=== fc_activation_argmax ===
==> fc_activation_argmax/congestion_map.png <==
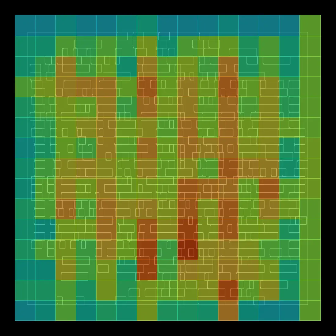

==> src/rtl/fc_activation_argmax.sv <==
// Post-FC activation block: ReLU + requantizing shift + unsigned saturation,
// two-stage pipeline with per-pass node indexing and running argmax.
module fc_activation_argmax #(
  parameter int unsigned IN_DATA_WITDH  = 9,
  parameter int unsigned OUT_DATA_WIDTH = 8,
  parameter int unsigned NUM_NODE       = 10,
  parameter int unsigned SHIFT          = 4,
  localparam int unsigned ACC_W = 4 * IN_DATA_WITDH,
  localparam int unsigned IDX_W = (NUM_NODE > 1) ? $clog2(NUM_NODE) : 1
) (
  input  logic                      clk,
  input  logic                      reset_n,
  input  logic                      i_run,
  input  logic                      i_valid,
  input  logic signed [ACC_W-1:0]   i_acc,
  output logic                      o_valid,
  output logic [OUT_DATA_WIDTH-1:0] o_node,
  output logic [IDX_W-1:0]          o_node_idx,
  output logic                      o_done,
  output logic [IDX_W-1:0]          o_max_idx,
  output logic [OUT_DATA_WIDTH-1:0] o_max_val,
  output logic                      o_err
);

  localparam logic [IDX_W-1:0] LAST_IDX = IDX_W'(NUM_NODE - 1);

  typedef enum logic [1:0] {
    S_IDLE    = 2'd0,
    S_COLLECT = 2'd1,
    S_DRAIN   = 2'd2
  } state_t;

  state_t r_state;
  state_t w_state_nxt;

  logic [IDX_W-1:0]          r_cnt;
  logic                      r_s1_vld;
  logic [ACC_W-1:0]          r_s1_val;
  logic [IDX_W-1:0]          r_s1_idx;

  logic                      w_accept;
  logic                      w_err_in;
  logic                      w_last_out;
  logic signed [ACC_W-1:0]   w_shift;
  logic [ACC_W-1:0]          w_s1;
  logic [OUT_DATA_WIDTH-1:0] w_sat;

  // Stage-1 requantize + ReLU, stage-2 saturation
  assign w_shift = i_acc >>> SHIFT;
  assign w_s1    = i_acc[ACC_W-1] ? '0 : w_shift;
  assign w_sat   = (|r_s1_val[ACC_W-1:OUT_DATA_WIDTH]) ? '1 : r_s1_val[OUT_DATA_WIDTH-1:0];

  always_ff @(posedge clk or negedge reset_n) begin
    if (!reset_n) r_state <= S_IDLE;
    else          r_state <= w_state_nxt;
  end

  // i_run overrides everything, including a coincident i_valid
  always_comb begin
    w_state_nxt = r_state;
    w_accept    = 1'b0;
    w_err_in    = 1'b0;
    w_last_out  = r_s1_vld && (r_s1_idx == LAST_IDX);
    if (i_run) begin
      w_state_nxt = S_COLLECT;
    end else begin
      case (r_state)
        S_COLLECT: begin
          w_accept = i_valid;
          if (i_valid && (r_cnt == LAST_IDX)) w_state_nxt = S_DRAIN;
        end
        S_DRAIN: begin
          w_err_in = i_valid;
          if (w_last_out) w_state_nxt = S_IDLE;
        end
        default: begin
          w_err_in = i_valid;
        end
      endcase
    end
  end

  always_ff @(posedge clk or negedge reset_n) begin
    if (!reset_n) begin
      r_cnt      <= '0;
      r_s1_vld   <= 1'b0;
      r_s1_val   <= '0;
      r_s1_idx   <= '0;
      o_valid    <= 1'b0;
      o_node     <= '0;
      o_node_idx <= '0;
      o_done     <= 1'b0;
      o_max_idx  <= '0;
      o_max_val  <= '0;
      o_err      <= 1'b0;
    end else if (i_run) begin
      r_cnt     <= '0;
      r_s1_vld  <= 1'b0;
      o_valid   <= 1'b0;
      o_done    <= 1'b0;
      o_max_idx <= '0;
      o_max_val <= '0;
      o_err     <= 1'b0;
    end else begin
      r_s1_vld <= w_accept;
      if (w_accept) begin
        r_s1_val <= w_s1;
        r_s1_idx <= r_cnt;
        r_cnt    <= (r_cnt == LAST_IDX) ? '0 : r_cnt + IDX_W'(1);
      end
      o_valid <= r_s1_vld;
      o_done  <= w_last_out;
      // Argmax tracks the same edge as o_node so it is current on o_done
      if (r_s1_vld) begin
        o_node     <= w_sat;
        o_node_idx <= r_s1_idx;
        if ((r_s1_idx == '0) || (w_sat > o_max_val)) begin
          o_max_idx <= r_s1_idx;
          o_max_val <= w_sat;
        end
      end
      if (w_err_in) o_err <= 1'b1;
    end
  end

endmodule

==> config.mk <==
export PLATFORM = sky130hd
export DESIGN_NAME = fc_activation_argmax
export DESIGN_NICKNAME = d
export VERILOG_FILES = /design/src/rtl/fc_activation_argmax.sv
export SDC_FILE = /design/constraint.sdc
export NUM_CORES = 1
export LEC_CHECK = 0
export ABC_CLOCK_PERIOD_IN_PS = 6200
export CELL_PAD_IN_SITES_DETAIL_PLACEMENT = 2
export CELL_PAD_IN_SITES_GLOBAL_PLACEMENT = 2
export CORE_MARGIN = 4
export CORE_UTILIZATION = 34
export DETAILED_ROUTE_END_ITERATION = 8
export PLACE_DENSITY = 0.95
export SLEW_MARGIN = 20
export SYNTH_ARGS = -nofsm -noshare
export SYNTH_HDL_FRONTEND = slang
export SYNTH_SLANG_ARGS = --single-unit
==> constraint.sdc <==
create_clock -name clk -period 6.2 [get_ports clk]
set_input_delay 0.93 -clock clk [delete_from_list [all_inputs] [get_ports clk]]
set_output_delay 0.93 -clock clk [all_outputs]
set_load 0.005 [all_outputs]
=== fetch_unit ===
===== config.mk =====
export PLATFORM = sky130hd
export DESIGN_NAME = fetch_unit
export DESIGN_NICKNAME = d
export VERILOG_FILES = /design/src/rtl/fetch_unit.sv
export SDC_FILE = /design/constraint.sdc
export NUM_CORES = 1
export LEC_CHECK = 0
export CORE_ASPECT_RATIO = 1.1
export CORE_MARGIN = 8
export CORE_UTILIZATION = 45
export CTS_BUF_LIST = sky130_fd_sc_hd__clkbuf_8
export DETAILED_ROUTE_END_ITERATION = 8
export PLACE_DENSITY = 0.84
export SLEW_MARGIN = 15
export SYNTH_ARGS = -nofsm -noshare
export SYNTH_HDL_FRONTEND = slang
export SYNTH_SLANG_ARGS = --single-unit

===== constraint.sdc =====
create_clock -name clk -period 2.6 [get_ports clk]
set_input_delay 0.65 -clock clk [delete_from_list [all_inputs] [get_ports clk]]
set_output_delay 0.65 -clock clk [all_outputs]
set_load 0.02 [all_outputs]

===== src/rtl/fetch_unit.sv =====
// -----------------------------------------------------------------------------
// fetch_unit
//
// Instruction fetch stage sitting directly downstream of the program counter.
// It fetches the word at pc_adrs over a req/ack memory port, holds it in the
// instruction register (IR) and offers it to decode with valid/ready. The PC
// is steered back through next_adrs/en_pc: a +1 advance after each fetch, or a
// redirect to a branch target from execute.
//
// Optional feature macro: FETCH_TIMEOUT_EN
//   Defined   - a request left unacknowledged for TIMEOUT_CYC cycles raises a
//               sticky fetch_err and parks the unit in S_IDLE until reset.
//   Undefined - no watchdog; fetch_err is tied to 0.
//
// Ports
//   clk          in   1   clock, rising edge
//   rst          in   1   asynchronous active-low reset
//   pc_adrs      in   AW  current PC value
//   next_adrs    out  AW  next PC value (combinational, valid with en_pc)
//   en_pc        out  1   PC load enable, single-cycle pulse (combinational)
//   mem_req      out  1   instruction memory read request
//   mem_adrs     out  AW  memory address (pc_adrs while mem_req, else 0)
//   mem_ack      in   1   memory done, mem_rdata valid in the same cycle
//   mem_rdata    in   IW  memory read data
//   instr_out    out  IW  fetched instruction (IR)
//   instr_valid  out  1   instr_out valid to decode
//   instr_ready  in   1   decode accepts instr_out
//   br_valid     in   1   branch/redirect pulse from execute
//   br_target    in   AW  redirect address
//   fetch_err    out  1   sticky fetch timeout flag
// -----------------------------------------------------------------------------
module fetch_unit #(
   parameter int unsigned AW          = 8,
   parameter int unsigned IW          = 16,
   parameter int unsigned TIMEOUT_CYC = 255
) (
   input  logic          clk,
   input  logic          rst,
   input  logic [AW-1:0] pc_adrs,
   output logic [AW-1:0] next_adrs,
   output logic          en_pc,
   output logic          mem_req,
   output logic [AW-1:0] mem_adrs,
   input  logic          mem_ack,
   input  logic [IW-1:0] mem_rdata,
   output logic [IW-1:0] instr_out,
   output logic          instr_valid,
   input  logic          instr_ready,
   input  logic          br_valid,
   input  logic [AW-1:0] br_target,
   output logic          fetch_err
);

   localparam logic [1:0] S_IDLE  = 2'd0;
   localparam logic [1:0] S_REQ   = 2'd1;
   localparam logic [1:0] S_VALID = 2'd2;

   logic [1:0]    state_q, state_d;
   logic [IW-1:0] ir_q, ir_d;
   logic          br_pend_q, br_pend_d;
   logic [AW-1:0] br_tgt_q, br_tgt_d;
   // One-cycle request bubble after a redirect inside S_REQ: the PC loads on
   // the redirect edge, so the new request starts from a clean cycle.
   logic          gap_q, gap_d;

   logic          halt;     // unit parked after a timeout
   logic          timeout;  // current request reaches the timeout limit

`ifdef FETCH_TIMEOUT_EN
   localparam int unsigned CW = (TIMEOUT_CYC > 255) ? $clog2(TIMEOUT_CYC + 1) : 8;

   logic [CW-1:0] cnt_q, cnt_d;
   logic          err_q, err_d;

   // Counts open-request cycles without an ack; any other cycle clears it, so
   // every fresh entry into a request starts from zero.
   always_comb begin
      cnt_d   = '0;
      timeout = 1'b0;
      if (state_q == S_REQ && !gap_q && !mem_ack) begin
         cnt_d   = cnt_q + CW'(1);
         timeout = (cnt_q == CW'(TIMEOUT_CYC - 1));
      end
      err_d = err_q | timeout;
   end

   always_ff @(posedge clk or negedge rst) begin
      if (!rst) begin
         cnt_q <= '0;
         err_q <= 1'b0;
      end else begin
         cnt_q <= cnt_d;
         err_q <= err_d;
      end
   end

   assign halt      = err_q;
   assign fetch_err = err_q;
`else
   logic unused_timeout_cfg;
   assign unused_timeout_cfg = |TIMEOUT_CYC;

   assign timeout   = 1'b0;
   assign halt      = 1'b0;
   assign fetch_err = 1'b0;
`endif

   always_comb begin
      state_d     = state_q;
      ir_d        = ir_q;
      br_pend_d   = br_pend_q;
      br_tgt_d    = br_tgt_q;
      gap_d       = 1'b0;
      en_pc       = 1'b0;
      next_adrs   = '0;
      mem_req     = 1'b0;
      instr_valid = 1'b0;

      case (state_q)
         S_IDLE: begin
            if (!halt) begin
               state_d = S_REQ;
               // rst gating keeps en_pc/next_adrs at 0 while reset is held.
               if (br_valid && rst) begin
                  en_pc     = 1'b1;
                  next_adrs = br_target;
               end
            end
         end

         S_REQ: begin
            mem_req = !gap_q;
            if (gap_q) begin
               // No request open: just record a branch, latest wins.
               if (br_valid) begin
                  br_pend_d = 1'b1;
                  br_tgt_d  = br_target;
               end
            end else if (mem_ack) begin
               if (br_valid) begin
                  // Branch in the ack cycle beats both the data and any
                  // older pending target.
                  en_pc     = 1'b1;
                  next_adrs = br_target;
                  br_pend_d = 1'b0;
                  gap_d     = 1'b1;
               end else if (br_pend_q) begin
                  en_pc     = 1'b1;
                  next_adrs = br_tgt_q;
                  br_pend_d = 1'b0;
                  gap_d     = 1'b1;
               end else begin
                  ir_d      = mem_rdata;
                  en_pc     = 1'b1;
                  next_adrs = pc_adrs + AW'(1);
                  state_d   = S_VALID;
               end
            end else begin
               if (br_valid) begin
                  br_pend_d = 1'b1;
                  br_tgt_d  = br_target;
               end
               if (timeout) begin
                  state_d   = S_IDLE;
                  br_pend_d = 1'b0;
               end
            end
         end

         S_VALID: begin
            instr_valid = !br_valid;
            if (br_valid) begin
               // Squash: the IR content is dropped even if decode is ready.
               en_pc     = 1'b1;
               next_adrs = br_target;
               state_d   = S_REQ;
            end else if (instr_ready) begin
               state_d = S_REQ;
            end
         end

         default: begin
            state_d = S_IDLE;
         end
      endcase
   end

   assign mem_adrs  = mem_req ? pc_adrs : '0;
   assign instr_out = ir_q;

   always_ff @(posedge clk or negedge rst) begin
      if (!rst) begin
         state_q   <= S_IDLE;
         ir_q      <= '0;
         br_pend_q <= 1'b0;
         br_tgt_q  <= '0;
         gap_q     <= 1'b0;
      end else begin
         state_q   <= state_d;
         ir_q      <= ir_d;
         br_pend_q <= br_pend_d;
         br_tgt_q  <= br_tgt_d;
         gap_q     <= gap_d;
      end
   end

endmodule


=== regfile_wb_flat ===
**src/rtl/cpu_pkg.sv**
```systemverilog
// Shared CPU datapath types: word and register-address widths plus the
// writeback request record that travels from the result-select mux.
package cpu_pkg;
  localparam int DATA_W = 16;
  localparam int REG_AW = 4;

  typedef logic [DATA_W-1:0] word_t;
  typedef logic [REG_AW-1:0] regaddr_t;

  typedef struct packed {
    logic     valid;
    regaddr_t addr;
    word_t    data;
  } wb_req_t;
endpackage

```
**src/rtl/regfile_wb_if.sv**
```systemverilog
// Writeback/read bus between the pipeline (master) and the register file (slave).
interface regfile_wb_if
  import cpu_pkg::*;
#(
  parameter int N  = DATA_W,
  parameter int AW = REG_AW
);
  // wb_valid qualifies wb_addr/wb_data for one cycle; there is no ready.
  // Back-pressure comes only from stall, which freezes the staged write.
  logic          wb_valid;
  logic [AW-1:0] wb_addr;
  logic [N-1:0]  wb_data;
  logic          stall;
  logic [AW-1:0] ra1;
  logic [AW-1:0] ra2;
  logic [N-1:0]  rd1;
  logic [N-1:0]  rd2;
  logic          pend_valid;
  logic [AW-1:0] pend_addr;

  modport master (
    output wb_valid, wb_addr, wb_data, stall, ra1, ra2,
    input  rd1, rd2, pend_valid, pend_addr
  );

  modport slave (
    input  wb_valid, wb_addr, wb_data, stall, ra1, ra2,
    output rd1, rd2, pend_valid, pend_addr
  );
endinterface

```
**src/rtl/wb_stage_reg.sv**
```systemverilog
// One-entry writeback staging register; holds its contents while stalled.
module wb_stage_reg
  import cpu_pkg::*;
(
  input  logic    clk,
  input  logic    reset,
  input  logic    stall,
  input  wb_req_t d,
  output wb_req_t q
);
  always_ff @(posedge clk or negedge reset) begin
    if (!reset) begin
      q <= '0;
    end else if (!stall) begin
      q <= d;
    end
  end
endmodule

```
**src/rtl/regfile_wb.sv**
```systemverilog
// Writeback register file: stages the mux result for one cycle, commits it
// to the array on the next unstalled edge, and forwards the staged value to reads.
module regfile_wb
  import cpu_pkg::*;
#(
  parameter int N    = DATA_W,
  parameter int REGS = 16
)(
  input logic         clk,
  input logic         reset,
  regfile_wb_if.slave bus
);
  localparam int AW = $clog2(REGS);

  wb_req_t      req;
  wb_req_t      pend;
  logic         commit;
  logic [N-1:0] regs [REGS];
  logic [N-1:0] rd1_v;
  logic [N-1:0] rd2_v;

  assign req = '{valid: bus.wb_valid, addr: bus.wb_addr, data: bus.wb_data};

  wb_stage_reg u_stage (
    .clk   (clk),
    .reset (reset),
    .stall (bus.stall),
    .d     (req),
    .q     (pend)
  );

  // The commit shares the edge with the staging load, so back-to-back writes
  // to the same address leave the younger value staged and the older stored.
  assign commit = !bus.stall && pend.valid && (pend.addr != '0);

  always_ff @(posedge clk or negedge reset) begin
    if (!reset) begin
      for (int i = 0; i < REGS; i++) begin
        regs[i] <= '0;
      end
    end else if (commit) begin
      regs[pend.addr] <= pend.data;
    end
  end

  always_comb begin
    rd1_v = regs[bus.ra1];
    if (bus.ra1 == '0) begin
      rd1_v = '0;
    end else if (pend.valid && (bus.ra1 == pend.addr)) begin
      rd1_v = pend.data;
    end
  end

  always_comb begin
    rd2_v = regs[bus.ra2];
    if (bus.ra2 == '0) begin
      rd2_v = '0;
    end else if (pend.valid && (bus.ra2 == pend.addr)) begin
      rd2_v = pend.data;
    end
  end

  assign bus.rd1        = rd1_v;
  assign bus.rd2        = rd2_v;
  assign bus.pend_valid = pend.valid;
  assign bus.pend_addr  = pend.addr[AW-1:0];
endmodule

```
**src/flat_wrapper.sv**
```systemverilog
// flat-port wrapper written by rule: the top's interface ports become plain ports
module regfile_wb_flat import cpu_pkg::*;
#(
  parameter int N    = DATA_W,
  parameter int REGS = 16
)
  (clk, reset, bus_wb_valid, bus_wb_addr, bus_wb_data, bus_stall, bus_ra1, bus_ra2, bus_rd1, bus_rd2, bus_pend_valid, bus_pend_addr);
  regfile_wb_if #(.N(N), .AW(4)) bus_i ();
  input logic clk;
  input logic reset;
  input wire logic [$bits(bus_i.wb_valid)-1:0] bus_wb_valid;
  input wire logic [$bits(bus_i.wb_addr)-1:0] bus_wb_addr;
  input wire logic [$bits(bus_i.wb_data)-1:0] bus_wb_data;
  input wire logic [$bits(bus_i.stall)-1:0] bus_stall;
  input wire logic [$bits(bus_i.ra1)-1:0] bus_ra1;
  input wire logic [$bits(bus_i.ra2)-1:0] bus_ra2;
  output wire logic [$bits(bus_i.rd1)-1:0] bus_rd1;
  output wire logic [$bits(bus_i.rd2)-1:0] bus_rd2;
  output wire logic [$bits(bus_i.pend_valid)-1:0] bus_pend_valid;
  output wire logic [$bits(bus_i.pend_addr)-1:0] bus_pend_addr;
  assign bus_i.wb_valid = bus_wb_valid;
  assign bus_i.wb_addr = bus_wb_addr;
  assign bus_i.wb_data = bus_wb_data;
  assign bus_i.stall = bus_stall;
  assign bus_i.ra1 = bus_ra1;
  assign bus_i.ra2 = bus_ra2;
  assign bus_rd1 = bus_i.rd1;
  assign bus_rd2 = bus_i.rd2;
  assign bus_pend_valid = bus_i.pend_valid;
  assign bus_pend_addr = bus_i.pend_addr;
  regfile_wb #(.N(N), .REGS(REGS)) u_core (.clk(clk), .reset(reset), .bus(bus_i));
endmodule
```
**config.mk**
```make
export PLATFORM = sky130hd
export DESIGN_NAME = regfile_wb_flat
export DESIGN_NICKNAME = d
export VERILOG_FILES = /design/src/rtl/cpu_pkg.sv /design/src/rtl/regfile_wb_if.sv /design/src/rtl/wb_stage_reg.sv /design/src/rtl/regfile_wb.sv /design/src/flat_wrapper.sv
export SDC_FILE = /design/constraint.sdc
export NUM_CORES = 1
export LEC_CHECK = 0
export ABC_CLOCK_PERIOD_IN_PS = 2100
export CAP_MARGIN = 30
export CELL_PAD_IN_SITES_DETAIL_PLACEMENT = 0
export CELL_PAD_IN_SITES_GLOBAL_PLACEMENT = 1
export CORE_MARGIN = 1
export CORE_UTILIZATION = 46
export DETAILED_ROUTE_END_ITERATION = 16
export GPL_ROUTABILITY_DRIVEN = 0
export PLACE_DENSITY = 0.81
export SYNTH_ARGS = -nofsm -noshare
export SYNTH_HDL_FRONTEND = slang
export SYNTH_SLANG_ARGS = --single-unit
export TNS_END_PERCENT = 5
```
**constraint.sdc**
```tcl
create_clock -name clk -period 2.1 [get_ports clk]
set_input_delay 0.42 -clock clk [delete_from_list [all_inputs] [get_ports clk]]
set_output_delay 0.42 -clock clk [all_outputs]
set_load 0.05 [all_outputs]
```

==> layout pictures side by side <==
The metal 2 layer.
Plate I
The bar under the picture is 50 um long. Cells faint in the background.
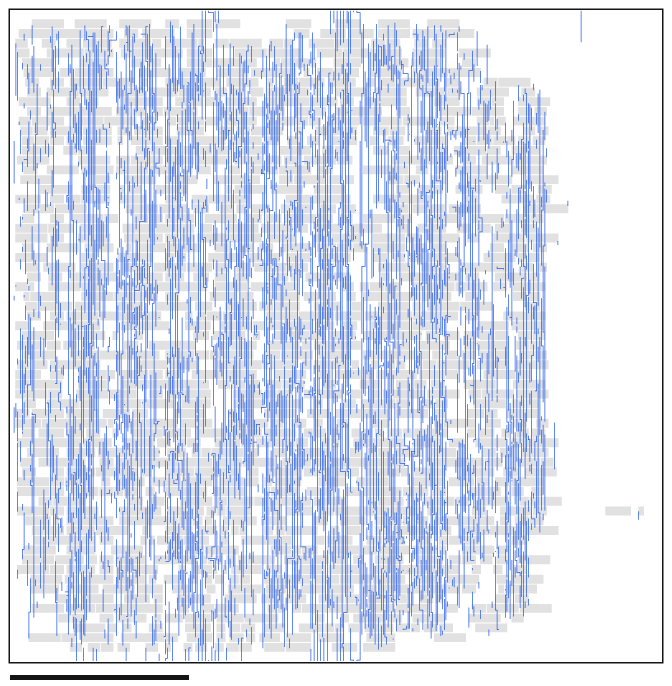
Plate II
The bar under the picture is 20 um long. Cells faint in the background.
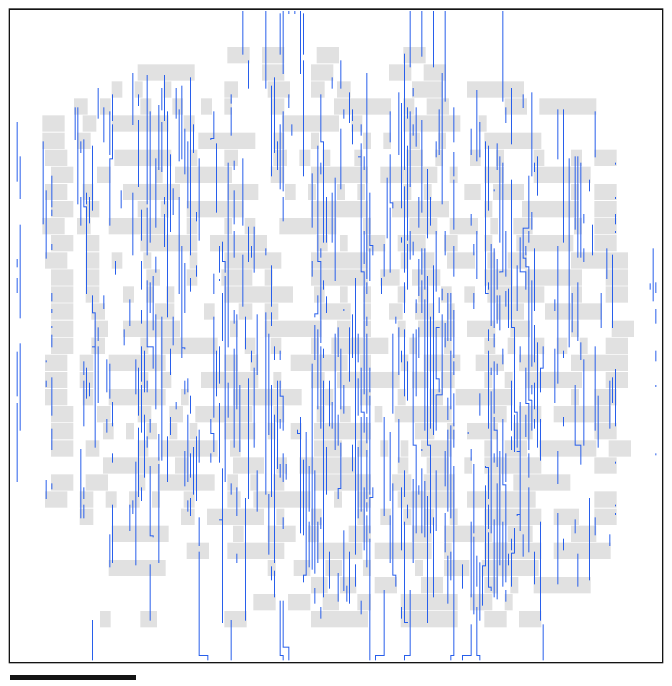
Plate III
The bar under the picture is 20 um long. Cells faint in the background.
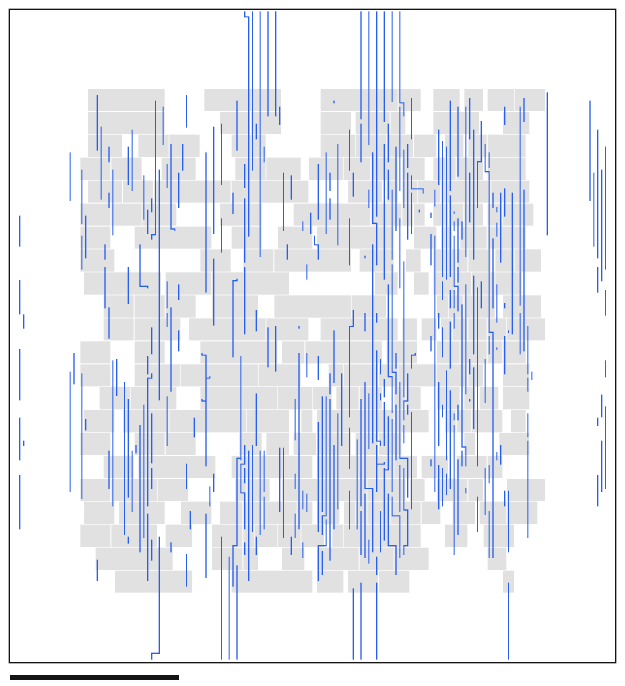
fc_activation_argmax: Plate II
fetch_unit: Plate III
regfile_wb_flat: Plate I
The one with the largest die is Plate I.
The one with the smallest die is Plate III.

Key to Plate I:
share of all routed wire: 49%
nets with wire on the layer: 1193

==> regfile_wb_flat/m1.png <==
The bar under the picture is 50 um long.
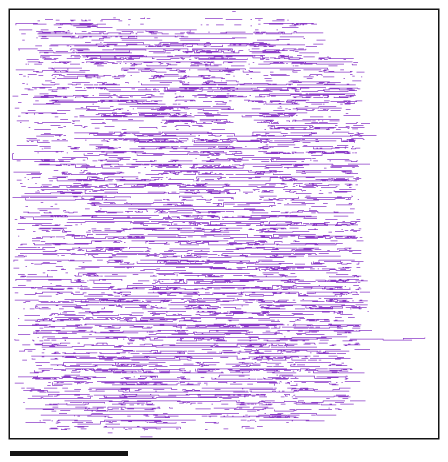
share of all routed wire: 44%
longest straight run: 57.0 um
nets with wire on the layer: 1160
main direction: horizontal

==> job_summary.md, regfile_wb_flat <==
## Implementation flow summary

| Metric | Value |
|---|---|
| Status | `finished, violations left` |
| Failing checks | `negative setup slack` |
| Synth top area share | `46.5%` |
| Num sequential | `277` |
| Final setup vio count | `32` |
| Final worst-path cycle share | `128%` |
| M1 wire length | `19300 um` |
| Leak | `8.62 nW` |
| P&R area growth vs syn | `34.3%` |
| Initial antenna violation count | `0` |
| Layout cells sized above 1 | `60.2%` |
| Setup Crit Path Kind | `reg -> out` |
| M1 GR Usage | `37.9%` |
| RSZ-0062 raised after global routing | `yes` |
| Worst-Margin Slew | `0.478 ns` |
| Worst Hold Slack | `0.404 ns` |
| Core box area | `0.0317 sq mm` |
| Register share after synthesis | `46.5%` |
| DP HPWL | `30900 um` |
| Floorplan net count | `1132` |
| Worst Slack Setup Final | `-0.584 ns` |
| Clock buf/inv share | `5.74%` |
| Pwr/cell area | `1090 mW/mm^2` |
| Distinct lib cells | `33` |
| CP Capture Point | `bus_rd2[14]` |
| Most instantiated logic cells after routing | `272 x dfrtp_1, 261 x mux2_2, 132 x buf_4, 126 x mux2i_1, 76 x buf_12` |
| Largest delay share family, worst path | `multiplexers` |
| Reg-to-Reg Start | `u_core.u_stage.q[19]` |
| CP Launch Type | `flip-flop` |
| Mean Syn Cell Area | `13.5 sq um` |
| Max Clk Rate | `373 MHz` |
| Inverters | `0` |
| Signal buffers | `242` |
| Worst-path cell chain | `mux4_2 -> mux2_4 -> a211oi_4 -> a21oi_4 -> buf_12` |
| CP endpoint kind | `primary output` |
-- regfile_wb_flat: power by group through the flow --
stage | Clock [mW] | Sequential (mW) | Combinational, mW
final | 6.08 | 8.24 | 7.57
after global routing | 6.36 | 8.43 | 7.95
after CTS | 6.17 | 8.17 | 7.51
after detailed placement | 0 | 8.23 | 7.28
after global placement | 0 | 8.11 | 7.17
after floorplan | 0 | 7.82 | 4.86
-- regfile_wb_flat: state kept, by name, summed over array words and instances, names as in the netlist --
register,flops
u_core.regs,256
u_core.u_stage.q,21
-- regfile_wb_flat: how the worst min path moves through the flow --
| stage | from | endpoint | slack, ns | cells after the start |
|---|---|---|---|---|
| global placement | reset | u_core.u_stage.q[4] | 0.38 | 1 |
| finish | u_core.regs[249] | u_core.regs[249] | 0.40 | 0 |
| detailed placement | reset | u_core.regs[0] | 0.39 | 1 |
| CTS | u_core.regs[240] | u_core.regs[240] | 0.40 | 0 |
| floorplan | reset | u_core.regs[0] | 0.12 | 0 |
| global route | u_core.regs[254] | u_core.regs[254] | 0.41 | 0 |
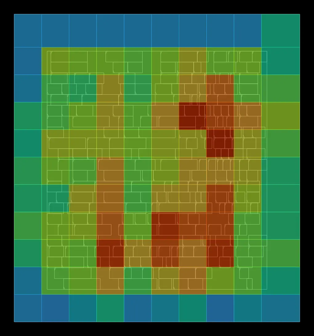
(fetch_unit/congestion_map.png)
GRT Total Usage: 16.5%
met3 usage: 7.93%
wire per inst: 17.3 um
met2 layer usage reported by global route: 28.7%

==> fetch_unit/m3.png <==
The bar under the picture is 20 um long. Cells faint in the background.
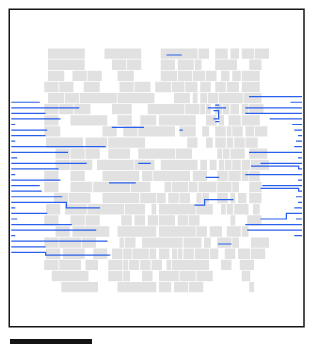
share of all routed wire: 11%
nets with wire on the layer: 61

==> job_summary.md, fetch_unit <==
## Implementation flow summary

| Metric | Value |
|---|---|
| Synth top area share | `45.6%` |
| Number of global-route vias before repair | `1522` |
| Yosys warning total | `0` |
| Status | `complete, no violations` |
| Tap cells | `36` |
| TritonCTS Sinks | `28` |
| Crit-path most repeated cell | `buf_4` |
| Synth area leader | `dfrtp_1` |
| Finished Layout Cells | `266` |
| DR top layer | `met4` |
| Longest Clk Path Bufs | `2` |
| Num sequential | `28` |
| Sequential Power | `0.804 mW` |
| Internal power | `1.60 mW` |
| Placement Setup Slack | `-0.573 ns` |
| Grt peak-use layer | `met2` |
| DR pass1 iterations | `4` |
| Clock buf/inv share | `2.17%` |
| Hold Buf Count CTS | `0` |
| Yosys adder share | `0.814%` |
| Logic family by area | `multiplexers` |
| Sequential cell area share | `27.8%` |
| CTS Buf Count | `3` |
==> fetch_unit: cell families (layout without fill, tap and decap cells) <==
kind of cell,Yosys count,after routing
compound gates,25,25
xor+xnor,4,4
fa+ha+maj,1,1
buf+inv,7,104
flops,28,28
mux,25,25
other cells,1,1
simple gates,42,42
==> fetch_unit: worst paths after layout <==
check | end | startpoint | depth (start not counted)
min reg2reg | br_tgt_q[5] | br_tgt_q[5] | 1
max | next_adrs[0] | mem_ack | 7
max reg2reg | br_tgt_q[2] | state_q[1] | 6
max in group asynchronous | state_q[0] | rst | 2
min | br_tgt_q[5] | br_tgt_q[5] | 1
min in group asynchronous | br_pend_q | rst | 2
==> fetch_unit: timing repair <==
item / in CTS / in global routing
buffers inserted: 6 / 1
pin swaps: 3 / 1
setup endpoints to repair: 16 / 11
gates resized: 56 / 16
==> fetch_unit: cell usage in the layout (no fill, tap or decap), drive strengths merged, types with 2 or more instances in the layout <==
master         count
and2               8
nor3               3
nand2              7
nor2              11
mux2              25
nor3b              2
nand3              3
o21ai             11
dlymetal6s2s       6
clkbuf             5
buf               34
clkdlybuf4s50     45
a22o               4
dfrtp             28
inv                3
nand2b             3
a21oi              2
xnor2              4
dlygate4sd2       10
==> fc_activation_argmax/m3.png <==
The bar under the picture is 20 um long. Cells faint in the background.
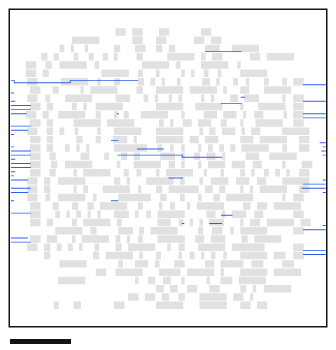
longest straight run: 22.1 um
share of all routed wire: 3.5%
nets with wire on the layer: 42
main direction: horizontal
wire length on this layer: 288 um

About fc_activation_argmax/congestion_map.png:
M1 GR Usage: 18.9%
wire per inst: 16.9 um

==> job_summary.md, fc_activation_argmax <==
## Implementation flow summary

| Metric | Value |
|---|---|
| Status | `complete, no violations` |
| Floorplan net count | `362` |
| Worst Slack Setup Final | `2.80 ns` |
| P&R area growth vs syn | `31.5%` |
| Setup TNS | `0 ns` |
| Setup Crit Path Kind | `reg -> reg` |
| Levels on crit path | `10` |
| Logic family by area | `simple AND/OR/NAND/NOR gates` |
| Largest net degree at the start of global routing | `70` |
| Finished Layout Cells | `487` |
| Pins Over Slew Limit | `0` |
| # fillers | `937` |
| Cell count of the worst hold path | `2` |
| Starting DRT DRC Count | `57` |
| Register share after synthesis | `55.4%` |
| Sequential Power | `0.506 mW` |
| Data required, critical path | `6.40 ns` |
fc_activation_argmax: cells in the mapped netlist:
library cell	number
a22oi_1	1
a21oi_2	1
nor4_4	1
o2bb2ai_1	10
a21o_1	2
a21oi_1	16
and4_1	1
a32o_1	2
o22a_1	1
buf_2	4
dfrtp_1	69
nand3b_4	1
nor3_1	3
nand3_1	2
nand2b_1	32
or4_1	1
or2_1	1
nand3b_1	1
o311ai_2	1
inv_1	19
clkbuf_1	9
nand4_1	3
o21ai_0	36
nor4_1	6
buf_4	1
o41ai_2	1
nand2_1	41
o211ai_2	1
nor2b_1	3
mux2_2	4
ha_1	10
or3_1	2
nor2_1	25
buf_1	1
fc_activation_argmax: routing by layer:
| layer | part of all wire, % | wire [um] | up-vias |
|---|---|---|---|
| li1 | - | - | 1177 |
| met1 | 43 | 3530 | 1233 |
| met2 | 52 | 4290 | 50 |
| met3 | 3.5 | 287 | 15 |
| met4 | 1.5 | 122 | 0 |
| met5 | 0 | 0 | - |
fc_activation_argmax: sequential cells by signal, summed over array words and instances (netlist names), 2 cells and up:
register	count
r_s1_idx	4
o_max_idx	4
r_s1_val	31
o_node_idx	4
o_max_val	8
r_state	2
o_node	8
r_cnt	4

=== seg_scan_ctrl ===
==> seg_scan_ctrl/m3.png <==
The bar under the picture is 20 um long. Cells faint in the background.
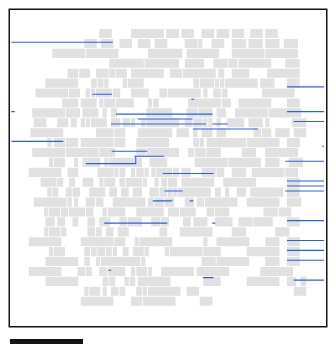

<file path="config.mk">
export PLATFORM = sky130hd
export DESIGN_NAME = seg_scan_ctrl
export DESIGN_NICKNAME = d
export VERILOG_FILES = /design/src/rtl/seg_scan_ctrl_pkg.sv /design/src/rtl/seg_scan_ctrl_bcd_dec.sv /design/src/rtl/seg_scan_ctrl.sv
export SDC_FILE = /design/constraint.sdc
export NUM_CORES = 1
export LEC_CHECK = 0
export CORE_MARGIN = 5
export CORE_UTILIZATION = 55
export CTS_CLUSTER_DIAMETER = 100
export DETAILED_ROUTE_END_ITERATION = 10
export PLACE_DENSITY = 0.75
export SLEW_MARGIN = 30
export SYNTH_ARGS = -nofsm -noshare
export SYNTH_HDL_FRONTEND = slang
export SYNTH_SLANG_ARGS = --single-unit
</file>
<file path="constraint.sdc">
create_clock -name clk -period 4.5 [get_ports clk]
set_input_delay 0.675 -clock clk [delete_from_list [all_inputs] [get_ports clk]]
set_output_delay 0.675 -clock clk [all_outputs]
set_load 0.03 [all_outputs]
</file>
<file path="src/rtl/seg_scan_ctrl_pkg.sv">
// Shared segment codes, scan state encoding and helpers for the 7-segment scan controller.
package seg_scan_ctrl_pkg;

    // Segment order {a,b,c,d,e,f,g}, active-high.
    localparam logic [6:0] SEG_0     = 7'b1111110;
    localparam logic [6:0] SEG_1     = 7'b0110000;
    localparam logic [6:0] SEG_2     = 7'b1101101;
    localparam logic [6:0] SEG_3     = 7'b1111001;
    localparam logic [6:0] SEG_4     = 7'b0110011;
    localparam logic [6:0] SEG_5     = 7'b1011011;
    localparam logic [6:0] SEG_6     = 7'b1011111;
    localparam logic [6:0] SEG_7     = 7'b1110000;
    localparam logic [6:0] SEG_8     = 7'b1111111;
    localparam logic [6:0] SEG_9     = 7'b1111011;
    localparam logic [6:0] SEG_BLANK = 7'b0000000;

    typedef enum logic [1:0] {
        IDLE  = 2'd0,
        BLANK = 2'd1,
        DRIVE = 2'd2
    } scan_state_t;

    function automatic int unsigned clog2(input int unsigned n);
        int unsigned r;
        longint unsigned v;
        r = 0;
        v = 1;
        while (v < longint'(n)) begin
            v = v << 1;
            r = r + 1;
        end
        return r;
    endfunction

endpackage

</file>
<file path="src/rtl/seg_scan_ctrl_bcd_dec.sv">
// BCD to 7-segment decoder; codes 10-15 decode to an all-off pattern.
module seg_scan_ctrl_bcd_dec
    import seg_scan_ctrl_pkg::*;
(
    input  logic [3:0] bcd,
    output logic [6:0] seg
);

    always_comb begin
        seg = SEG_BLANK;
        case (bcd)
            4'd0:    seg = SEG_0;
            4'd1:    seg = SEG_1;
            4'd2:    seg = SEG_2;
            4'd3:    seg = SEG_3;
            4'd4:    seg = SEG_4;
            4'd5:    seg = SEG_5;
            4'd6:    seg = SEG_6;
            4'd7:    seg = SEG_7;
            4'd8:    seg = SEG_8;
            4'd9:    seg = SEG_9;
            default: seg = SEG_BLANK;
        endcase
    end

endmodule

</file>
<file path="src/rtl/seg_scan_ctrl.sv">
// Time-multiplexed scan controller for an N-digit common-anode 7-segment display.
// Each slot is a blank gap followed by a drive phase; the displayed value only changes at frame wrap.
module seg_scan_ctrl
    import seg_scan_ctrl_pkg::*;
#(
    parameter int unsigned N_DIGITS     = 4,
    parameter int unsigned PRESCALE     = 50000,
    parameter int unsigned BLANK_CYCLES = 2
) (
    input  logic                  clk,
    input  logic                  rst,
    input  logic                  enable,
    input  logic [4*N_DIGITS-1:0] value,
    input  logic                  load,
    input  logic                  lz_suppress,
    output logic [6:0]            seg,
    output logic [N_DIGITS-1:0]   an,
    output logic                  frame_done
);

    localparam int unsigned CW = (clog2(PRESCALE) > 0) ? clog2(PRESCALE) : 1;
    localparam int unsigned IW = (clog2(N_DIGITS) > 0) ? clog2(N_DIGITS) : 1;
    localparam int unsigned DRIVE_LAST = PRESCALE - BLANK_CYCLES - 1;
    localparam int unsigned BLANK_LAST = (BLANK_CYCLES > 0) ? BLANK_CYCLES - 1 : 0;
    localparam logic [CW-1:0] DRIVE_TC = CW'(DRIVE_LAST);
    localparam logic [CW-1:0] BLANK_TC = CW'(BLANK_LAST);
    localparam logic [IW-1:0] LAST_IDX = IW'(N_DIGITS - 1);
    localparam scan_state_t SLOT_START = (BLANK_CYCLES == 0) ? DRIVE : BLANK;

    scan_state_t           state_q, state_d;
    logic [IW-1:0]         idx_q, idx_d;
    logic [CW-1:0]         cnt_q, cnt_d;
    logic [4*N_DIGITS-1:0] shadow_q, shadow_d;
    logic [4*N_DIGITS-1:0] display_q, display_d;
    logic                  pending_q, pending_d;
    logic [6:0]            seg_q, seg_d;
    logic [N_DIGITS-1:0]   an_q, an_d;
    logic                  frame_done_q, frame_done_d;

    logic                  wrap;
    logic [N_DIGITS-1:0]   lz_mask;
    logic                  zero_run;
    logic [3:0]            dec_bcd;
    logic [6:0]            dec_seg;

    always_ff @(posedge clk or posedge rst) begin
        if (rst) begin
            state_q      <= IDLE;
            idx_q        <= '0;
            cnt_q        <= '0;
            shadow_q     <= '0;
            display_q    <= '0;
            pending_q    <= 1'b0;
            seg_q        <= SEG_BLANK;
            an_q         <= '1;
            frame_done_q <= 1'b0;
        end else begin
            state_q      <= state_d;
            idx_q        <= idx_d;
            cnt_q        <= cnt_d;
            shadow_q     <= shadow_d;
            display_q    <= display_d;
            pending_q    <= pending_d;
            seg_q        <= seg_d;
            an_q         <= an_d;
            frame_done_q <= frame_done_d;
        end
    end

    always_comb begin
        state_d   = state_q;
        idx_d     = idx_q;
        cnt_d     = cnt_q;
        shadow_d  = shadow_q;
        display_d = display_q;
        pending_d = pending_q;
        wrap      = 1'b0;

        if (load) begin
            shadow_d  = value;
            pending_d = 1'b1;
        end

        if (!enable) begin
            state_d = IDLE;
            idx_d   = '0;
            cnt_d   = '0;
        end else begin
            case (state_q)
                IDLE: begin
                    state_d = SLOT_START;
                    idx_d   = '0;
                    cnt_d   = '0;
                end
                BLANK: begin
                    if (cnt_q == BLANK_TC) begin
                        state_d = DRIVE;
                        cnt_d   = '0;
                    end else begin
                        cnt_d = cnt_q + 1'b1;
                    end
                end
                DRIVE: begin
                    if (cnt_q == DRIVE_TC) begin
                        state_d = SLOT_START;
                        cnt_d   = '0;
                        if (idx_q == LAST_IDX) begin
                            wrap  = 1'b1;
                            idx_d = '0;
                        end else begin
                            idx_d = idx_q + 1'b1;
                        end
                    end else begin
                        cnt_d = cnt_q + 1'b1;
                    end
                end
                default: begin
                    state_d = IDLE;
                    idx_d   = '0;
                    cnt_d   = '0;
                end
            endcase
        end

        // A load on the wrap edge bypasses the shadow so the new value starts this frame.
        if (wrap && (load || pending_q)) begin
            display_d = load ? value : shadow_q;
            pending_d = 1'b0;
        end
    end

    // Digit i is a leading zero when it and every more significant nibble are zero.
    always_comb begin
        zero_run = 1'b1;
        lz_mask  = '0;
        for (int i = N_DIGITS - 1; i > 0; i--) begin
            zero_run   = zero_run & (display_d[4*i +: 4] == 4'd0);
            lz_mask[i] = zero_run;
        end
    end

    assign dec_bcd = display_d[4*int'(idx_d) +: 4];

    seg_scan_ctrl_bcd_dec u_bcd_dec (
        .bcd (dec_bcd),
        .seg (dec_seg)
    );

    // Outputs are computed from the next state so they move on the same edge as the FSM.
    always_comb begin
        an_d         = '1;
        seg_d        = SEG_BLANK;
        frame_done_d = wrap;
        if (state_d == DRIVE) begin
            an_d[idx_d] = 1'b0;
            if (!(lz_suppress && lz_mask[idx_d])) begin
                seg_d = dec_seg;
            end
        end
    end

    assign seg        = seg_q;
    assign an         = an_q;
    assign frame_done = frame_done_q;

endmodule

</file>
=== fetch_redirect_ctrl ===
**src/rtl/fetch_redirect_ctrl.sv**
```systemverilog
// IF-stage sequencer: owns the PC, drives the imem request/ack handshake,
// loads IF/ID, applies ID-stage redirects and counts redirects/stall cycles.
module fetch_redirect_ctrl #(
  parameter logic [31:0] RESET_PC = 32'h0000_0000,
  parameter int unsigned CNT_W    = 16
) (
  input  logic             clk,
  input  logic             rst_n,
  output logic             imem_req,
  output logic [31:0]      imem_addr,
  input  logic             imem_ack,
  input  logic [31:0]      imem_rdata,
  output logic             ifid_valid,
  output logic [31:0]      ifid_instr,
  output logic [31:0]      ifid_pc1,
  input  logic             br_taken,
  input  logic [31:0]      br_target,
  input  logic             id_stall,
  output logic [CNT_W-1:0] redirect_cnt,
  output logic [CNT_W-1:0] stall_cnt
);

  localparam int unsigned XLEN = 32;

  // RST: idle cycle after reset; FETCH: request outstanding at pc;
  // DRAIN: wrong-path request still in flight; BUF: IF/ID and skid both full
  typedef enum logic [1:0] {
    ST_RST   = 2'd0,
    ST_FETCH = 2'd1,
    ST_DRAIN = 2'd2,
    ST_BUF   = 2'd3
  } state_t;

  state_t            state_q, state_d;
  logic [XLEN-1:0]   pc_q, pc_d;
  logic [XLEN-1:0]   pend_q, pend_d;
  logic [XLEN-1:0]   skid_instr_q, skid_instr_d;
  logic [XLEN-1:0]   skid_pc1_q, skid_pc1_d;
  logic              ifid_valid_q, ifid_valid_d;
  logic [XLEN-1:0]   ifid_instr_q, ifid_instr_d;
  logic [XLEN-1:0]   ifid_pc1_q, ifid_pc1_d;
  logic              req_q, req_d;
  logic [CNT_W-1:0]  redir_q, redir_d;
  logic [CNT_W-1:0]  stall_q, stall_d;
  logic              take_c;
  logic [XLEN-1:0]   pc_inc_c;

  // PC is only updated on ack/redirect, so it is also the held DRAIN address
  assign imem_req     = req_q;
  assign imem_addr    = pc_q;
  assign ifid_valid   = ifid_valid_q;
  assign ifid_instr   = ifid_instr_q;
  assign ifid_pc1     = ifid_pc1_q;
  assign redirect_cnt = redir_q;
  assign stall_cnt    = stall_q;

  // Next-state, datapath and counter update; a stalled ID never redirects
  always_comb begin
    state_d      = state_q;
    pc_d         = pc_q;
    pend_d       = pend_q;
    skid_instr_d = skid_instr_q;
    skid_pc1_d   = skid_pc1_q;
    ifid_valid_d = ifid_valid_q;
    ifid_instr_d = ifid_instr_q;
    ifid_pc1_d   = ifid_pc1_q;
    req_d        = 1'b0;
    redir_d      = redir_q;
    stall_d      = stall_q + CNT_W'(ifid_valid_q & id_stall);
    take_c       = ifid_valid_q & br_taken & ~id_stall;
    pc_inc_c     = pc_q + 32'd1;

    unique case (state_q)
      ST_RST: begin
        state_d = ST_FETCH;
      end
      ST_FETCH: begin
        if (take_c) begin
          redir_d      = redir_q + CNT_W'(1);
          ifid_valid_d = 1'b0;
          if (imem_ack) begin
            pc_d = br_target;
          end else begin
            pend_d  = br_target;
            state_d = ST_DRAIN;
          end
        end else if (id_stall) begin
          if (imem_ack) begin
            skid_instr_d = imem_rdata;
            skid_pc1_d   = pc_inc_c;
            pc_d         = pc_inc_c;
            state_d      = ST_BUF;
          end
        end else if (imem_ack) begin
          ifid_instr_d = imem_rdata;
          ifid_pc1_d   = pc_inc_c;
          ifid_valid_d = 1'b1;
          pc_d         = pc_inc_c;
        end else begin
          ifid_valid_d = 1'b0;
        end
      end
      ST_DRAIN: begin
        ifid_valid_d = 1'b0;
        if (imem_ack) begin
          pc_d    = pend_q;
          state_d = ST_FETCH;
        end
      end
      ST_BUF: begin
        if (id_stall) begin
          state_d = ST_BUF;
        end else if (take_c) begin
          redir_d      = redir_q + CNT_W'(1);
          ifid_valid_d = 1'b0;
          pc_d         = br_target;
          state_d      = ST_FETCH;
        end else begin
          ifid_instr_d = skid_instr_q;
          ifid_pc1_d   = skid_pc1_q;
          ifid_valid_d = 1'b1;
          state_d      = ST_FETCH;
        end
      end
      default: begin
        state_d = ST_RST;
      end
    endcase

    req_d = (state_d == ST_FETCH) || (state_d == ST_DRAIN);
  end

  // State and datapath registers; reset abandons any outstanding request
  always_ff @(posedge clk or negedge rst_n) begin
    if (!rst_n) begin
      state_q      <= ST_RST;
      pc_q         <= RESET_PC;
      pend_q       <= '0;
      skid_instr_q <= '0;
      skid_pc1_q   <= '0;
      ifid_valid_q <= 1'b0;
      ifid_instr_q <= '0;
      ifid_pc1_q   <= '0;
      req_q        <= 1'b0;
      redir_q      <= '0;
      stall_q      <= '0;
    end else begin
      state_q      <= state_d;
      pc_q         <= pc_d;
      pend_q       <= pend_d;
      skid_instr_q <= skid_instr_d;
      skid_pc1_q   <= skid_pc1_d;
      ifid_valid_q <= ifid_valid_d;
      ifid_instr_q <= ifid_instr_d;
      ifid_pc1_q   <= ifid_pc1_d;
      req_q        <= req_d;
      redir_q      <= redir_d;
      stall_q      <= stall_d;
    end
  end

endmodule

```
**config.mk**
```make
export PLATFORM = sky130hd
export DESIGN_NAME = fetch_redirect_ctrl
export DESIGN_NICKNAME = d
export VERILOG_FILES = /design/src/rtl/fetch_redirect_ctrl.sv
export SDC_FILE = /design/constraint.sdc
export NUM_CORES = 1
export LEC_CHECK = 0
export CAP_MARGIN = 20
export CORE_UTILIZATION = 45
export CTS_CLUSTER_DIAMETER = 80
export DETAILED_ROUTE_END_ITERATION = 7
export GPL_TIMING_DRIVEN = 0
export HOLD_SLACK_MARGIN = 0.05
export PLACE_DENSITY_LB_ADDON = 0.2
export SYNTH_ARGS = -nofsm -noshare
export SYNTH_HDL_FRONTEND = slang
export SYNTH_SLANG_ARGS = --single-unit
```
**constraint.sdc**
```tcl
create_clock -name clk -period 2.3 [get_ports clk]
set_input_delay 0.345 -clock clk [delete_from_list [all_inputs] [get_ports clk]]
set_output_delay 0.345 -clock clk [all_outputs]
set_load 0.1 [all_outputs]
```
=== serial_mod_n ===
### config.mk
export PLATFORM = sky130hd
export DESIGN_NAME = serial_mod_n
export DESIGN_NICKNAME = d
export VERILOG_FILES = /design/src/rtl/serial_mod_n.sv
export SDC_FILE = /design/constraint.sdc
export NUM_CORES = 1
export LEC_CHECK = 0
export CORE_MARGIN = 2
export CORE_UTILIZATION = 28
export CTS_CLUSTER_DIAMETER = 200
export DETAILED_ROUTE_END_ITERATION = 16
export PLACE_DENSITY = 0.6
export SYNTH_ARGS = -nofsm -noshare
export SYNTH_HDL_FRONTEND = slang
export SYNTH_SLANG_ARGS = --single-unit
### constraint.sdc
create_clock -name clk -period 4.5 [get_ports clk]
set_input_delay 0.9 -clock clk [delete_from_list [all_inputs] [get_ports clk]]
set_output_delay 0.9 -clock clk [all_outputs]
set_load 0.03 [all_outputs]
### src/rtl/serial_mod_n.sv
// Serial divisibility checker: tracks the remainder of an incoming bitstream modulo a
// runtime-selected N, in MSB-first or LSB-first order, one bit per clock.
module serial_mod_n #(
    parameter int unsigned MOD_W = 4,
    parameter int unsigned CNT_W = 8
) (
    input  logic             clk,
    input  logic             reset,
    input  logic             start,
    input  logic [MOD_W-1:0] mod_in,
    input  logic             lsb_first,
    input  logic             in,
    input  logic             in_valid,
    output logic             out,
    output logic [MOD_W-1:0] rem,
    output logic [CNT_W-1:0] bit_count,
    output logic             busy,
    output logic             err
);

    localparam logic [1:0] StIdle = 2'd0;
    localparam logic [1:0] StRun  = 2'd1;
    localparam logic [1:0] StErr  = 2'd2;

    logic [1:0]       state_q, state_d;
    logic [MOD_W-1:0] n_q, n_d;
    logic [MOD_W-1:0] rem_q, rem_d;
    logic [MOD_W-1:0] wt_q, wt_d;
    logic             lsb_q, lsb_d;
    logic             out_q, out_d;
    logic [CNT_W-1:0] cnt_q, cnt_d;

    logic [MOD_W-1:0] op_rem, op_wt, op_n, wt_init, rem_step, wt_step;
    logic             op_lsb;
    logic [MOD_W:0]   t, u, n_ext;

    // Step operands come from the cleared frame on a start cycle so that a bit
    // accepted alongside start is processed against remainder 0.
    always_comb begin
        wt_init = (mod_in == MOD_W'(1)) ? '0 : MOD_W'(1);
        if (start) begin
            op_rem = '0;
            op_wt  = wt_init;
            op_n   = mod_in;
            op_lsb = lsb_first;
        end else begin
            op_rem = rem_q;
            op_wt  = wt_q;
            op_n   = n_q;
            op_lsb = lsb_q;
        end

        n_ext = {1'b0, op_n};
        if (op_lsb) begin
            t = {1'b0, op_rem} + (in ? {1'b0, op_wt} : '0);
        end else begin
            t = {op_rem, in};
        end
        // rem and weight are both < N, so one conditional subtract reduces them.
        rem_step = (t >= n_ext) ? MOD_W'(t - n_ext) : t[MOD_W-1:0];
        u        = {op_wt, 1'b0};
        wt_step  = (u >= n_ext) ? MOD_W'(u - n_ext) : u[MOD_W-1:0];
    end

    always_comb begin
        state_d = state_q;
        n_d     = n_q;
        rem_d   = rem_q;
        wt_d    = wt_q;
        lsb_d   = lsb_q;
        out_d   = out_q;
        cnt_d   = cnt_q;

        if (start) begin
            if (mod_in == '0) begin
                state_d = StErr;
                n_d     = '0;
                rem_d   = '0;
                wt_d    = '0;
                out_d   = 1'b0;
                cnt_d   = '0;
            end else begin
                state_d = StRun;
                n_d     = mod_in;
                lsb_d   = lsb_first;
                if (in_valid) begin
                    rem_d = rem_step;
                    out_d = (rem_step == '0);
                    cnt_d = CNT_W'(1);
                    wt_d  = lsb_first ? wt_step : wt_init;
                end else begin
                    rem_d = '0;
                    out_d = 1'b0;
                    cnt_d = '0;
                    wt_d  = wt_init;
                end
            end
        end else if (state_q == StRun && in_valid) begin
            rem_d = rem_step;
            out_d = (rem_step == '0);
            cnt_d = (cnt_q == '1) ? cnt_q : cnt_q + CNT_W'(1);
            if (lsb_q) begin
                wt_d = wt_step;
            end
        end
    end

    always_ff @(posedge clk) begin
        if (reset) begin
            state_q <= StIdle;
            n_q     <= '0;
            rem_q   <= '0;
            wt_q    <= '0;
            lsb_q   <= 1'b0;
            out_q   <= 1'b0;
            cnt_q   <= '0;
        end else begin
            state_q <= state_d;
            n_q     <= n_d;
            rem_q   <= rem_d;
            wt_q    <= wt_d;
            lsb_q   <= lsb_d;
            out_q   <= out_d;
            cnt_q   <= cnt_d;
        end
    end

    assign out       = out_q;
    assign rem       = rem_q;
    assign bit_count = cnt_q;
    assign busy      = (state_q == StRun);
    assign err       = (state_q == StErr);

endmodule
=== bit_manip_sequencer ===
File: src/rtl/bm_pkg.sv
// ---------------------------------------------------------------------------
// bm_pkg
// Shared definitions for the bit manipulation sequencer and its single-step
// BitManipulation unit.
//   state_t       : FSM state encoding (IDLE, RUN, DONE)
//   OP_* / DIR_*  : encodings of the op_rotate and direction controls
//   DEFAULT_WIDTH : default operand width
// ---------------------------------------------------------------------------
package bm_pkg;

  typedef enum logic [1:0] {
    IDLE = 2'd0,
    RUN  = 2'd1,
    DONE = 2'd2
  } state_t;

  localparam logic OP_SHIFT  = 1'b0;
  localparam logic OP_ROTATE = 1'b1;
  localparam logic DIR_LEFT  = 1'b0;
  localparam logic DIR_RIGHT = 1'b1;

  localparam int DEFAULT_WIDTH = 8;

endpackage

File: src/rtl/bit_manip_sequencer_step.sv
// ---------------------------------------------------------------------------
// BitManipulation
// Single-step combinational shift/rotate unit. It moves the operand by
// exactly one bit position and reports the bit that left (or wrapped around).
// Ports:
//   data_in       in  WIDTH  operand
//   enable_shift  in  1      perform a logical shift (zero fill)
//   enable_rotate in  1      perform a rotate
//   shift_dir     in  1      shift direction (0 = left, 1 = right)
//   rotate_dir    in  1      rotate direction (0 = left, 1 = right)
//   data_out      out WIDTH  stepped operand (passes data_in through if idle)
//   carry         out 1      bit shifted out / wrapped; 0 if no op enabled
// ---------------------------------------------------------------------------
module BitManipulation
  import bm_pkg::*;
#(
  parameter int WIDTH = DEFAULT_WIDTH
) (
  input  logic [WIDTH-1:0] data_in,
  input  logic             enable_shift,
  input  logic             enable_rotate,
  input  logic             shift_dir,
  input  logic             rotate_dir,
  output logic [WIDTH-1:0] data_out,
  output logic             carry
);

  // Shift takes priority over rotate if both enables are ever set at once.
  always_comb begin
    data_out = data_in;
    carry    = 1'b0;
    if (enable_shift) begin
      if (shift_dir == DIR_LEFT) begin
        {carry, data_out} = {data_in, 1'b0};
      end else begin
        {data_out, carry} = {1'b0, data_in};
      end
    end else if (enable_rotate) begin
      if (rotate_dir == DIR_LEFT) begin
        data_out = {data_in[WIDTH-2:0], data_in[WIDTH-1]};
        carry    = data_in[WIDTH-1];
      end else begin
        data_out = {data_in[0], data_in[WIDTH-1:1]};
        carry    = data_in[0];
      end
    end
  end

endmodule

File: src/rtl/bit_manip_sequencer.sv
// ---------------------------------------------------------------------------
// bit_manip_sequencer
// Multi-cycle controller that shifts or rotates an operand by 0..WIDTH-1
// positions, one position per clock, using the BitManipulation step unit.
// Optional feature macro: BIT_MANIP_SEQ_ZERO_FLAG_EN (adds the zero output).
// Ports:
//   clk        in  1      system clock, rising edge
//   rst_n      in  1      synchronous active-low reset
//   start      in  1      request, sampled only in IDLE
//   op_rotate  in  1      0 = logical shift, 1 = rotate
//   direction  in  1      0 = left, 1 = right
//   amount     in  AMT_W  number of single-bit steps
//   data_in    in  WIDTH  operand, latched with start
//   busy       out 1      high whenever not IDLE
//   done       out 1      one-cycle result-valid pulse
//   data_out   out WIDTH  working register (intermediate values during RUN)
//   carry      out 1      bit moved out / wrapped on the final step
//   zero       out 1      result == 0 (only with BIT_MANIP_SEQ_ZERO_FLAG_EN)
// ---------------------------------------------------------------------------
module bit_manip_sequencer
  import bm_pkg::*;
#(
  parameter int WIDTH = DEFAULT_WIDTH,
  parameter int AMT_W = 3
) (
  input  logic             clk,
  input  logic             rst_n,
  input  logic             start,
  input  logic             op_rotate,
  input  logic             direction,
  input  logic [AMT_W-1:0] amount,
  input  logic [WIDTH-1:0] data_in,
  output logic             busy,
  output logic             done,
  output logic [WIDTH-1:0] data_out,
  output logic             carry
`ifdef BIT_MANIP_SEQ_ZERO_FLAG_EN
  ,
  output logic             zero
`endif
);

  if (AMT_W != $clog2(WIDTH)) begin : g_bad_amt_w
    $error("bit_manip_sequencer: AMT_W must equal clog2(WIDTH)");
  end

  state_t           state;
  state_t           state_next;
  logic [WIDTH-1:0] work;
  logic [AMT_W-1:0] cnt;
  logic             carry_r;
  logic             op_rotate_r;
  logic             direction_r;
  logic [WIDTH-1:0] step_data;
  logic             step_carry;

  // The step unit always looks at the work register; its result is only
  // committed while in RUN.
  BitManipulation #(.WIDTH(WIDTH)) u_step (
    .data_in      (work),
    .enable_shift (op_rotate_r == OP_SHIFT),
    .enable_rotate(op_rotate_r == OP_ROTATE),
    .shift_dir    (direction_r),
    .rotate_dir   (direction_r),
    .data_out     (step_data),
    .carry        (step_carry)
  );

  always_ff @(posedge clk) begin
    if (!rst_n) begin
      state <= IDLE;
    end else begin
      state <= state_next;
    end
  end

  // A zero amount skips RUN entirely; the last RUN step is the one taken
  // with cnt == 1. DONE always falls back to IDLE, ignoring start.
  always_comb begin
    state_next = state;
    case (state)
      IDLE: begin
        if (start) begin
          state_next = (amount == '0) ? DONE : RUN;
        end
      end
      RUN: begin
        if (cnt == AMT_W'(1)) begin
          state_next = DONE;
        end
      end
      DONE:    state_next = IDLE;
      default: state_next = IDLE;
    endcase
  end

  // Operand/control capture on an accepted start, then one step per RUN
  // cycle. Nothing changes in DONE, so the result is held into IDLE.
  always_ff @(posedge clk) begin
    if (!rst_n) begin
      work        <= '0;
      cnt         <= '0;
      carry_r     <= 1'b0;
      op_rotate_r <= 1'b0;
      direction_r <= 1'b0;
`ifdef BIT_MANIP_SEQ_ZERO_FLAG_EN
      zero        <= 1'b0;
`endif
    end else begin
      case (state)
        IDLE: begin
          if (start) begin
            work        <= data_in;
            cnt         <= amount;
            carry_r     <= 1'b0;
            op_rotate_r <= op_rotate;
            direction_r <= direction;
`ifdef BIT_MANIP_SEQ_ZERO_FLAG_EN
            zero        <= (data_in == '0);
`endif
          end
        end
        RUN: begin
          work    <= step_data;
          carry_r <= step_carry;
          cnt     <= cnt - AMT_W'(1);
`ifdef BIT_MANIP_SEQ_ZERO_FLAG_EN
          zero    <= (step_data == '0);
`endif
        end
        default: begin
        end
      endcase
    end
  end

  assign busy     = (state != IDLE);
  assign done     = (state == DONE);
  assign data_out = work;
  assign carry    = carry_r;

endmodule

File: config.mk
export PLATFORM = sky130hd
export DESIGN_NAME = bit_manip_sequencer
export DESIGN_NICKNAME = d
export VERILOG_FILES = /design/src/rtl/bm_pkg.sv /design/src/rtl/bit_manip_sequencer_step.sv /design/src/rtl/bit_manip_sequencer.sv
export SDC_FILE = /design/constraint.sdc
export NUM_CORES = 1
export LEC_CHECK = 0
export ABC_AREA = 1
export CAP_MARGIN = 10
export CORE_ASPECT_RATIO = 0.9
export CORE_UTILIZATION = 40
export DETAILED_ROUTE_END_ITERATION = 8
export PLACE_DENSITY = 0.69
export SKIP_LAST_GASP = 1
export SYNTH_ARGS = -nofsm -noshare
export SYNTH_HDL_FRONTEND = slang
export SYNTH_HIERARCHICAL = 1
export SYNTH_SLANG_ARGS = --single-unit
File: constraint.sdc
create_clock -name clk -period 1.7 [get_ports clk]
set_clock_uncertainty 0.2 [all_clocks]
set_input_delay 0.34 -clock clk [delete_from_list [all_inputs] [get_ports clk]]
set_output_delay 0.34 -clock clk [all_outputs]
set_load 0.01 [all_outputs]
==> bit_manip_sequencer/congestion_map.png <==
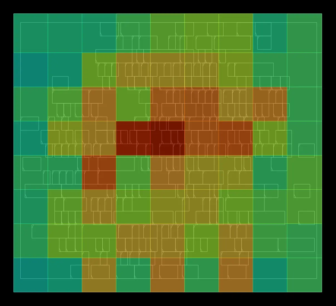
wire per inst: 10.2 um
Util after Layout: 54.4%
met3 usage: 3.89%
grt peak-use layer: met1
met2 layer usage reported by global route: 27.0%

==> job_summary.md, bit_manip_sequencer <==
## Implementation flow summary

| Metric | Value |
|---|---|
| Syn Inst Count | `221` |
| # Post-CTS Setup Buffers | `0` |
| Mux area share | `0%` |
| XOR/XNOR Area Share | `0%` |
| Final setup vio count | `0` |
| First-pass GRT wire length | `5180 um` |
| Die width | `62.2 um` |
| GR Overflow Total | `0` |
| Final worst-path cycle share | `93.7%` |
| Die area | `0.00350 sq mm` |
| Post-layout min period | `1.59 ns` |
| Final hold violation count | `0` |
| Sequential cell area share | `19.3%` |
| Status | `complete, no violations` |
| M1 GR Usage | `28.2%` |
| Floorplan net count | `239` |
| CP Launch Type | `flip-flop` |
| Hold Buf Count CTS | `0` |
| Drt total wl | `3040 um` |
| Register share after synthesis | `24.5%` |
| Worst Hold Slack | `0.268 ns` |
| Commonest non-fill, non-tap cell in the layout | `nand2_1` |
| Simple share | `48.4%` |
| Logic share of the area | `47.1%` |
| Clock buf/inv share | `1.34%` |
| ANT nets after route | `0` |
| DR pass1 iterations | `4` |
| Worst-path cell chain | `inv_2 -> nand2_1 -> dlygate4sd2_1` |
| Tool warnings | `27` |
==> bit_manip_sequencer: cells in the mapped netlist (all sizes together) <==
cell type | instances | area [sq um]
or2 | 4 | 25.0
and2 | 1 | 8.76
ha | 2 | 25.0
inv | 28 | 113
nor2 | 27 | 109
o211ai | 8 | 60.1
buf | 9 | 80.1
dfxtp | 16 | 320
nand2 | 95 | 389
a21oi | 4 | 23.8
o21ai | 8 | 51.3
nand3 | 19 | 100
==> bit_manip_sequencer: where the power goes <==
| part | internal, mW | total (mW) | switching [mW] |
|---|---|---|---|
| combinational | 0.268 | 0.607 | 0.339 |
| clock | 0.0824 | 0.206 | 0.124 |
| sequential | 0.423 | 0.459 | 0.0360 |
==> bit_manip_sequencer: worst max-delay path, delay by kind of cell, from the launching register on <==
| kind | cells | cell delay (ns) |
|---|---|---|
| DFF | 1 | 0.33 |
| and+or+nand+nor | 1 | 0.07 |
| buffers and inverters | 2 | 0.37 |
==> bit_manip_sequencer: state kept, by name (all words and copies together) (netlist names) <==
register	flops
direction_r	1
data_out	8
cnt	3
carry	1
op_rotate_r	1
state	2
==> seg_scan_ctrl/util_map.png <==
The die is cut into 9 by 9 equal tiles; white is low, dark blue is high, 0 to 100% covered.
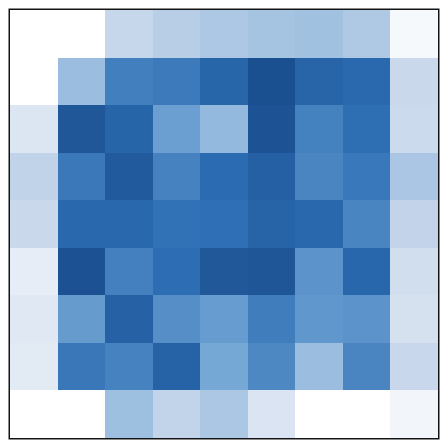
mean over tiles: 50%
nearly empty tiles: 8.6%
densest ninth of the die: center
emptiest ninth of the die: south-east
tiles over 75% full: 26%

Notes on seg_scan_ctrl/m3.png above:
longest straight run: 27.6 um
wire length on this layer: 329 um
main direction: horizontal
nets with wire on the layer: 26
share of all routed wire: 5.0%

==> job_summary.md, seg_scan_ctrl <==
## Implementation flow summary

| Metric | Value |
|---|---|
| Pins Over Slew Limit | `0` |
| Yosys cell count | `286` |
| Tap cells | `75` |
| Worst vdd ir | `0.225 mV` |
| Comb power | `0.0786 mW` |
| Placed insts | `388` |
| # DRC | `0` |
| Logic family by area | `simple AND/OR/NAND/NOR gates` |
| Distinct lib cells | `56` |
| Reg-to-Reg Start | `cnt_q[1]` |
| Wire per inst | `16.4 um` |
| Status | `complete, no violations` |
| Via/cell ratio | `5.57` |
| CTS resizes | `0` |
| Max incr delay on CP | `0.66 ns` |
| YS chip area | `0.00324 sq mm` |
| Row cnt | `28` |
| GRT Total Usage | `19.7%` |
| Switch Pwr | `0.268 mW` |
| Die area | `0.00752 sq mm` |
| Layout cells sized above 1 | `21.0%` |
| Commonest non-fill, non-tap cell in the layout | `dfrtp_1` |
| R2R Setup Slk | `0.42 ns` |
| GR Overflow Total | `0` |
| Layout clock buffers | `11` |
| Sequential cell area share | `42.5%` |
-- seg_scan_ctrl: synth_stat cells (2+ instances only) --
cell,instances
and4_1,2
mux2i_1,2
nand2b_1,3
o21ai_0,7
a21oi_1,7
dfstp_2,4
and3_1,4
and2_1,4
dfrtp_1,61
nor2_1,25
inv_1,13
o211ai_1,2
nand4_1,5
nor4_1,6
or4_1,5
a21oi_2,5
buf_6,2
ha_1,12
nand3_1,14
o21ai_1,2
mux2_4,2
nor3_1,3
mux2_2,28
buf_4,2
or3_1,4
nand2_1,17
a211oi_1,2
xor2_1,6
xnor2_1,6
a22oi_1,2
clkbuf_1,4
-- seg_scan_ctrl: state kept, by name, indices dropped and copies added (netlist names) --
register / count
cnt_q: 16
display_q: 16
shadow_q: 16
seg: 7
an: 4
idx_q: 2
state_q: 2
frame_done: 1
pending_q: 1
-- seg_scan_ctrl: layer usage --
layer | global-route usage [%] | routed length, um
met3 | 4.37 | 328
met4 | 9.77 | 129
met5 | 0 | 0
met2 | 31.4 | 3230
met1 | 25.5 | 2920
-- seg_scan_ctrl: tightest hold or removal path, stage by stage (launching register included) --
cell     delay [ns]
dfrtp_1        0.32
mux2i_1        0.08
inv_1          0.06
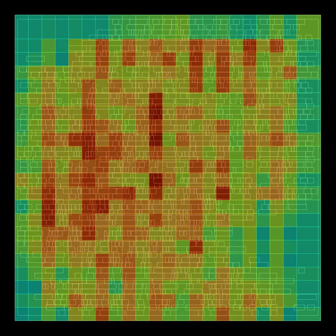
(fetch_redirect_ctrl/congestion_map.png)
Util after Layout: 60.2%
met2 layer usage reported by global route: 39.1%
M1 GR Usage: 35.0%

==> fetch_redirect_ctrl/m4.png <==
The bar under the picture is 50 um long.
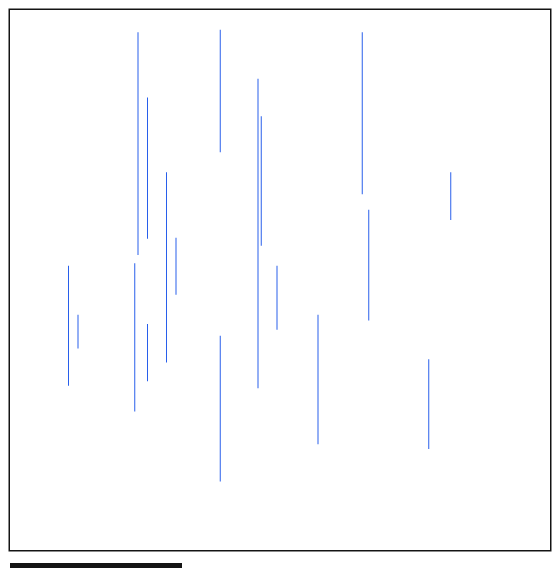
share of all routed wire: 2.2%
main direction: vertical
longest straight run: 89.8 um
nets with wire on the layer: 11

==> job_summary.md, fetch_redirect_ctrl <==
## Implementation flow summary

| Metric | Value |
|---|---|
| # Post-CTS Setup Buffers | `0` |
| Pwr/cell area | `1410 mW/mm^2` |
| YS chip area | `0.0108 sq mm` |
| Most common cell in the synthesized netlist | `dfrtp_1` |
| CTS tree | `yes` |
| Most instantiated logic cells after routing | `203 x dfrtp_1, 164 x nand2_1, 128 x dlygate4sd2_1, 105 x nor2_1, 86 x o21ai_0` |
| Worst-path cell chain | `dlygate4sd2_1` |
| Final setup vio count | `0` |
| CP endpoint kind | `primary output` |
| Register share after synthesis | `52.6%` |
| Top_reg_cell synth | `dfrtp_1` |
| Leak | `6.42 nW` |
| Async set-reset flop share out of synthesis | `100%` |
| Wire per inst | `18.1 um` |
| Status | `complete, no violations` |
| Die area | `0.0247 sq mm` |
| Yosys cell count | `1084` |
| Layout cells sized above 1 | `16.2%` |
| Total number of vias | `8928` |
| CTS resizes | `140` |
| Comb pwr share | `46.7%` |
| Worst path slowest cell | `dlygate4sd2_1` |
fetch_redirect_ctrl: power by group through the flow:
stage / registers [mW] / clock network [mW] / logic (mW)
floorplan: 11.3 / 0 / 2.18
global placement: 6.38 / 0 / 9.71
detailed placement: 6.43 / 0 / 9.81
CTS: 6.34 / 4.40 / 9.34
global route: 6.55 / 4.55 / 9.81
finish: 6.38 / 4.31 / 9.37
fetch_redirect_ctrl: metrics by stage:
step	hold WS (ns)	instances	utilization (%)	power, mW	worst slack (ns)
after CTS	0.320	1651	59.9	20.1	0.000927
after global routing	0.370	1651	60.2	20.9	0.000857
after global placement	0.456	1601	56.3	16.1	-10.66
after detailed placement	0.281	1603	56.6	16.2	-0.896
after floorplan	0.0494	1084	-	13.5	-0.00506
final	0.316	1651	60.2	20.1	0.0429
fetch_redirect_ctrl: cell families (layout without fill, tap and decap cells):
group	count (synthesis)	after routing	synth area share, %
AOI/OAI and AO/OA	238	238	13.2
adders and majority gates	4	4	0.462
and+or+nand+nor	383	383	16.2
xor gates and xnor gates	59	59	4.77
muxes	96	96	9.74
DFF	228	228	52.6
buffers and inverters	76	324	2.92
==> serial_mod_n/m3.png <==
The bar under the picture is 20 um long. Cells faint in the background.
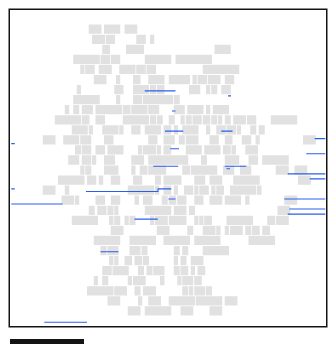
main direction: horizontal
longest straight run: 19.3 um
nets with wire on the layer: 20
wire length on this layer: 144 um

==> job_summary.md, serial_mod_n <==
## Implementation flow summary

| Metric | Value |
|---|---|
| Status | `complete, no violations` |
| Wire per inst | `13.6 um` |
| Distinct lib cells | `53` |
| CTS Buf Count | `3` |
| Setup Crit Path Kind | `in -> reg` |
| Worst Hold Slack | `0.485 ns` |
| Met3 usage | `2.43%` |
| Total number of vias | `1724` |
| Logic area | `0.00129 sq mm` |
| Logic share of the area | `54.1%` |
| Yosys warning total | `0` |
| Worst vdd ir | `0.194 mV` |
| Final hold violation count | `0` |
| Number of global-route vias before repair | `1669` |
| GR Overflow Total | `0` |
| RD Place Congestion | `0.907` |
| Top cell category | `multi-input combinational cells` |
| Row cnt | `29` |
| Clock Latency Late Sink | `0.27 ns` |
| M1 GR Usage | `18.3%` |
| Tool warnings | `27` |
| Hold Path End | `out` |
[serial_mod_n: what timing repair did]
action	in CTS	in global routing
hold buffers	0	0
resized	0	2
setup endpoints to repair	0	3
[serial_mod_n: flip-flops by register name (all words and copies together), names as in the netlist]
name	flops
bit_count	8
lsb_q	1
n_q	4
out	1
rem	4
state_q	2
wt_q	4
[serial_mod_n: critical path, cell delays in order]
cell             delay, ns
clkdlybuf4s50_1       0.41
or3_1                 0.40
o22ai_2               0.14
nor2b_1               0.06
ha_1                  0.20
fa_2                  0.45
mux2i_1               0.15
nor2_1                0.05
a31oi_1               0.19
inv_1                 0.09
ha_1                  0.29
nand2_1               0.08
a21oi_1               0.06
o21a_1                0.19
a211oi_2              0.22
mux2i_1               0.25
nand2b_1              0.15
o31ai_2               0.06
[serial_mod_n: power breakdown]
| part | leakage [nW] | switching (mW) | internal [mW] |
|---|---|---|---|
| combinational | 0.775 | 0.104 | 0.0952 |
| sequential | 0.196 | 0.00957 | 0.222 |
| clock | 0.0357 | 0.0765 | 0.119 |
| total | 1.01 | 0.190 | 0.436 |

## Gallery

The metal 1 layer.
(a)
The bar under the picture is 20 um long.
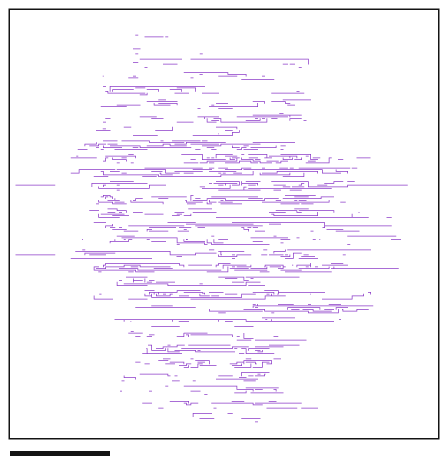
(b)
The bar under the picture is 20 um long.
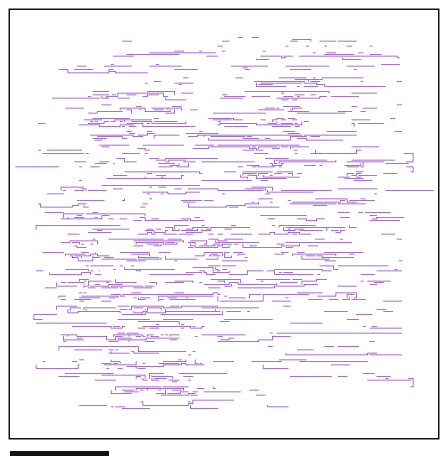
(c)
The bar under the picture is 20 um long.
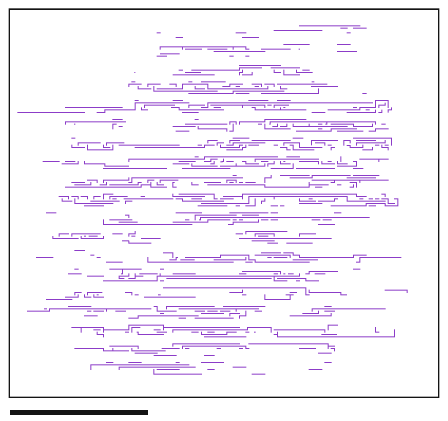
(d)
The bar under the picture is 50 um long.
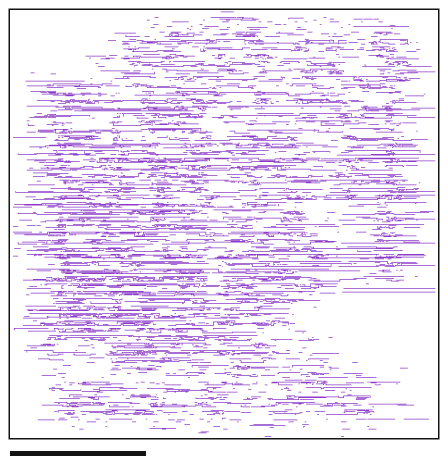
- serial_mod_n = (a)
- fetch_redirect_ctrl = (d)
- seg_scan_ctrl = (b)
- bit_manip_sequencer = (c)

Key to (b):
wire length on this layer: 2920 um
main direction: horizontal


=== router_fifo_flat ===
==> router_fifo_flat/m2.png <==
The bar under the picture is 50 um long. Cells faint in the background.
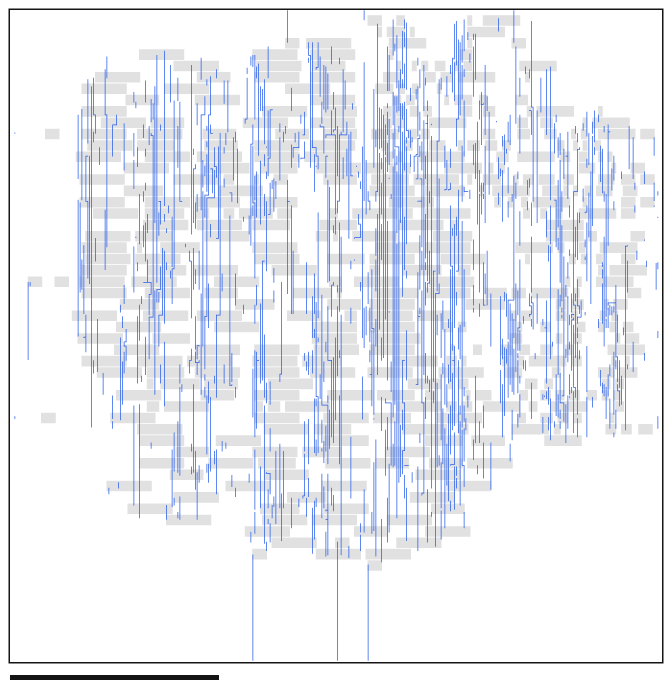

### config.mk
export PLATFORM = sky130hd
export DESIGN_NAME = router_fifo_flat
export DESIGN_NICKNAME = d
export VERILOG_FILES = /design/src/rtl/router_fifo_if.sv /design/src/rtl/router_fifo.sv /design/src/flat_wrapper.sv
export SDC_FILE = /design/constraint.sdc
export NUM_CORES = 1
export LEC_CHECK = 0
export CELL_PAD_IN_SITES_DETAIL_PLACEMENT = 1
export CELL_PAD_IN_SITES_GLOBAL_PLACEMENT = 1
export CORE_UTILIZATION = 30
export CTS_CLUSTER_DIAMETER = 40
export CTS_CLUSTER_SIZE = 16
export DETAILED_ROUTE_END_ITERATION = 8
export GPL_ROUTABILITY_DRIVEN = 0
export PLACE_DENSITY = 0.59
export SETUP_SLACK_MARGIN = 0.3
export SLEW_MARGIN = 20
export SYNTH_ARGS = -nofsm -noshare
export SYNTH_HDL_FRONTEND = slang
export SYNTH_SLANG_ARGS = --single-unit
### constraint.sdc
create_clock -name clock -period 8.39 [get_ports clock]
set_clock_uncertainty 0.05 [all_clocks]
set_input_delay 0.839 -clock clock [delete_from_list [all_inputs] [get_ports clock]]
set_output_delay 0.839 -clock clock [all_outputs]
set_load 0.05 [all_outputs]
### src/rtl/router_fifo_if.sv
// rtl/router_fifo_if.sv - write/read strobe, flush and status bundle for router_fifo
interface router_fifo_if #(
    parameter int DATA_W = 8
);
    logic              write_enb;
    logic              lfd_state;
    logic [DATA_W-1:0] data_in;
    logic              read_enb;
    logic              soft_reset;
    logic              full;
    logic              empty;
    logic [DATA_W-1:0] data_out;

    modport master (
        output write_enb, lfd_state, data_in, read_enb, soft_reset,
        input  full, empty, data_out
    );

    modport slave (
        input  write_enb, lfd_state, data_in, read_enb, soft_reset,
        output full, empty, data_out
    );
endinterface

### src/rtl/router_fifo.sv
// rtl/router_fifo.sv - packet FIFO with header-tagged entries; ROUTER_FIFO_TRISTATE_EN makes idle data_out high-Z
module router_fifo #(
    parameter int DATA_W = 8,
    parameter int DEPTH  = 16
) (
    input  logic          clock,
    input  logic          resetn,
    router_fifo_if.slave  bus
);
    localparam int AW = $clog2(DEPTH);

    logic [DATA_W:0]   mem [DEPTH];
    logic [AW:0]       wptr;
    logic [AW:0]       rptr;
    logic [6:0]        pkt_cnt;
    logic [DATA_W-1:0] data_q;
    logic              full;
    logic              empty;
    logic              wr_en;
    logic              rd_en;
    logic [DATA_W:0]   rd_word;

    assign empty   = (wptr == rptr);
    assign full    = (wptr[AW-1:0] == rptr[AW-1:0]) && (wptr[AW] != rptr[AW]);
    assign wr_en   = bus.write_enb && !full;
    assign rd_en   = bus.read_enb && !empty;
    assign rd_word = mem[rptr[AW-1:0]];

    // Storage is never cleared; only the pointers define what is valid.
    always_ff @(posedge clock) begin
        if (wr_en && !bus.soft_reset)
            mem[wptr[AW-1:0]] <= {bus.lfd_state, bus.data_in};
    end

`ifdef ROUTER_FIFO_TRISTATE_EN
    logic data_idle;

    always_ff @(posedge clock or negedge resetn) begin
        if (!resetn)
            data_idle <= 1'b1;
        else if (bus.soft_reset)
            data_idle <= 1'b1;
        else if (rd_en)
            data_idle <= 1'b0;
        else if (pkt_cnt == 7'd0 && !bus.read_enb)
            data_idle <= 1'b1;
    end

    assign bus.data_out = data_idle ? {DATA_W{1'bz}} : data_q;
`else
    assign bus.data_out = data_q;
`endif

    always_ff @(posedge clock or negedge resetn) begin
        if (!resetn) begin
            wptr    <= '0;
            rptr    <= '0;
            pkt_cnt <= '0;
            data_q  <= '0;
        end else if (bus.soft_reset) begin
            wptr    <= '0;
            rptr    <= '0;
            pkt_cnt <= '0;
            data_q  <= '0;
        end else begin
            if (wr_en)
                wptr <= wptr + 1'b1;
            if (rd_en) begin
                rptr   <= rptr + 1'b1;
                data_q <= rd_word[DATA_W-1:0];
                // Header byte carries the payload length in bits [7:2]; +1 covers parity.
                if (rd_word[DATA_W])
                    pkt_cnt <= {1'b0, rd_word[7:2]} + 7'd1;
                else if (pkt_cnt != 7'd0)
                    pkt_cnt <= pkt_cnt - 7'd1;
            end else if (pkt_cnt == 7'd0 && !bus.read_enb) begin
                data_q <= '0;
            end
        end
    end

    assign bus.full  = full;
    assign bus.empty = empty;
endmodule

### src/flat_wrapper.sv
// flat-port wrapper written by rule: the top's interface ports become plain ports
module router_fifo_flat 
#(
    parameter int DATA_W = 8,
    parameter int DEPTH  = 16
)
  (clock, resetn, bus_write_enb, bus_lfd_state, bus_data_in, bus_read_enb, bus_soft_reset, bus_full, bus_empty, bus_data_out);
  router_fifo_if #(.DATA_W(DATA_W)) bus_i ();
  input  logic clock;
  input  logic resetn;
  input wire logic [$bits(bus_i.write_enb)-1:0] bus_write_enb;
  input wire logic [$bits(bus_i.lfd_state)-1:0] bus_lfd_state;
  input wire logic [$bits(bus_i.data_in)-1:0] bus_data_in;
  input wire logic [$bits(bus_i.read_enb)-1:0] bus_read_enb;
  input wire logic [$bits(bus_i.soft_reset)-1:0] bus_soft_reset;
  output wire logic [$bits(bus_i.full)-1:0] bus_full;
  output wire logic [$bits(bus_i.empty)-1:0] bus_empty;
  output wire logic [$bits(bus_i.data_out)-1:0] bus_data_out;
  assign bus_i.write_enb = bus_write_enb;
  assign bus_i.lfd_state = bus_lfd_state;
  assign bus_i.data_in = bus_data_in;
  assign bus_i.read_enb = bus_read_enb;
  assign bus_i.soft_reset = bus_soft_reset;
  assign bus_full = bus_i.full;
  assign bus_empty = bus_i.empty;
  assign bus_data_out = bus_i.data_out;
  router_fifo #(.DATA_W(DATA_W), .DEPTH(DEPTH)) u_core (.clock(clock), .resetn(resetn), .bus(bus_i));
endmodule
=== event_barrier_array ===
File: src/rtl/event_barrier_pkg.sv
// Shared definitions for the barrier bank.
// Contents: register select encodings, the completion mode type, and the bit
// positions of the fields in the mode and status registers.
package event_barrier_pkg;

    // Register select encodings on cfg_sel_i
    localparam logic [1:0] SEL_TEAM   = 2'd0;
    localparam logic [1:0] SEL_TARGET = 2'd1;
    localparam logic [1:0] SEL_MODE   = 2'd2;
    localparam logic [1:0] SEL_STATUS = 2'd3;

    // Completion mode of one barrier
    typedef enum logic {
        MODE_FULL  = 1'b0,
        MODE_COUNT = 1'b1
    } barr_mode_e;

    // Field positions inside the 32-bit register words
    localparam int unsigned MODE_BIT       = 31;
    localparam int unsigned STATUS_ARR_LSB = 0;
    localparam int unsigned STATUS_CNT_LSB = 16;
    localparam int unsigned STATUS_ERR_BIT = 31;

endpackage

File: src/rtl/event_barrier_slot.sv
// One barrier: configuration registers, arrival collection and completion test.
// Ports:
//   clk, rst       clock and synchronous active-high reset
//   hit            cores whose strobe targets this barrier this cycle
//   cfg_wr         config write addressed to this barrier
//   cfg_sel        register select of the write
//   cfg_wdata      write data
//   team, target   programmed masks
//   mode, thr      programmed completion mode and count threshold
//   arr, cnt       current arrival mask and arrival count
//   fire_c         completion this cycle (combinational)
//   nonmember_c    a strobe from a core outside the team (combinational)
module event_barrier_slot
    import event_barrier_pkg::*;
#(
    parameter int unsigned NB_CORES = 8,
    parameter int unsigned CNT_W    = 4
) (
    input  logic                clk,
    input  logic                rst,
    input  logic [NB_CORES-1:0] hit,
    input  logic                cfg_wr,
    input  logic [1:0]          cfg_sel,
    input  logic [31:0]         cfg_wdata,
    output logic [NB_CORES-1:0] team,
    output logic [NB_CORES-1:0] target,
    output barr_mode_e          mode,
    output logic [CNT_W-1:0]    thr,
    output logic [NB_CORES-1:0] arr,
    output logic [CNT_W-1:0]    cnt,
    output logic                fire_c,
    output logic                nonmember_c
);

    localparam int unsigned CNT_MAX = (32'd1 << CNT_W) - 32'd1;

    logic [NB_CORES-1:0] accepted;
    logic [NB_CORES-1:0] arr_next;
    logic [CNT_W-1:0]    cnt_next;
    logic [31:0]         pop;
    logic [31:0]         sum;
    logic                full_done;
    logic                count_done;

    // Only some write-data bits are meaningful for a given select
    logic unused_wdata;
    assign unused_wdata = ^cfg_wdata;

    // Next-state arrival view and completion decision
    always_comb begin
        accepted    = hit & team;
        nonmember_c = |(hit & ~team);
        pop         = '0;
        for (int c = 0; c < NB_CORES; c++) begin
            pop = pop + 32'(accepted[c]);
        end
        sum        = 32'(cnt) + pop;
        cnt_next   = (sum > CNT_MAX) ? CNT_W'(CNT_MAX) : CNT_W'(sum);
        arr_next   = arr | accepted;
        full_done  = (team != '0) && (arr_next == team);
        count_done = (thr != '0) && (cnt_next >= thr);
        // A config write restarts the round, so it also masks the completion
        fire_c     = !cfg_wr && ((mode == MODE_FULL) ? full_done : count_done);
    end

    // Configuration and round state
    always_ff @(posedge clk) begin
        if (rst) begin
            team   <= '0;
            target <= '0;
            mode   <= MODE_FULL;
            thr    <= '0;
            arr    <= '0;
            cnt    <= '0;
        end else if (cfg_wr) begin
            arr <= '0;
            cnt <= '0;
            case (cfg_sel)
                SEL_TEAM:   team   <= cfg_wdata[NB_CORES-1:0];
                SEL_TARGET: target <= cfg_wdata[NB_CORES-1:0];
                SEL_MODE: begin
                    mode <= barr_mode_e'(cfg_wdata[MODE_BIT]);
                    thr  <= cfg_wdata[CNT_W-1:0];
                end
                default: ;
            endcase
        end else if (fire_c) begin
            // Arrivals of the completing cycle are consumed by this round
            arr <= '0;
            cnt <= '0;
        end else begin
            arr <= arr_next;
            cnt <= cnt_next;
        end
    end

endmodule

File: src/rtl/event_barrier_array.sv
// Bank of NB_BARR hardware barriers feeding the cluster event map.
// Ports:
//   clk_i, rst_i         clock and synchronous active-high reset
//   trig_valid_i         per-core arrival strobe
//   trig_barr_id_i       per-core barrier index, core c at [c*BARR_ID_W +: BARR_ID_W]
//   cfg_req_i/we_i/...   register port (select, barrier, write data)
//   cfg_gnt_o            combinational grant, mirrors cfg_req_i
//   cfg_rvalid_o/rdata_o registered response one cycle after grant
//   barr_evt_o           per-core wake pulse, OR of completing target masks
//   barr_done_o          per-barrier completion pulse
//   err_o                sticky error: non-member or out-of-range arrival
module event_barrier_array
    import event_barrier_pkg::*;
#(
    parameter int unsigned NB_CORES  = 8,
    parameter int unsigned NB_BARR   = 8,
    parameter int unsigned BARR_ID_W = (NB_BARR > 1) ? $clog2(NB_BARR) : 1,
    parameter int unsigned CNT_W     = $clog2(NB_CORES + 1)
) (
    input  logic                          clk_i,
    input  logic                          rst_i,
    input  logic [NB_CORES-1:0]           trig_valid_i,
    input  logic [NB_CORES*BARR_ID_W-1:0] trig_barr_id_i,
    input  logic                          cfg_req_i,
    input  logic                          cfg_we_i,
    input  logic [BARR_ID_W-1:0]          cfg_barr_i,
    input  logic [1:0]                    cfg_sel_i,
    input  logic [31:0]                   cfg_wdata_i,
    output logic                          cfg_gnt_o,
    output logic                          cfg_rvalid_o,
    output logic [31:0]                   cfg_rdata_o,
    output logic [NB_CORES-1:0]           barr_evt_o,
    output logic [NB_BARR-1:0]            barr_done_o,
    output logic                          err_o
);

    logic [NB_CORES-1:0]  hit       [NB_BARR];
    logic [NB_CORES-1:0]  team      [NB_BARR];
    logic [NB_CORES-1:0]  target    [NB_BARR];
    barr_mode_e           mode      [NB_BARR];
    logic [CNT_W-1:0]     thr       [NB_BARR];
    logic [NB_CORES-1:0]  arr       [NB_BARR];
    logic [CNT_W-1:0]     cnt       [NB_BARR];
    logic [NB_BARR-1:0]   fire;
    logic [NB_BARR-1:0]   nonmember;
    logic [NB_BARR-1:0]   cfg_wr;
    logic [BARR_ID_W-1:0] id;
    logic                 range_err;
    logic                 err_clr;
    logic                 err_next;
    logic [NB_CORES-1:0]  evt_next;
    logic [31:0]          rdata_next;
    logic                 cfg_barr_ok;

    assign cfg_gnt_o   = cfg_req_i;
    assign cfg_barr_ok = 32'(cfg_barr_i) < NB_BARR;

    // Route each core's strobe to the barrier it names
    always_comb begin
        id        = '0;
        range_err = 1'b0;
        for (int b = 0; b < NB_BARR; b++) begin
            hit[b] = '0;
        end
        for (int c = 0; c < NB_CORES; c++) begin
            id = trig_barr_id_i[c*BARR_ID_W +: BARR_ID_W];
            if (trig_valid_i[c]) begin
                if (32'(id) < NB_BARR) begin
                    hit[id][c] = 1'b1;
                end else begin
                    range_err = 1'b1;
                end
            end
        end
    end

    // Barrier slots
    for (genvar b = 0; b < NB_BARR; b++) begin : g_slot
        assign cfg_wr[b] = cfg_req_i && cfg_we_i && (cfg_barr_i == BARR_ID_W'(b));

        event_barrier_slot #(
            .NB_CORES (NB_CORES),
            .CNT_W    (CNT_W)
        ) u_slot (
            .clk         (clk_i),
            .rst         (rst_i),
            .hit         (hit[b]),
            .cfg_wr      (cfg_wr[b]),
            .cfg_sel     (cfg_sel_i),
            .cfg_wdata   (cfg_wdata_i),
            .team        (team[b]),
            .target      (target[b]),
            .mode        (mode[b]),
            .thr         (thr[b]),
            .arr         (arr[b]),
            .cnt         (cnt[b]),
            .fire_c      (fire[b]),
            .nonmember_c (nonmember[b])
        );
    end

    // Wake targets of all completing barriers, and the sticky error update
    always_comb begin
        evt_next = '0;
        for (int b = 0; b < NB_BARR; b++) begin
            if (fire[b]) begin
                evt_next = evt_next | target[b];
            end
        end
        err_clr  = cfg_req_i && cfg_we_i && (cfg_sel_i == SEL_STATUS) &&
                   cfg_wdata_i[STATUS_ERR_BIT];
        // A new error in the clearing cycle wins over the clear
        err_next = (err_o && !err_clr) || range_err || (|nonmember);
    end

    // Register read mux; reflects state before this cycle's arrivals
    always_comb begin
        rdata_next = '0;
        if (cfg_req_i && !cfg_we_i && cfg_barr_ok) begin
            case (cfg_sel_i)
                SEL_TEAM:   rdata_next[NB_CORES-1:0] = team[cfg_barr_i];
                SEL_TARGET: rdata_next[NB_CORES-1:0] = target[cfg_barr_i];
                SEL_MODE: begin
                    rdata_next[MODE_BIT]  = (mode[cfg_barr_i] == MODE_COUNT);
                    rdata_next[CNT_W-1:0] = thr[cfg_barr_i];
                end
                default: begin
                    rdata_next[STATUS_ARR_LSB +: NB_CORES] = arr[cfg_barr_i];
                    rdata_next[STATUS_CNT_LSB +: CNT_W]    = cnt[cfg_barr_i];
                    rdata_next[STATUS_ERR_BIT]             = err_o;
                end
            endcase
        end
    end

    // Registered outputs
    always_ff @(posedge clk_i) begin
        if (rst_i) begin
            barr_done_o  <= '0;
            barr_evt_o   <= '0;
            err_o        <= 1'b0;
            cfg_rvalid_o <= 1'b0;
            cfg_rdata_o  <= '0;
        end else begin
            barr_done_o  <= fire;
            barr_evt_o   <= evt_next;
            err_o        <= err_next;
            cfg_rvalid_o <= cfg_req_i;
            cfg_rdata_o  <= rdata_next;
        end
    end

endmodule
File: config.mk
export PLATFORM = sky130hd
export DESIGN_NAME = event_barrier_array
export DESIGN_NICKNAME = d
export VERILOG_FILES = /design/src/rtl/event_barrier_pkg.sv /design/src/rtl/event_barrier_slot.sv /design/src/rtl/event_barrier_array.sv
export SDC_FILE = /design/constraint.sdc
export NUM_CORES = 1
export LEC_CHECK = 0
export CORE_MARGIN = 3
export CORE_UTILIZATION = 67
export CTS_BUF_LIST = sky130_fd_sc_hd__clkbuf_8
export CTS_CLUSTER_SIZE = 30
export DETAILED_ROUTE_END_ITERATION = 12
export GPL_TIMING_DRIVEN = 0
export MAX_ROUTING_LAYER = met4
export PLACE_DENSITY = 0.89
export RECOVER_POWER = 50
export SYNTH_ARGS = -nofsm -noshare
export SYNTH_HDL_FRONTEND = slang
export SYNTH_SLANG_ARGS = --single-unit
File: constraint.sdc
create_clock -name clk_i -period 11.23 [get_ports clk_i]
set_input_delay 2.246 -clock clk_i [delete_from_list [all_inputs] [get_ports clk_i]]
set_output_delay 2.246 -clock clk_i [all_outputs]
set_load 0.005 [all_outputs]
=== pc_ctrl_unit ===
`config.mk`:
```
export PLATFORM = sky130hd
export DESIGN_NAME = pc_ctrl_unit
export DESIGN_NICKNAME = d
export VERILOG_FILES = /design/src/rtl/pc_ctrl_pkg.sv /design/src/rtl/pc_cond_eval.sv /design/src/rtl/pc_ctrl_unit.sv
export SDC_FILE = /design/constraint.sdc
export NUM_CORES = 1
export LEC_CHECK = 0
export CAP_MARGIN = 0
export CORE_MARGIN = 2
export CORE_UTILIZATION = 48
export CTS_BUF_LIST = sky130_fd_sc_hd__clkbuf_16
export DETAILED_ROUTE_END_ITERATION = 8
export GPL_TIMING_DRIVEN = 0
export PLACE_DENSITY = 0.81
export SYNTH_ARGS = -nofsm -noshare
export SYNTH_HDL_FRONTEND = slang
export SYNTH_HIERARCHICAL = 1
export SYNTH_SLANG_ARGS = --single-unit
```
`constraint.sdc`:
```
create_clock -name clk -period 3.3 [get_ports clk]
set_input_delay 0.33 -clock clk [delete_from_list [all_inputs] [get_ports clk]]
set_output_delay 0.33 -clock clk [all_outputs]
set_load 0.005 [all_outputs]
```
`src/rtl/pc_ctrl_pkg.sv`:
```
// -----------------------------------------------------------------------------
// pc_ctrl_pkg
// Shared constants for the program-counter control unit:
//   - opcode values recognised by the PC unit (B, BR, PCS, HLT)
//   - branch condition codes (ccc field)
//   - run/halt FSM state enum
// No ports; imported by pc_cond_eval and pc_ctrl_unit.
// -----------------------------------------------------------------------------
package pc_ctrl_pkg;

  // Opcodes that change PC behaviour; every other value is a plain sequential op.
  localparam logic [3:0] OP_B   = 4'b1100;
  localparam logic [3:0] OP_BR  = 4'b1101;
  localparam logic [3:0] OP_PCS = 4'b1110;
  localparam logic [3:0] OP_HLT = 4'b1111;

  // Condition codes, flags are {N,V,Z}.
  localparam logic [2:0] CC_NE = 3'b000;  // ~Z
  localparam logic [2:0] CC_EQ = 3'b001;  // Z
  localparam logic [2:0] CC_GT = 3'b010;  // ~Z & ~N
  localparam logic [2:0] CC_LT = 3'b011;  // N
  localparam logic [2:0] CC_GE = 3'b100;  // Z | ~N
  localparam logic [2:0] CC_LE = 3'b101;  // N | Z
  localparam logic [2:0] CC_OV = 3'b110;  // V
  localparam logic [2:0] CC_UN = 3'b111;  // always

  typedef enum logic {
    ST_RUN  = 1'b0,
    ST_HALT = 1'b1
  } pc_state_e;

endpackage : pc_ctrl_pkg

```
`src/rtl/pc_cond_eval.sv`:
```
// -----------------------------------------------------------------------------
// pc_cond_eval
// Purely combinational branch-condition evaluator.
// Ports:
//   cond  [2:0] in   condition code ccc
//   flags [2:0] in   {N,V,Z}
//   taken       out  1 when the condition holds
// -----------------------------------------------------------------------------
module pc_cond_eval
  import pc_ctrl_pkg::*;
(
  input  logic [2:0] cond,
  input  logic [2:0] flags,
  output logic       taken
);

  logic flag_n;
  logic flag_v;
  logic flag_z;

  assign flag_n = flags[2];
  assign flag_v = flags[1];
  assign flag_z = flags[0];

  always_comb begin
    taken = 1'b0;
    case (cond)
      CC_NE:   taken = ~flag_z;
      CC_EQ:   taken = flag_z;
      CC_GT:   taken = ~flag_z & ~flag_n;
      CC_LT:   taken = flag_n;
      CC_GE:   taken = flag_z | ~flag_n;
      CC_LE:   taken = flag_n | flag_z;
      CC_OV:   taken = flag_v;
      CC_UN:   taken = 1'b1;
      default: taken = 1'b0;
    endcase
  end

endmodule : pc_cond_eval

```
`src/rtl/pc_ctrl_unit.sv`:
```
// -----------------------------------------------------------------------------
// pc_ctrl_unit
// Program-counter control: sequential advance, conditional PC-relative (B) and
// register (BR) branches, PC-save (PCS) register write, and halt (HLT).
// An instruction retires when inst_valid=1, stall=0 and the FSM is in RUN;
// all outputs are registered and update on the retiring clock edge.
//
// Parameters: XLEN, IMM_W (< XLEN), INST_BYTES, RESET_PC.
// Ports:
//   clk, rst_n (async active-low)
//   inst_valid, stall, opcode[3:0], cond[2:0], imm[IMM_W-1:0], flags[2:0]={N,V,Z},
//   rs_val[XLEN-1:0]                                   -- inputs
//   pc, branch_taken, flush, wr_en, wr_val, halted     -- outputs
// Optional feature (macro PC_CTRL_BRANCH_STATS_EN):
//   br_count[15:0], br_taken_count[15:0] -- saturating retired / taken branch counts
// -----------------------------------------------------------------------------
module pc_ctrl_unit
  import pc_ctrl_pkg::*;
#(
  parameter int XLEN       = 16,
  parameter int IMM_W      = 9,
  parameter int INST_BYTES = 2,
  parameter int RESET_PC   = 0
) (
  input  logic             clk,
  input  logic             rst_n,
  input  logic             inst_valid,
  input  logic             stall,
  input  logic [3:0]       opcode,
  input  logic [2:0]       cond,
  input  logic [IMM_W-1:0] imm,
  input  logic [2:0]       flags,
  input  logic [XLEN-1:0]  rs_val,
  output logic [XLEN-1:0]  pc,
  output logic             branch_taken,
  output logic             flush,
  output logic             wr_en,
  output logic [XLEN-1:0]  wr_val,
  output logic             halted
`ifdef PC_CTRL_BRANCH_STATS_EN
  ,
  output logic [15:0]      br_count,
  output logic [15:0]      br_taken_count
`endif
);

  localparam logic [XLEN-1:0] RESET_PC_V = XLEN'(RESET_PC);
  localparam logic [XLEN-1:0] INC_V      = XLEN'(INST_BYTES);

  pc_state_e       state_q, state_d;
  logic [XLEN-1:0] pc_q, pc_d;
  logic            br_taken_q, br_taken_d;
  logic            flush_q, flush_d;
  logic            wr_en_q, wr_en_d;
  logic [XLEN-1:0] wr_val_q, wr_val_d;

  logic            retire;
  logic            cond_true;
  logic            is_branch;
  logic [XLEN-1:0] seq_pc;
  logic [XLEN-1:0] imm_ext;
  logic [XLEN-1:0] tgt_b;

  pc_cond_eval u_cond_eval (
    .cond  (cond),
    .flags (flags),
    .taken (cond_true)
  );

  assign retire    = inst_valid & ~stall & (state_q == ST_RUN);
  assign is_branch = (opcode == OP_B) | (opcode == OP_BR);

  // Immediate is a signed word offset: sign-extend, then scale to bytes.
  // All additions wrap modulo 2^XLEN by width truncation.
  assign imm_ext = {{(XLEN-IMM_W){imm[IMM_W-1]}}, imm};
  assign seq_pc  = pc_q + INC_V;
  assign tgt_b   = seq_pc + (imm_ext << 1);

  always_ff @(posedge clk or negedge rst_n) begin
    if (!rst_n) begin
      state_q    <= ST_RUN;
      pc_q       <= RESET_PC_V;
      br_taken_q <= 1'b0;
      flush_q    <= 1'b0;
      wr_en_q    <= 1'b0;
      wr_val_q   <= '0;
    end else begin
      state_q    <= state_d;
      pc_q       <= pc_d;
      br_taken_q <= br_taken_d;
      flush_q    <= flush_d;
      wr_en_q    <= wr_en_d;
      wr_val_q   <= wr_val_d;
    end
  end

  // Next-state and registered-output logic. flush/wr_en/wr_val fall back to 0
  // whenever nothing retires; pc, branch_taken and the FSM hold.
  always_comb begin
    state_d    = state_q;
    pc_d       = pc_q;
    br_taken_d = br_taken_q;
    flush_d    = 1'b0;
    wr_en_d    = 1'b0;
    wr_val_d   = '0;

    if (retire) begin
      br_taken_d = 1'b0;
      case (opcode)
        OP_B: begin
          br_taken_d = cond_true;
          flush_d    = cond_true;
          pc_d       = cond_true ? tgt_b : seq_pc;
        end
        OP_BR: begin
          br_taken_d = cond_true;
          flush_d    = cond_true;
          pc_d       = cond_true ? rs_val : seq_pc;
        end
        OP_PCS: begin
          wr_en_d  = 1'b1;
          wr_val_d = seq_pc;
          pc_d     = seq_pc;
        end
        OP_HLT: begin
          state_d = ST_HALT;
        end
        default: begin
          pc_d = seq_pc;
        end
      endcase
    end
  end

  assign pc           = pc_q;
  assign branch_taken = br_taken_q;
  assign flush        = flush_q;
  assign wr_en        = wr_en_q;
  assign wr_val       = wr_val_q;
  assign halted       = (state_q == ST_HALT);

`ifdef PC_CTRL_BRANCH_STATS_EN
  logic [15:0] br_cnt_q, br_cnt_d;
  logic [15:0] br_tkn_cnt_q, br_tkn_cnt_d;

  always_comb begin
    br_cnt_d     = br_cnt_q;
    br_tkn_cnt_d = br_tkn_cnt_q;
    if (retire && is_branch) begin
      if (br_cnt_q != 16'hFFFF) begin
        br_cnt_d = br_cnt_q + 16'd1;
      end
      if (cond_true && (br_tkn_cnt_q != 16'hFFFF)) begin
        br_tkn_cnt_d = br_tkn_cnt_q + 16'd1;
      end
    end
  end

  always_ff @(posedge clk or negedge rst_n) begin
    if (!rst_n) begin
      br_cnt_q     <= '0;
      br_tkn_cnt_q <= '0;
    end else begin
      br_cnt_q     <= br_cnt_d;
      br_tkn_cnt_q <= br_tkn_cnt_d;
    end
  end

  assign br_count       = br_cnt_q;
  assign br_taken_count = br_tkn_cnt_q;
`else
  logic unused_is_branch;
  assign unused_is_branch = is_branch;
`endif

endmodule : pc_ctrl_unit
```
==> event_barrier_array/m4.png <==
The bar under the picture is 50 um long.
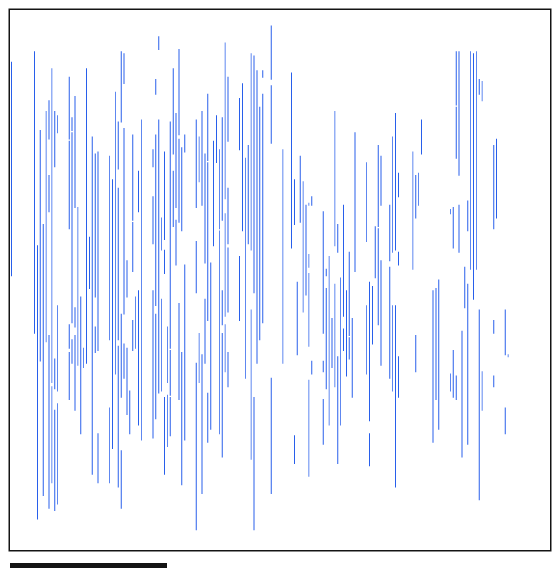
nets with wire on the layer: 161
share of all routed wire: 9.0%
main direction: vertical

==> event_barrier_array/m2.png <==
The bar under the picture is 50 um long. Cells faint in the background.
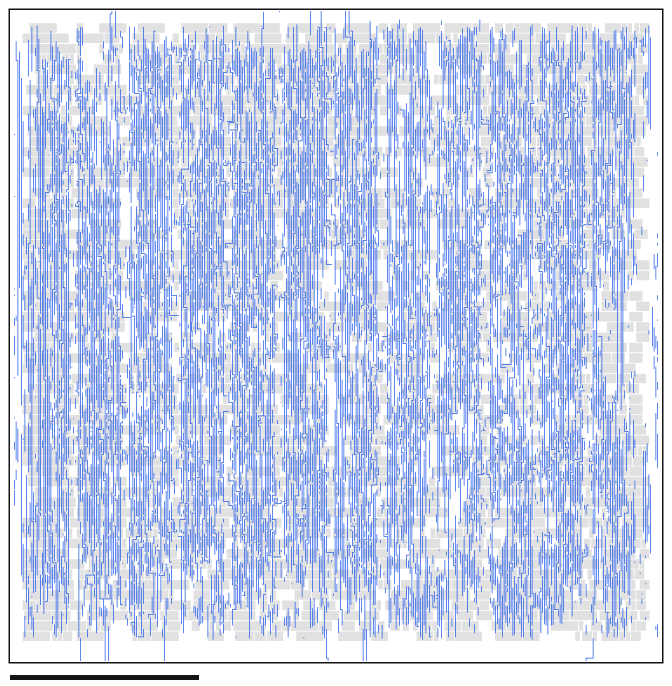
nets with wire on the layer: 2091
longest straight run: 103 um
share of all routed wire: 42%
wire length on this layer: 31.1 mm

==> job_summary.md, event_barrier_array <==
## Implementation flow summary

| Metric | Value |
|---|---|
| Status | `complete, no violations` |
| Worst clock skew | `0.0590 ns` |
| Placed Area | `0.0197 sq mm` |
| Synth Register Bits | `295` |
| Pwr/cell area | `109 mW/mm^2` |
| Register area | `0.00591 sq mm` |
| Worst-path fanout max | `10` |
| Relative slew margins | `5.63%` |
| CTS H-Tree Depth | `2` |
| Final worst-path cycle share | `81.0%` |
| Design area | `0.0207 sq mm` |
| Max incr delay on CP | `0.77 ns` |
| Initial antenna violation count | `1` |
| Logic area | `0.0115 sq mm` |
| Crit-path most repeated cell | `fa_1` |
| I/O pin total | `124` |
| Clock Latency Late Sink | `0.61 ns` |
| Levels on crit path | `25` |
| CP Capture Point | `g_slot[5].u_slot.cnt[2]` |
| Die Span Y | `172 um` |
| Most instantiated logic cells after routing | `295 x dfxtp_1, 212 x nand2_1, 203 x nor2_1, 176 x a21oi_1, 152 x inv_1` |
| Final hold violation count | `0` |
| Cell count of the worst hold path | `2` |
| Async set-reset flop share out of synthesis | `0%` |
| Placed insts | `2508` |
| Worst-Margin Slew | `1.40 ns` |
| Worst Hold Slack | `0.503 ns` |
| Worst path slowest cell | `nor3_1` |
| Sequential cell area share | `28.5%` |
| Post-synth EDFFs | `0` |
| Worst setup path startpoint | `trig_barr_id_i[0]` |
| CP endpoint kind | `flip-flop` |
| RD Place Congestion | `1.13` |
| CTS tree | `yes` |
| Reg2Reg Depth | `23` |
| Finished Layout Cells | `2596` |
| DR pass1 iterations | `9` |
| Num sequential | `295` |
| Layout clock buffers | `67` |
| Max Clk Rate | `110 MHz` |
| Commonest non-fill, non-tap cell in the layout | `dfxtp_1` |
| Pwr Total | `2.26 mW` |
==> event_barrier_array: sequential cells by signal, indices dropped and copies added (netlist names) <==
| register | cells |
|---|---|
| err_o | 1 |
| g_slot.u_slot.mode | 8 |
| g_slot.u_slot.thr | 32 |
| g_slot.u_slot.cnt | 32 |
| cfg_rdata_o | 13 |
| barr_evt_o | 8 |
| cfg_rvalid_o | 1 |
| g_slot.u_slot.target | 64 |
| g_slot.u_slot.arr | 64 |
| g_slot.u_slot.team | 64 |
| barr_done_o | 8 |
==> event_barrier_array: layer usage <==
layer / share of wire, % / global-route usage, % / wire length [um] / vias to the layer above
li1: - / - / - / 7698
met1: 33 / 60.5 / 24800 / 8545
met2: 42 / 74.4 / 31100 / 1790
met3: 16 / 15.8 / 12000 / 486
met4: 9.0 / 34.4 / 6700 / 0
met5: 0 / - / 0 / -
==> event_barrier_array: power by group <==
part	switching, mW	internal (mW)	total, mW	leakage (nW)
Sequential	0.00620	1.05	1.06	2.38
Clock	0.473	0.533	1.01	0.587
Combinational	0.136	0.0650	0.201	5.36
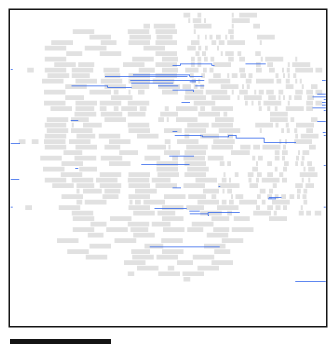
(router_fifo_flat/m3.png)
The bar under the picture is 50 um long. Cells faint in the background.
main direction: horizontal
nets with wire on the layer: 30
share of all routed wire: 3.0%

About router_fifo_flat/m2.png:
share of all routed wire: 50%
main direction: vertical

==> job_summary.md, router_fifo_flat <==
## Implementation flow summary

| Metric | Value |
|---|---|
| Yosys adder share | `1.23%` |
| GRT Total Usage | `14.0%` |
| Cell count of the worst hold path | `2` |
| Comb power | `0.377 mW` |
| Worst Slack Setup Final | `4.21 ns` |
| Relative slew margins | `25.8%` |
| Setup Crit Path Kind | `reg -> out` |
| Util after Layout | `35.3%` |
| Top_reg_cell synth | `edfxtp_1` |
| GR Overflow Total | `0` |
| Longest Clk Path Bufs | `2` |
| Most common cell in the synthesized netlist | `edfxtp_1` |
| Status | `complete, no violations` |
| Pwr/cell area | `250 mW/mm^2` |
| Max Clk Rate | `239 MHz` |
| Worst setup path startpoint | `u_core.rptr[0]` |
## router_fifo_flat: cells in the final DEF (no fill, tap or decap), types with 6 or more instances in the layout
cell / n
a21oi_1: 15
a22oi_1: 9
and3_1: 12
buf_4: 7
clkbuf_16: 17
clkdlybuf4s50_1: 23
dfrtp_1: 24
edfxtp_1: 144
ha_1: 7
inv_1: 6
mux4_1: 15
mux4_2: 25
nand2_1: 19
nand3_1: 10
nor2_1: 20
xnor2_1: 9
xor2_1: 8
## router_fifo_flat: sequential cells by signal, summed over array words and instances, names as in the netlist
signal / cells
u_core.mem: 144
u_core.bus.data_out: 8
u_core.pkt_cnt: 7
u_core.rptr: 5
u_core.wptr: 5
## router_fifo_flat: worst max-delay path: stages, from the launching register on
cell and delay [ns]:
dfrtp_2 0.73, buf_4 0.50, xnor2_1 0.17, nand4_1 0.21, or2_2 0.38, inv_1 0.06
clkdlybuf4s50_1 0.79
## router_fifo_flat: area by class of cell
| class | count | share of cell area, % |
|---|---|---|
| clock buffer | 19 | 5.24 |
| clock inverter | 13 | 1.35 |
| inverter | 6 | 0.273 |
| multi-input combinational | 208 | 24.9 |
| sequential | 169 | 59.9 |
| tap | 319 | 4.83 |
| timing repair buffer | 30 | 3.42 |
==> pc_ctrl_unit/util_map.png <==
The die is cut into 8 by 8 equal tiles; white is low, dark blue is high, 0 to 100% covered.
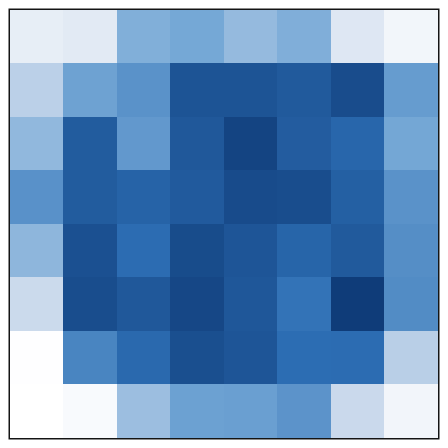
nearly empty tiles: 3.1%
fullest tile: 95%
mean over tiles: 61%

==> job_summary.md, pc_ctrl_unit <==
## Implementation flow summary

| Metric | Value |
|---|---|
| CTS Buf Count | `5` |
| # Post-CTS Setup Buffers | `0` |
| Compound Share, Synth | `20.5%` |
| Worst vdd ir | `0.443 mV` |
| Post-layout min period | `3.23 ns` |
| CP Capture Point | `pc[15]` |
| Yosys warning total | `6` |
| Pwr Total | `2.57 mW` |
| Placement Setup Slack | `-0.0249 ns` |
| RR Endpoint | `pc[15]` |
| Top cells, area | `dfrtp_1 35%, ha_1 7.2%, nand2_1 5.6%, xor2_1 5.4%, o21ai_0 4.6%` |
| Status | `complete, no violations` |
| Levels on crit path | `15` |
| TritonCTS Sinks | `36` |
| Core box area | `0.00517 sq mm` |
| Max incr delay on CP | `0.38 ns` |
| Finished Layout Cells | `465` |
| Core Util at FP | `50.1%` |
| Pwr/cell area | `685 mW/mm^2` |
[pc_ctrl_unit: metal layers]
layer  vias up  share of wire, %  GRT usage (%)
li1       1249                 -              -
met1      1197                42           31.4
met2       121                48           37.0
met3        13               7.8           6.05
met4         0               1.6           8.21
met5         -                 0              0
[pc_ctrl_unit: cell usage after synthesis, types with 3 or more instances]
library cell and n:
nand2_1 39, dfrtp_1 36, nor2_1 27, o21ai_0 24
a21oi_1 20, inv_1 17, xor2_1 16, ha_1 15
nand3_1 11, xnor2_1 9, a21o_1 7, mux2i_1 7
and2_1 6, nand2b_1 5, o21bai_1 5, a31oi_1 4
clkbuf_1 4, o21ai_1 4, and3_1 3, nand4_1 3
[pc_ctrl_unit: final cells by class]
type	instances	area share (%)
Clock inverter	3	0.367
Inverter	17	1.70
Buffer	10	1.57
Multi-Input combinational cell	242	45.1
Sequential cell	36	24.1
Clock buffer	5	3.33
Tap cell	70	2.33
Timing Repair Buffer	82	21.5
[pc_ctrl_unit: cells by family (layout without fill, tap and decap cells)]
logic type,Yosys count,after routing
mux,8,8
simple gates,108,108
xor+xnor,25,25
compound gates,85,85
buf+inv,27,117
fa+ha+maj,16,16
flops,36,36

==> layout pictures side by side <==
Congestion heat map.
image #1
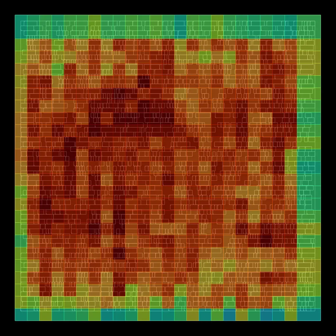
image #2
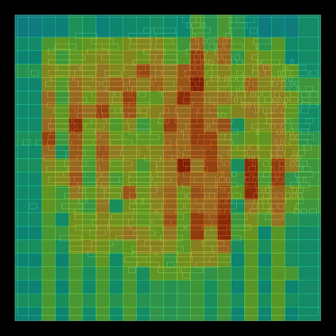
image #3
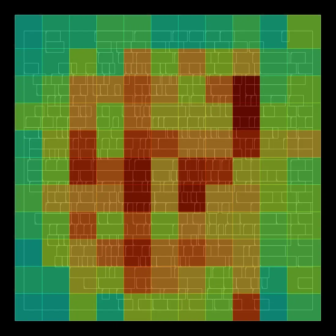
- image #3 = pc_ctrl_unit
- image #1 = event_barrier_array
- image #2 = router_fifo_flat
Of these, most wire per cell: image #1
Of these, highest track usage: image #1


=== inst_fetch ===
==> inst_fetch/m1.png <==
The bar under the picture is 20 um long.
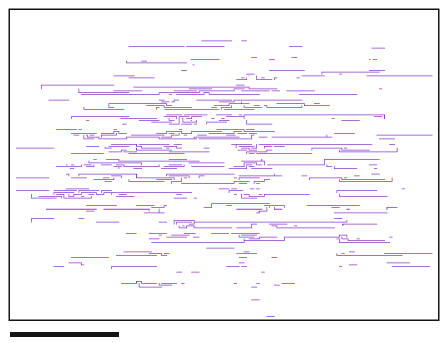
==> inst_fetch/m2.png <==
The bar under the picture is 20 um long. Cells faint in the background.
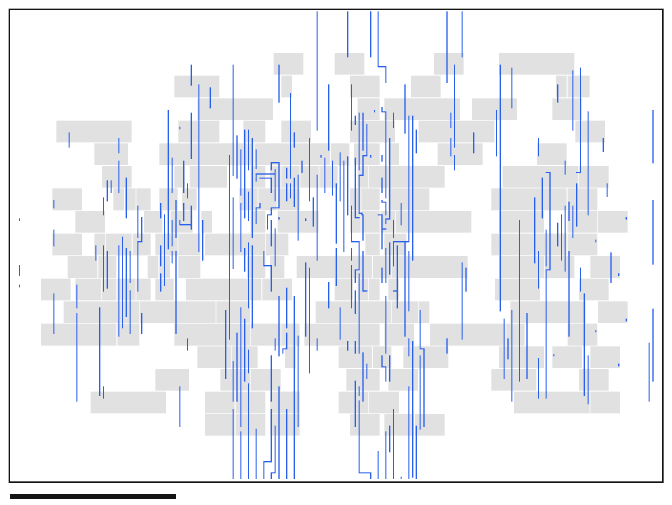
[src/rtl/inst_fetch.sv]
// Instruction fetch unit: drives the instROM address, registers the returned
// instruction toward decode over valid/ready, and handles branch redirect and halt.
// Optional build macro INST_FETCH_PERF_EN adds a saturating handshake counter (inst_count_o).
module inst_fetch #(
  parameter int                 ADDR_W     = 7,
  parameter int                 DATA_W     = 8,
  parameter logic [ADDR_W-1:0]  START_ADDR = '0,
  parameter logic [DATA_W-1:0]  HALT_OP    = 8'hFF
) (
  input  logic              clk_i,
  input  logic              reset_i,
  input  logic              start_i,
  input  logic              branch_en_i,
  input  logic [ADDR_W-1:0] branch_target_i,
  output logic [ADDR_W-1:0] address_o,
  input  logic [DATA_W-1:0] rom_data_i,
  output logic [DATA_W-1:0] inst_o,
  output logic [ADDR_W-1:0] inst_pc_o,
  output logic              inst_valid_o,
  input  logic              inst_ready_i,
  output logic              busy_o,
  output logic              done_o
`ifdef INST_FETCH_PERF_EN
 ,output logic [15:0]       inst_count_o
`endif
);

  typedef enum logic [1:0] {
    S_IDLE = 2'd0,
    S_RUN  = 2'd1,
    S_DONE = 2'd2
  } state_e;

  state_e            state_q, state_d;
  logic [ADDR_W-1:0] pc_q, pc_d;
  logic [DATA_W-1:0] inst_q, inst_d;
  logic [ADDR_W-1:0] inst_pc_q, inst_pc_d;
  logic              valid_q, valid_d;

  logic handshake;
  logic halt_held;
  logic slot_open;

  // Valid/ready: a transfer happens on any edge where inst_valid_o && inst_ready_i;
  // while valid is high and ready is low, inst_o/inst_pc_o must not change.
  assign handshake = valid_q && inst_ready_i;
  assign halt_held = valid_q && (inst_q == HALT_OP);
  assign slot_open = (!valid_q || inst_ready_i) && !halt_held;

  always_ff @(posedge clk_i or posedge reset_i) begin
    if (reset_i) begin
      state_q   <= S_IDLE;
      pc_q      <= START_ADDR;
      inst_q    <= '0;
      inst_pc_q <= '0;
      valid_q   <= 1'b0;
    end else begin
      state_q   <= state_d;
      pc_q      <= pc_d;
      inst_q    <= inst_d;
      inst_pc_q <= inst_pc_d;
      valid_q   <= valid_d;
    end
  end

  always_comb begin
    state_d   = state_q;
    pc_d      = pc_q;
    inst_d    = inst_q;
    inst_pc_d = inst_pc_q;
    valid_d   = valid_q;
    case (state_q)
      S_IDLE, S_DONE: begin
        valid_d = 1'b0;
        if (start_i) begin
          state_d = S_RUN;
          pc_d    = START_ADDR;
        end
      end
      S_RUN: begin
        // Redirect wins over everything, including a halt waiting in the output register.
        if (branch_en_i) begin
          pc_d    = branch_target_i;
          valid_d = 1'b0;
        end else if (halt_held) begin
          if (handshake) begin
            state_d = S_DONE;
            valid_d = 1'b0;
          end
        end else if (slot_open) begin
          inst_d    = rom_data_i;
          inst_pc_d = pc_q;
          valid_d   = 1'b1;
          pc_d      = pc_q + ADDR_W'(1);
        end
      end
      default: begin
        state_d = S_IDLE;
        valid_d = 1'b0;
      end
    endcase
  end

  assign address_o    = pc_q;
  assign inst_o       = inst_q;
  assign inst_pc_o    = inst_pc_q;
  assign inst_valid_o = valid_q;
  assign busy_o       = (state_q == S_RUN);
  assign done_o       = (state_q == S_DONE);

`ifdef INST_FETCH_PERF_EN
  logic [15:0] cnt_q, cnt_d;

  // Start can only be taken outside RUN, where no handshake is possible.
  always_comb begin
    cnt_d = cnt_q;
    if ((state_q != S_RUN) && start_i) begin
      cnt_d = '0;
    end else if (handshake && (cnt_q != 16'hFFFF)) begin
      cnt_d = cnt_q + 16'd1;
    end
  end

  always_ff @(posedge clk_i or posedge reset_i) begin
    if (reset_i) begin
      cnt_q <= '0;
    end else begin
      cnt_q <= cnt_d;
    end
  end

  assign inst_count_o = cnt_q;
`endif

endmodule
[config.mk]
export PLATFORM = sky130hd
export DESIGN_NAME = inst_fetch
export DESIGN_NICKNAME = d
export VERILOG_FILES = /design/src/rtl/inst_fetch.sv
export SDC_FILE = /design/constraint.sdc
export NUM_CORES = 1
export LEC_CHECK = 0
export CAP_MARGIN = 20
export CORE_ASPECT_RATIO = 0.7
export CORE_MARGIN = 3
export CORE_UTILIZATION = 35
export CTS_CLUSTER_SIZE = 16
export DETAILED_ROUTE_END_ITERATION = 7
export HOLD_SLACK_MARGIN = 0.05
export PLACE_DENSITY = 0.66
export SLEW_MARGIN = 20
export SYNTH_ARGS = -nofsm -noshare
export SYNTH_HDL_FRONTEND = slang
export SYNTH_SLANG_ARGS = --single-unit
export TNS_END_PERCENT = 100
[constraint.sdc]
create_clock -name clk_i -period 2.8 [get_ports clk_i]
set_input_delay 0.7 -clock clk_i [delete_from_list [all_inputs] [get_ports clk_i]]
set_output_delay 0.7 -clock clk_i [all_outputs]
set_load 0.02 [all_outputs]
==> job_summary.md <==
## Implementation flow summary

| Metric | Value |
|---|---|
| Status | `complete, no violations` |
| Die area | `0.00447 sq mm` |
| Clock-pin slew on the worst setup and hold paths | `0.09 ns` |
| Setup TNS | `0 ns` |
| Most instantiated logic cells after routing | `44 x clkdlybuf4s50_1, 25 x dfrtp_1, 11 x inv_1, 10 x mux2_4, 9 x o22ai_1` |
| Worst vdd ir | `0.517 mV` |
| Layout cells sized above 1 | `15.3%` |
| RD Place Congestion | `0.847` |
| Die width | `78.6 um` |
| # fillers | `293` |
| Top cells by count, synth | `25 x dfrtp_1, 11 x inv_1, 10 x mux2_4` |
| Clock Latency Late Sink | `0.27 ns` |
| Placed Area | `0.00176 sq mm` |
| Worst-path fanout max | `7` |
| Worst clock skew | `0.00610 ns` |
| I/O pin total | `45` |
| Comb pwr share | `50.2%` |
| Max cap viols | `0` |
| Synth top area share | `48.4%` |
| Internal power | `1.05 mW` |
| Register share after synthesis | `48.4%` |
| Sequential Power Share | `36.7%` |
| Antenna Cells | `0` |
| TritonCTS Sinks | `25` |
| DP HPWL | `2360 um` |
| Logic area | `573 sq um` |
| Leak | `0.790 nW` |
| CP endpoint kind | `primary output` |
| Worst Slack Setup Final | `0.411 ns` |
| Worst Hold Slack | `0.515 ns` |
| Mux area share | `17.6%` |
| Top power group | `combinational cells` |
| Top cells, area | `dfrtp_1 48%, mux2_4 12%, mux2_2 5.2%, o22ai_1 4.4%, inv_1 3.2%` |
| Design area | `0.00181 sq mm` |
| Hold Buf Count CTS | `0` |
| Most common cell in the synthesized netlist | `dfrtp_1` |
| Max Clk Rate | `419 MHz` |
| Data required, critical path | `2.10 ns` |
| Worst-Margin Slew | `0.475 ns` |
| Sequential Power | `0.618 mW` |
| Distinct lib cells | `32` |
| Die Span Y | `56.8 um` |
| Simple share | `11.1%` |
| Wire per inst | `15.1 um` |
About inst_fetch/m1.png:
share of all routed wire: 49%
nets with wire on the layer: 158

About inst_fetch/m2.png:
longest straight run: 29.6 um
share of all routed wire: 44%
nets with wire on the layer: 154
wire length on this layer: 1350 um
main direction: vertical

critical path: stages (launching register included):
cell and delay, ns:
dfrtp_1 0.39, nand2b_1 0.19, inv_1 0.18, clkdlybuf4s50_1 0.65
final cells by class:
type | instances | area share [%]
Clock buffer | 3 | 2.28
Clock inverter | 1 | 0.415
Inverter | 11 | 2.28
Multi-Input combinational cell | 70 | 31.7
Sequential cell | 25 | 34.6
Tap cell | 47 | 3.25
Timing Repair Buffer | 47 | 25.6
routing by layer:
metal / wire length (um) / track usage, % / up-vias
met2: 1350 / 22.0 / 34
li1: - / - / 503
met5: 0 / 0 / -
met1: 1500 / 19.2 / 490
met3: 216 / 4.49 / 4
met4: 19 / 2.24 / 0
path summary, 6_finish.rpt:
path	start	to	slack (ns)	cells past startpoint
setup reg to reg	inst_o[1]	inst_o[3]	0.92	4
hold reg to reg	inst_pc_o[6]	inst_pc_o[6]	0.51	1
hold / removal	inst_pc_o[6]	inst_pc_o[6]	0.51	1
setup / recovery	state_q[1]	busy_o	0.41	3
max in group asynchronous	reset_i	inst_pc_o[0]	1.78	3
min in group asynchronous	reset_i	inst_pc_o[2]	0.77	3


==> screenshots <==
The metal 3 layer.
panel A
The bar under the picture is 50 um long. Cells faint in the background.
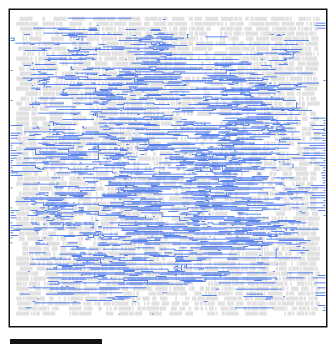
panel B
The bar under the picture is 20 um long. Cells faint in the background.
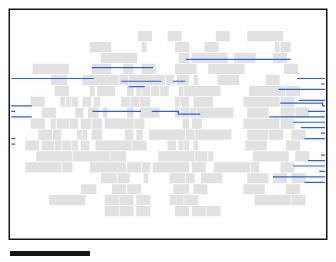
panel C
The bar under the picture is 20 um long. Cells faint in the background.
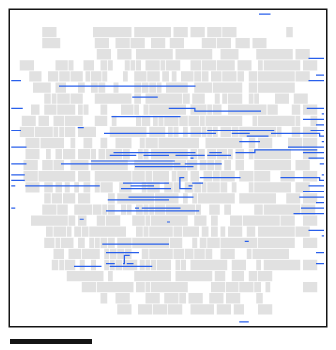
panel D
The bar under the picture is 50 um long. Cells faint in the background.
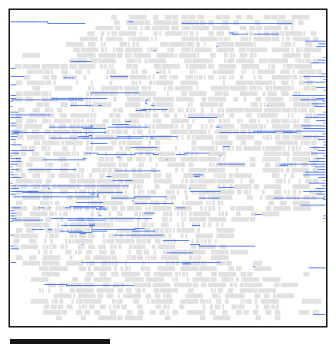
panel E
The bar under the picture is 50 um long. Cells faint in the background.
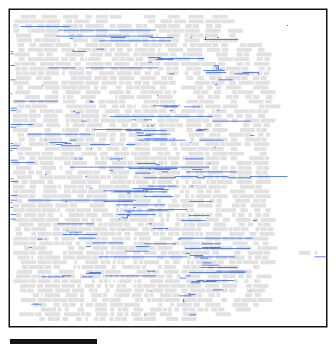
panel F
The bar under the picture is 20 um long. Cells faint in the background.
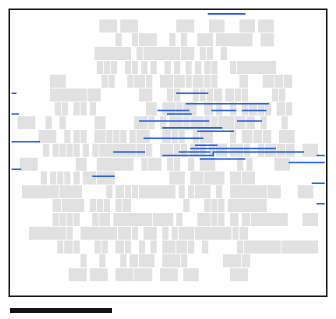
- smallest die: panel F
panel B: inst_fetch
panel D: fetch_redirect_ctrl
panel C: pc_ctrl_unit
panel F: bit_manip_sequencer
panel E: regfile_wb_flat
panel A: event_barrier_array

Key to panel D:
main direction: horizontal
nets with wire on the layer: 162
share of all routed wire: 6.4%
wire length on this layer: 1910 um
longest straight run: 69.0 um


==> screenshots <==
Placement density heat map.
shot_01.png
The die is cut into 7 by 8 equal tiles; white is low, dark blue is high, 0 to 100% covered.
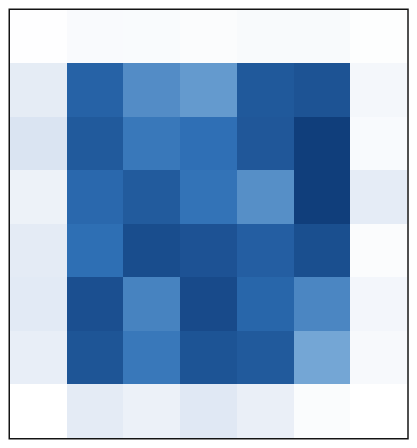
shot_02.png
The die is cut into 9 by 9 equal tiles; white is low, dark blue is high, 0 to 100% covered.
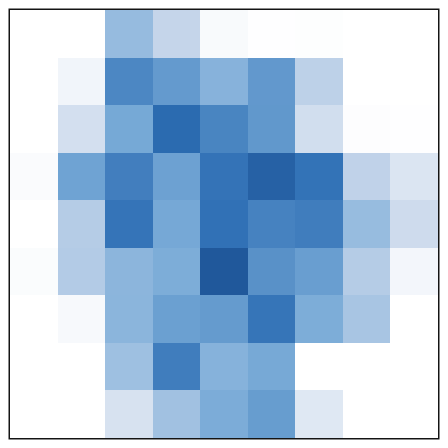
shot_03.png
The die is cut into 8 by 6 equal tiles; white is low, dark blue is high, 0 to 100% covered.
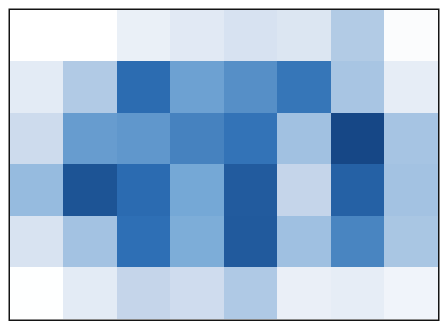
shot_04.png
The die is cut into 6 by 6 equal tiles; white is low, dark blue is high, 0 to 100% covered.
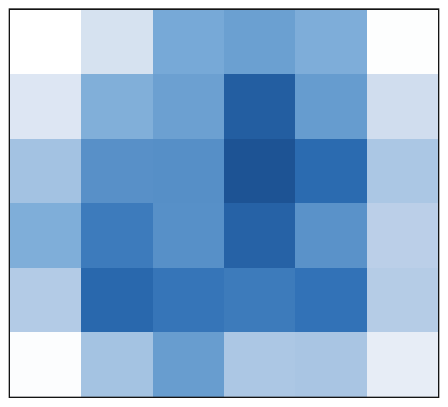
shot_02.png is serial_mod_n.
shot_04.png is bit_manip_sequencer.
shot_03.png is inst_fetch.
shot_01.png is fetch_unit.
The one with the lowest utilization is shot_02.png.
The one with the highest utilization is shot_01.png.

Power and IR drop assume default switching activity.
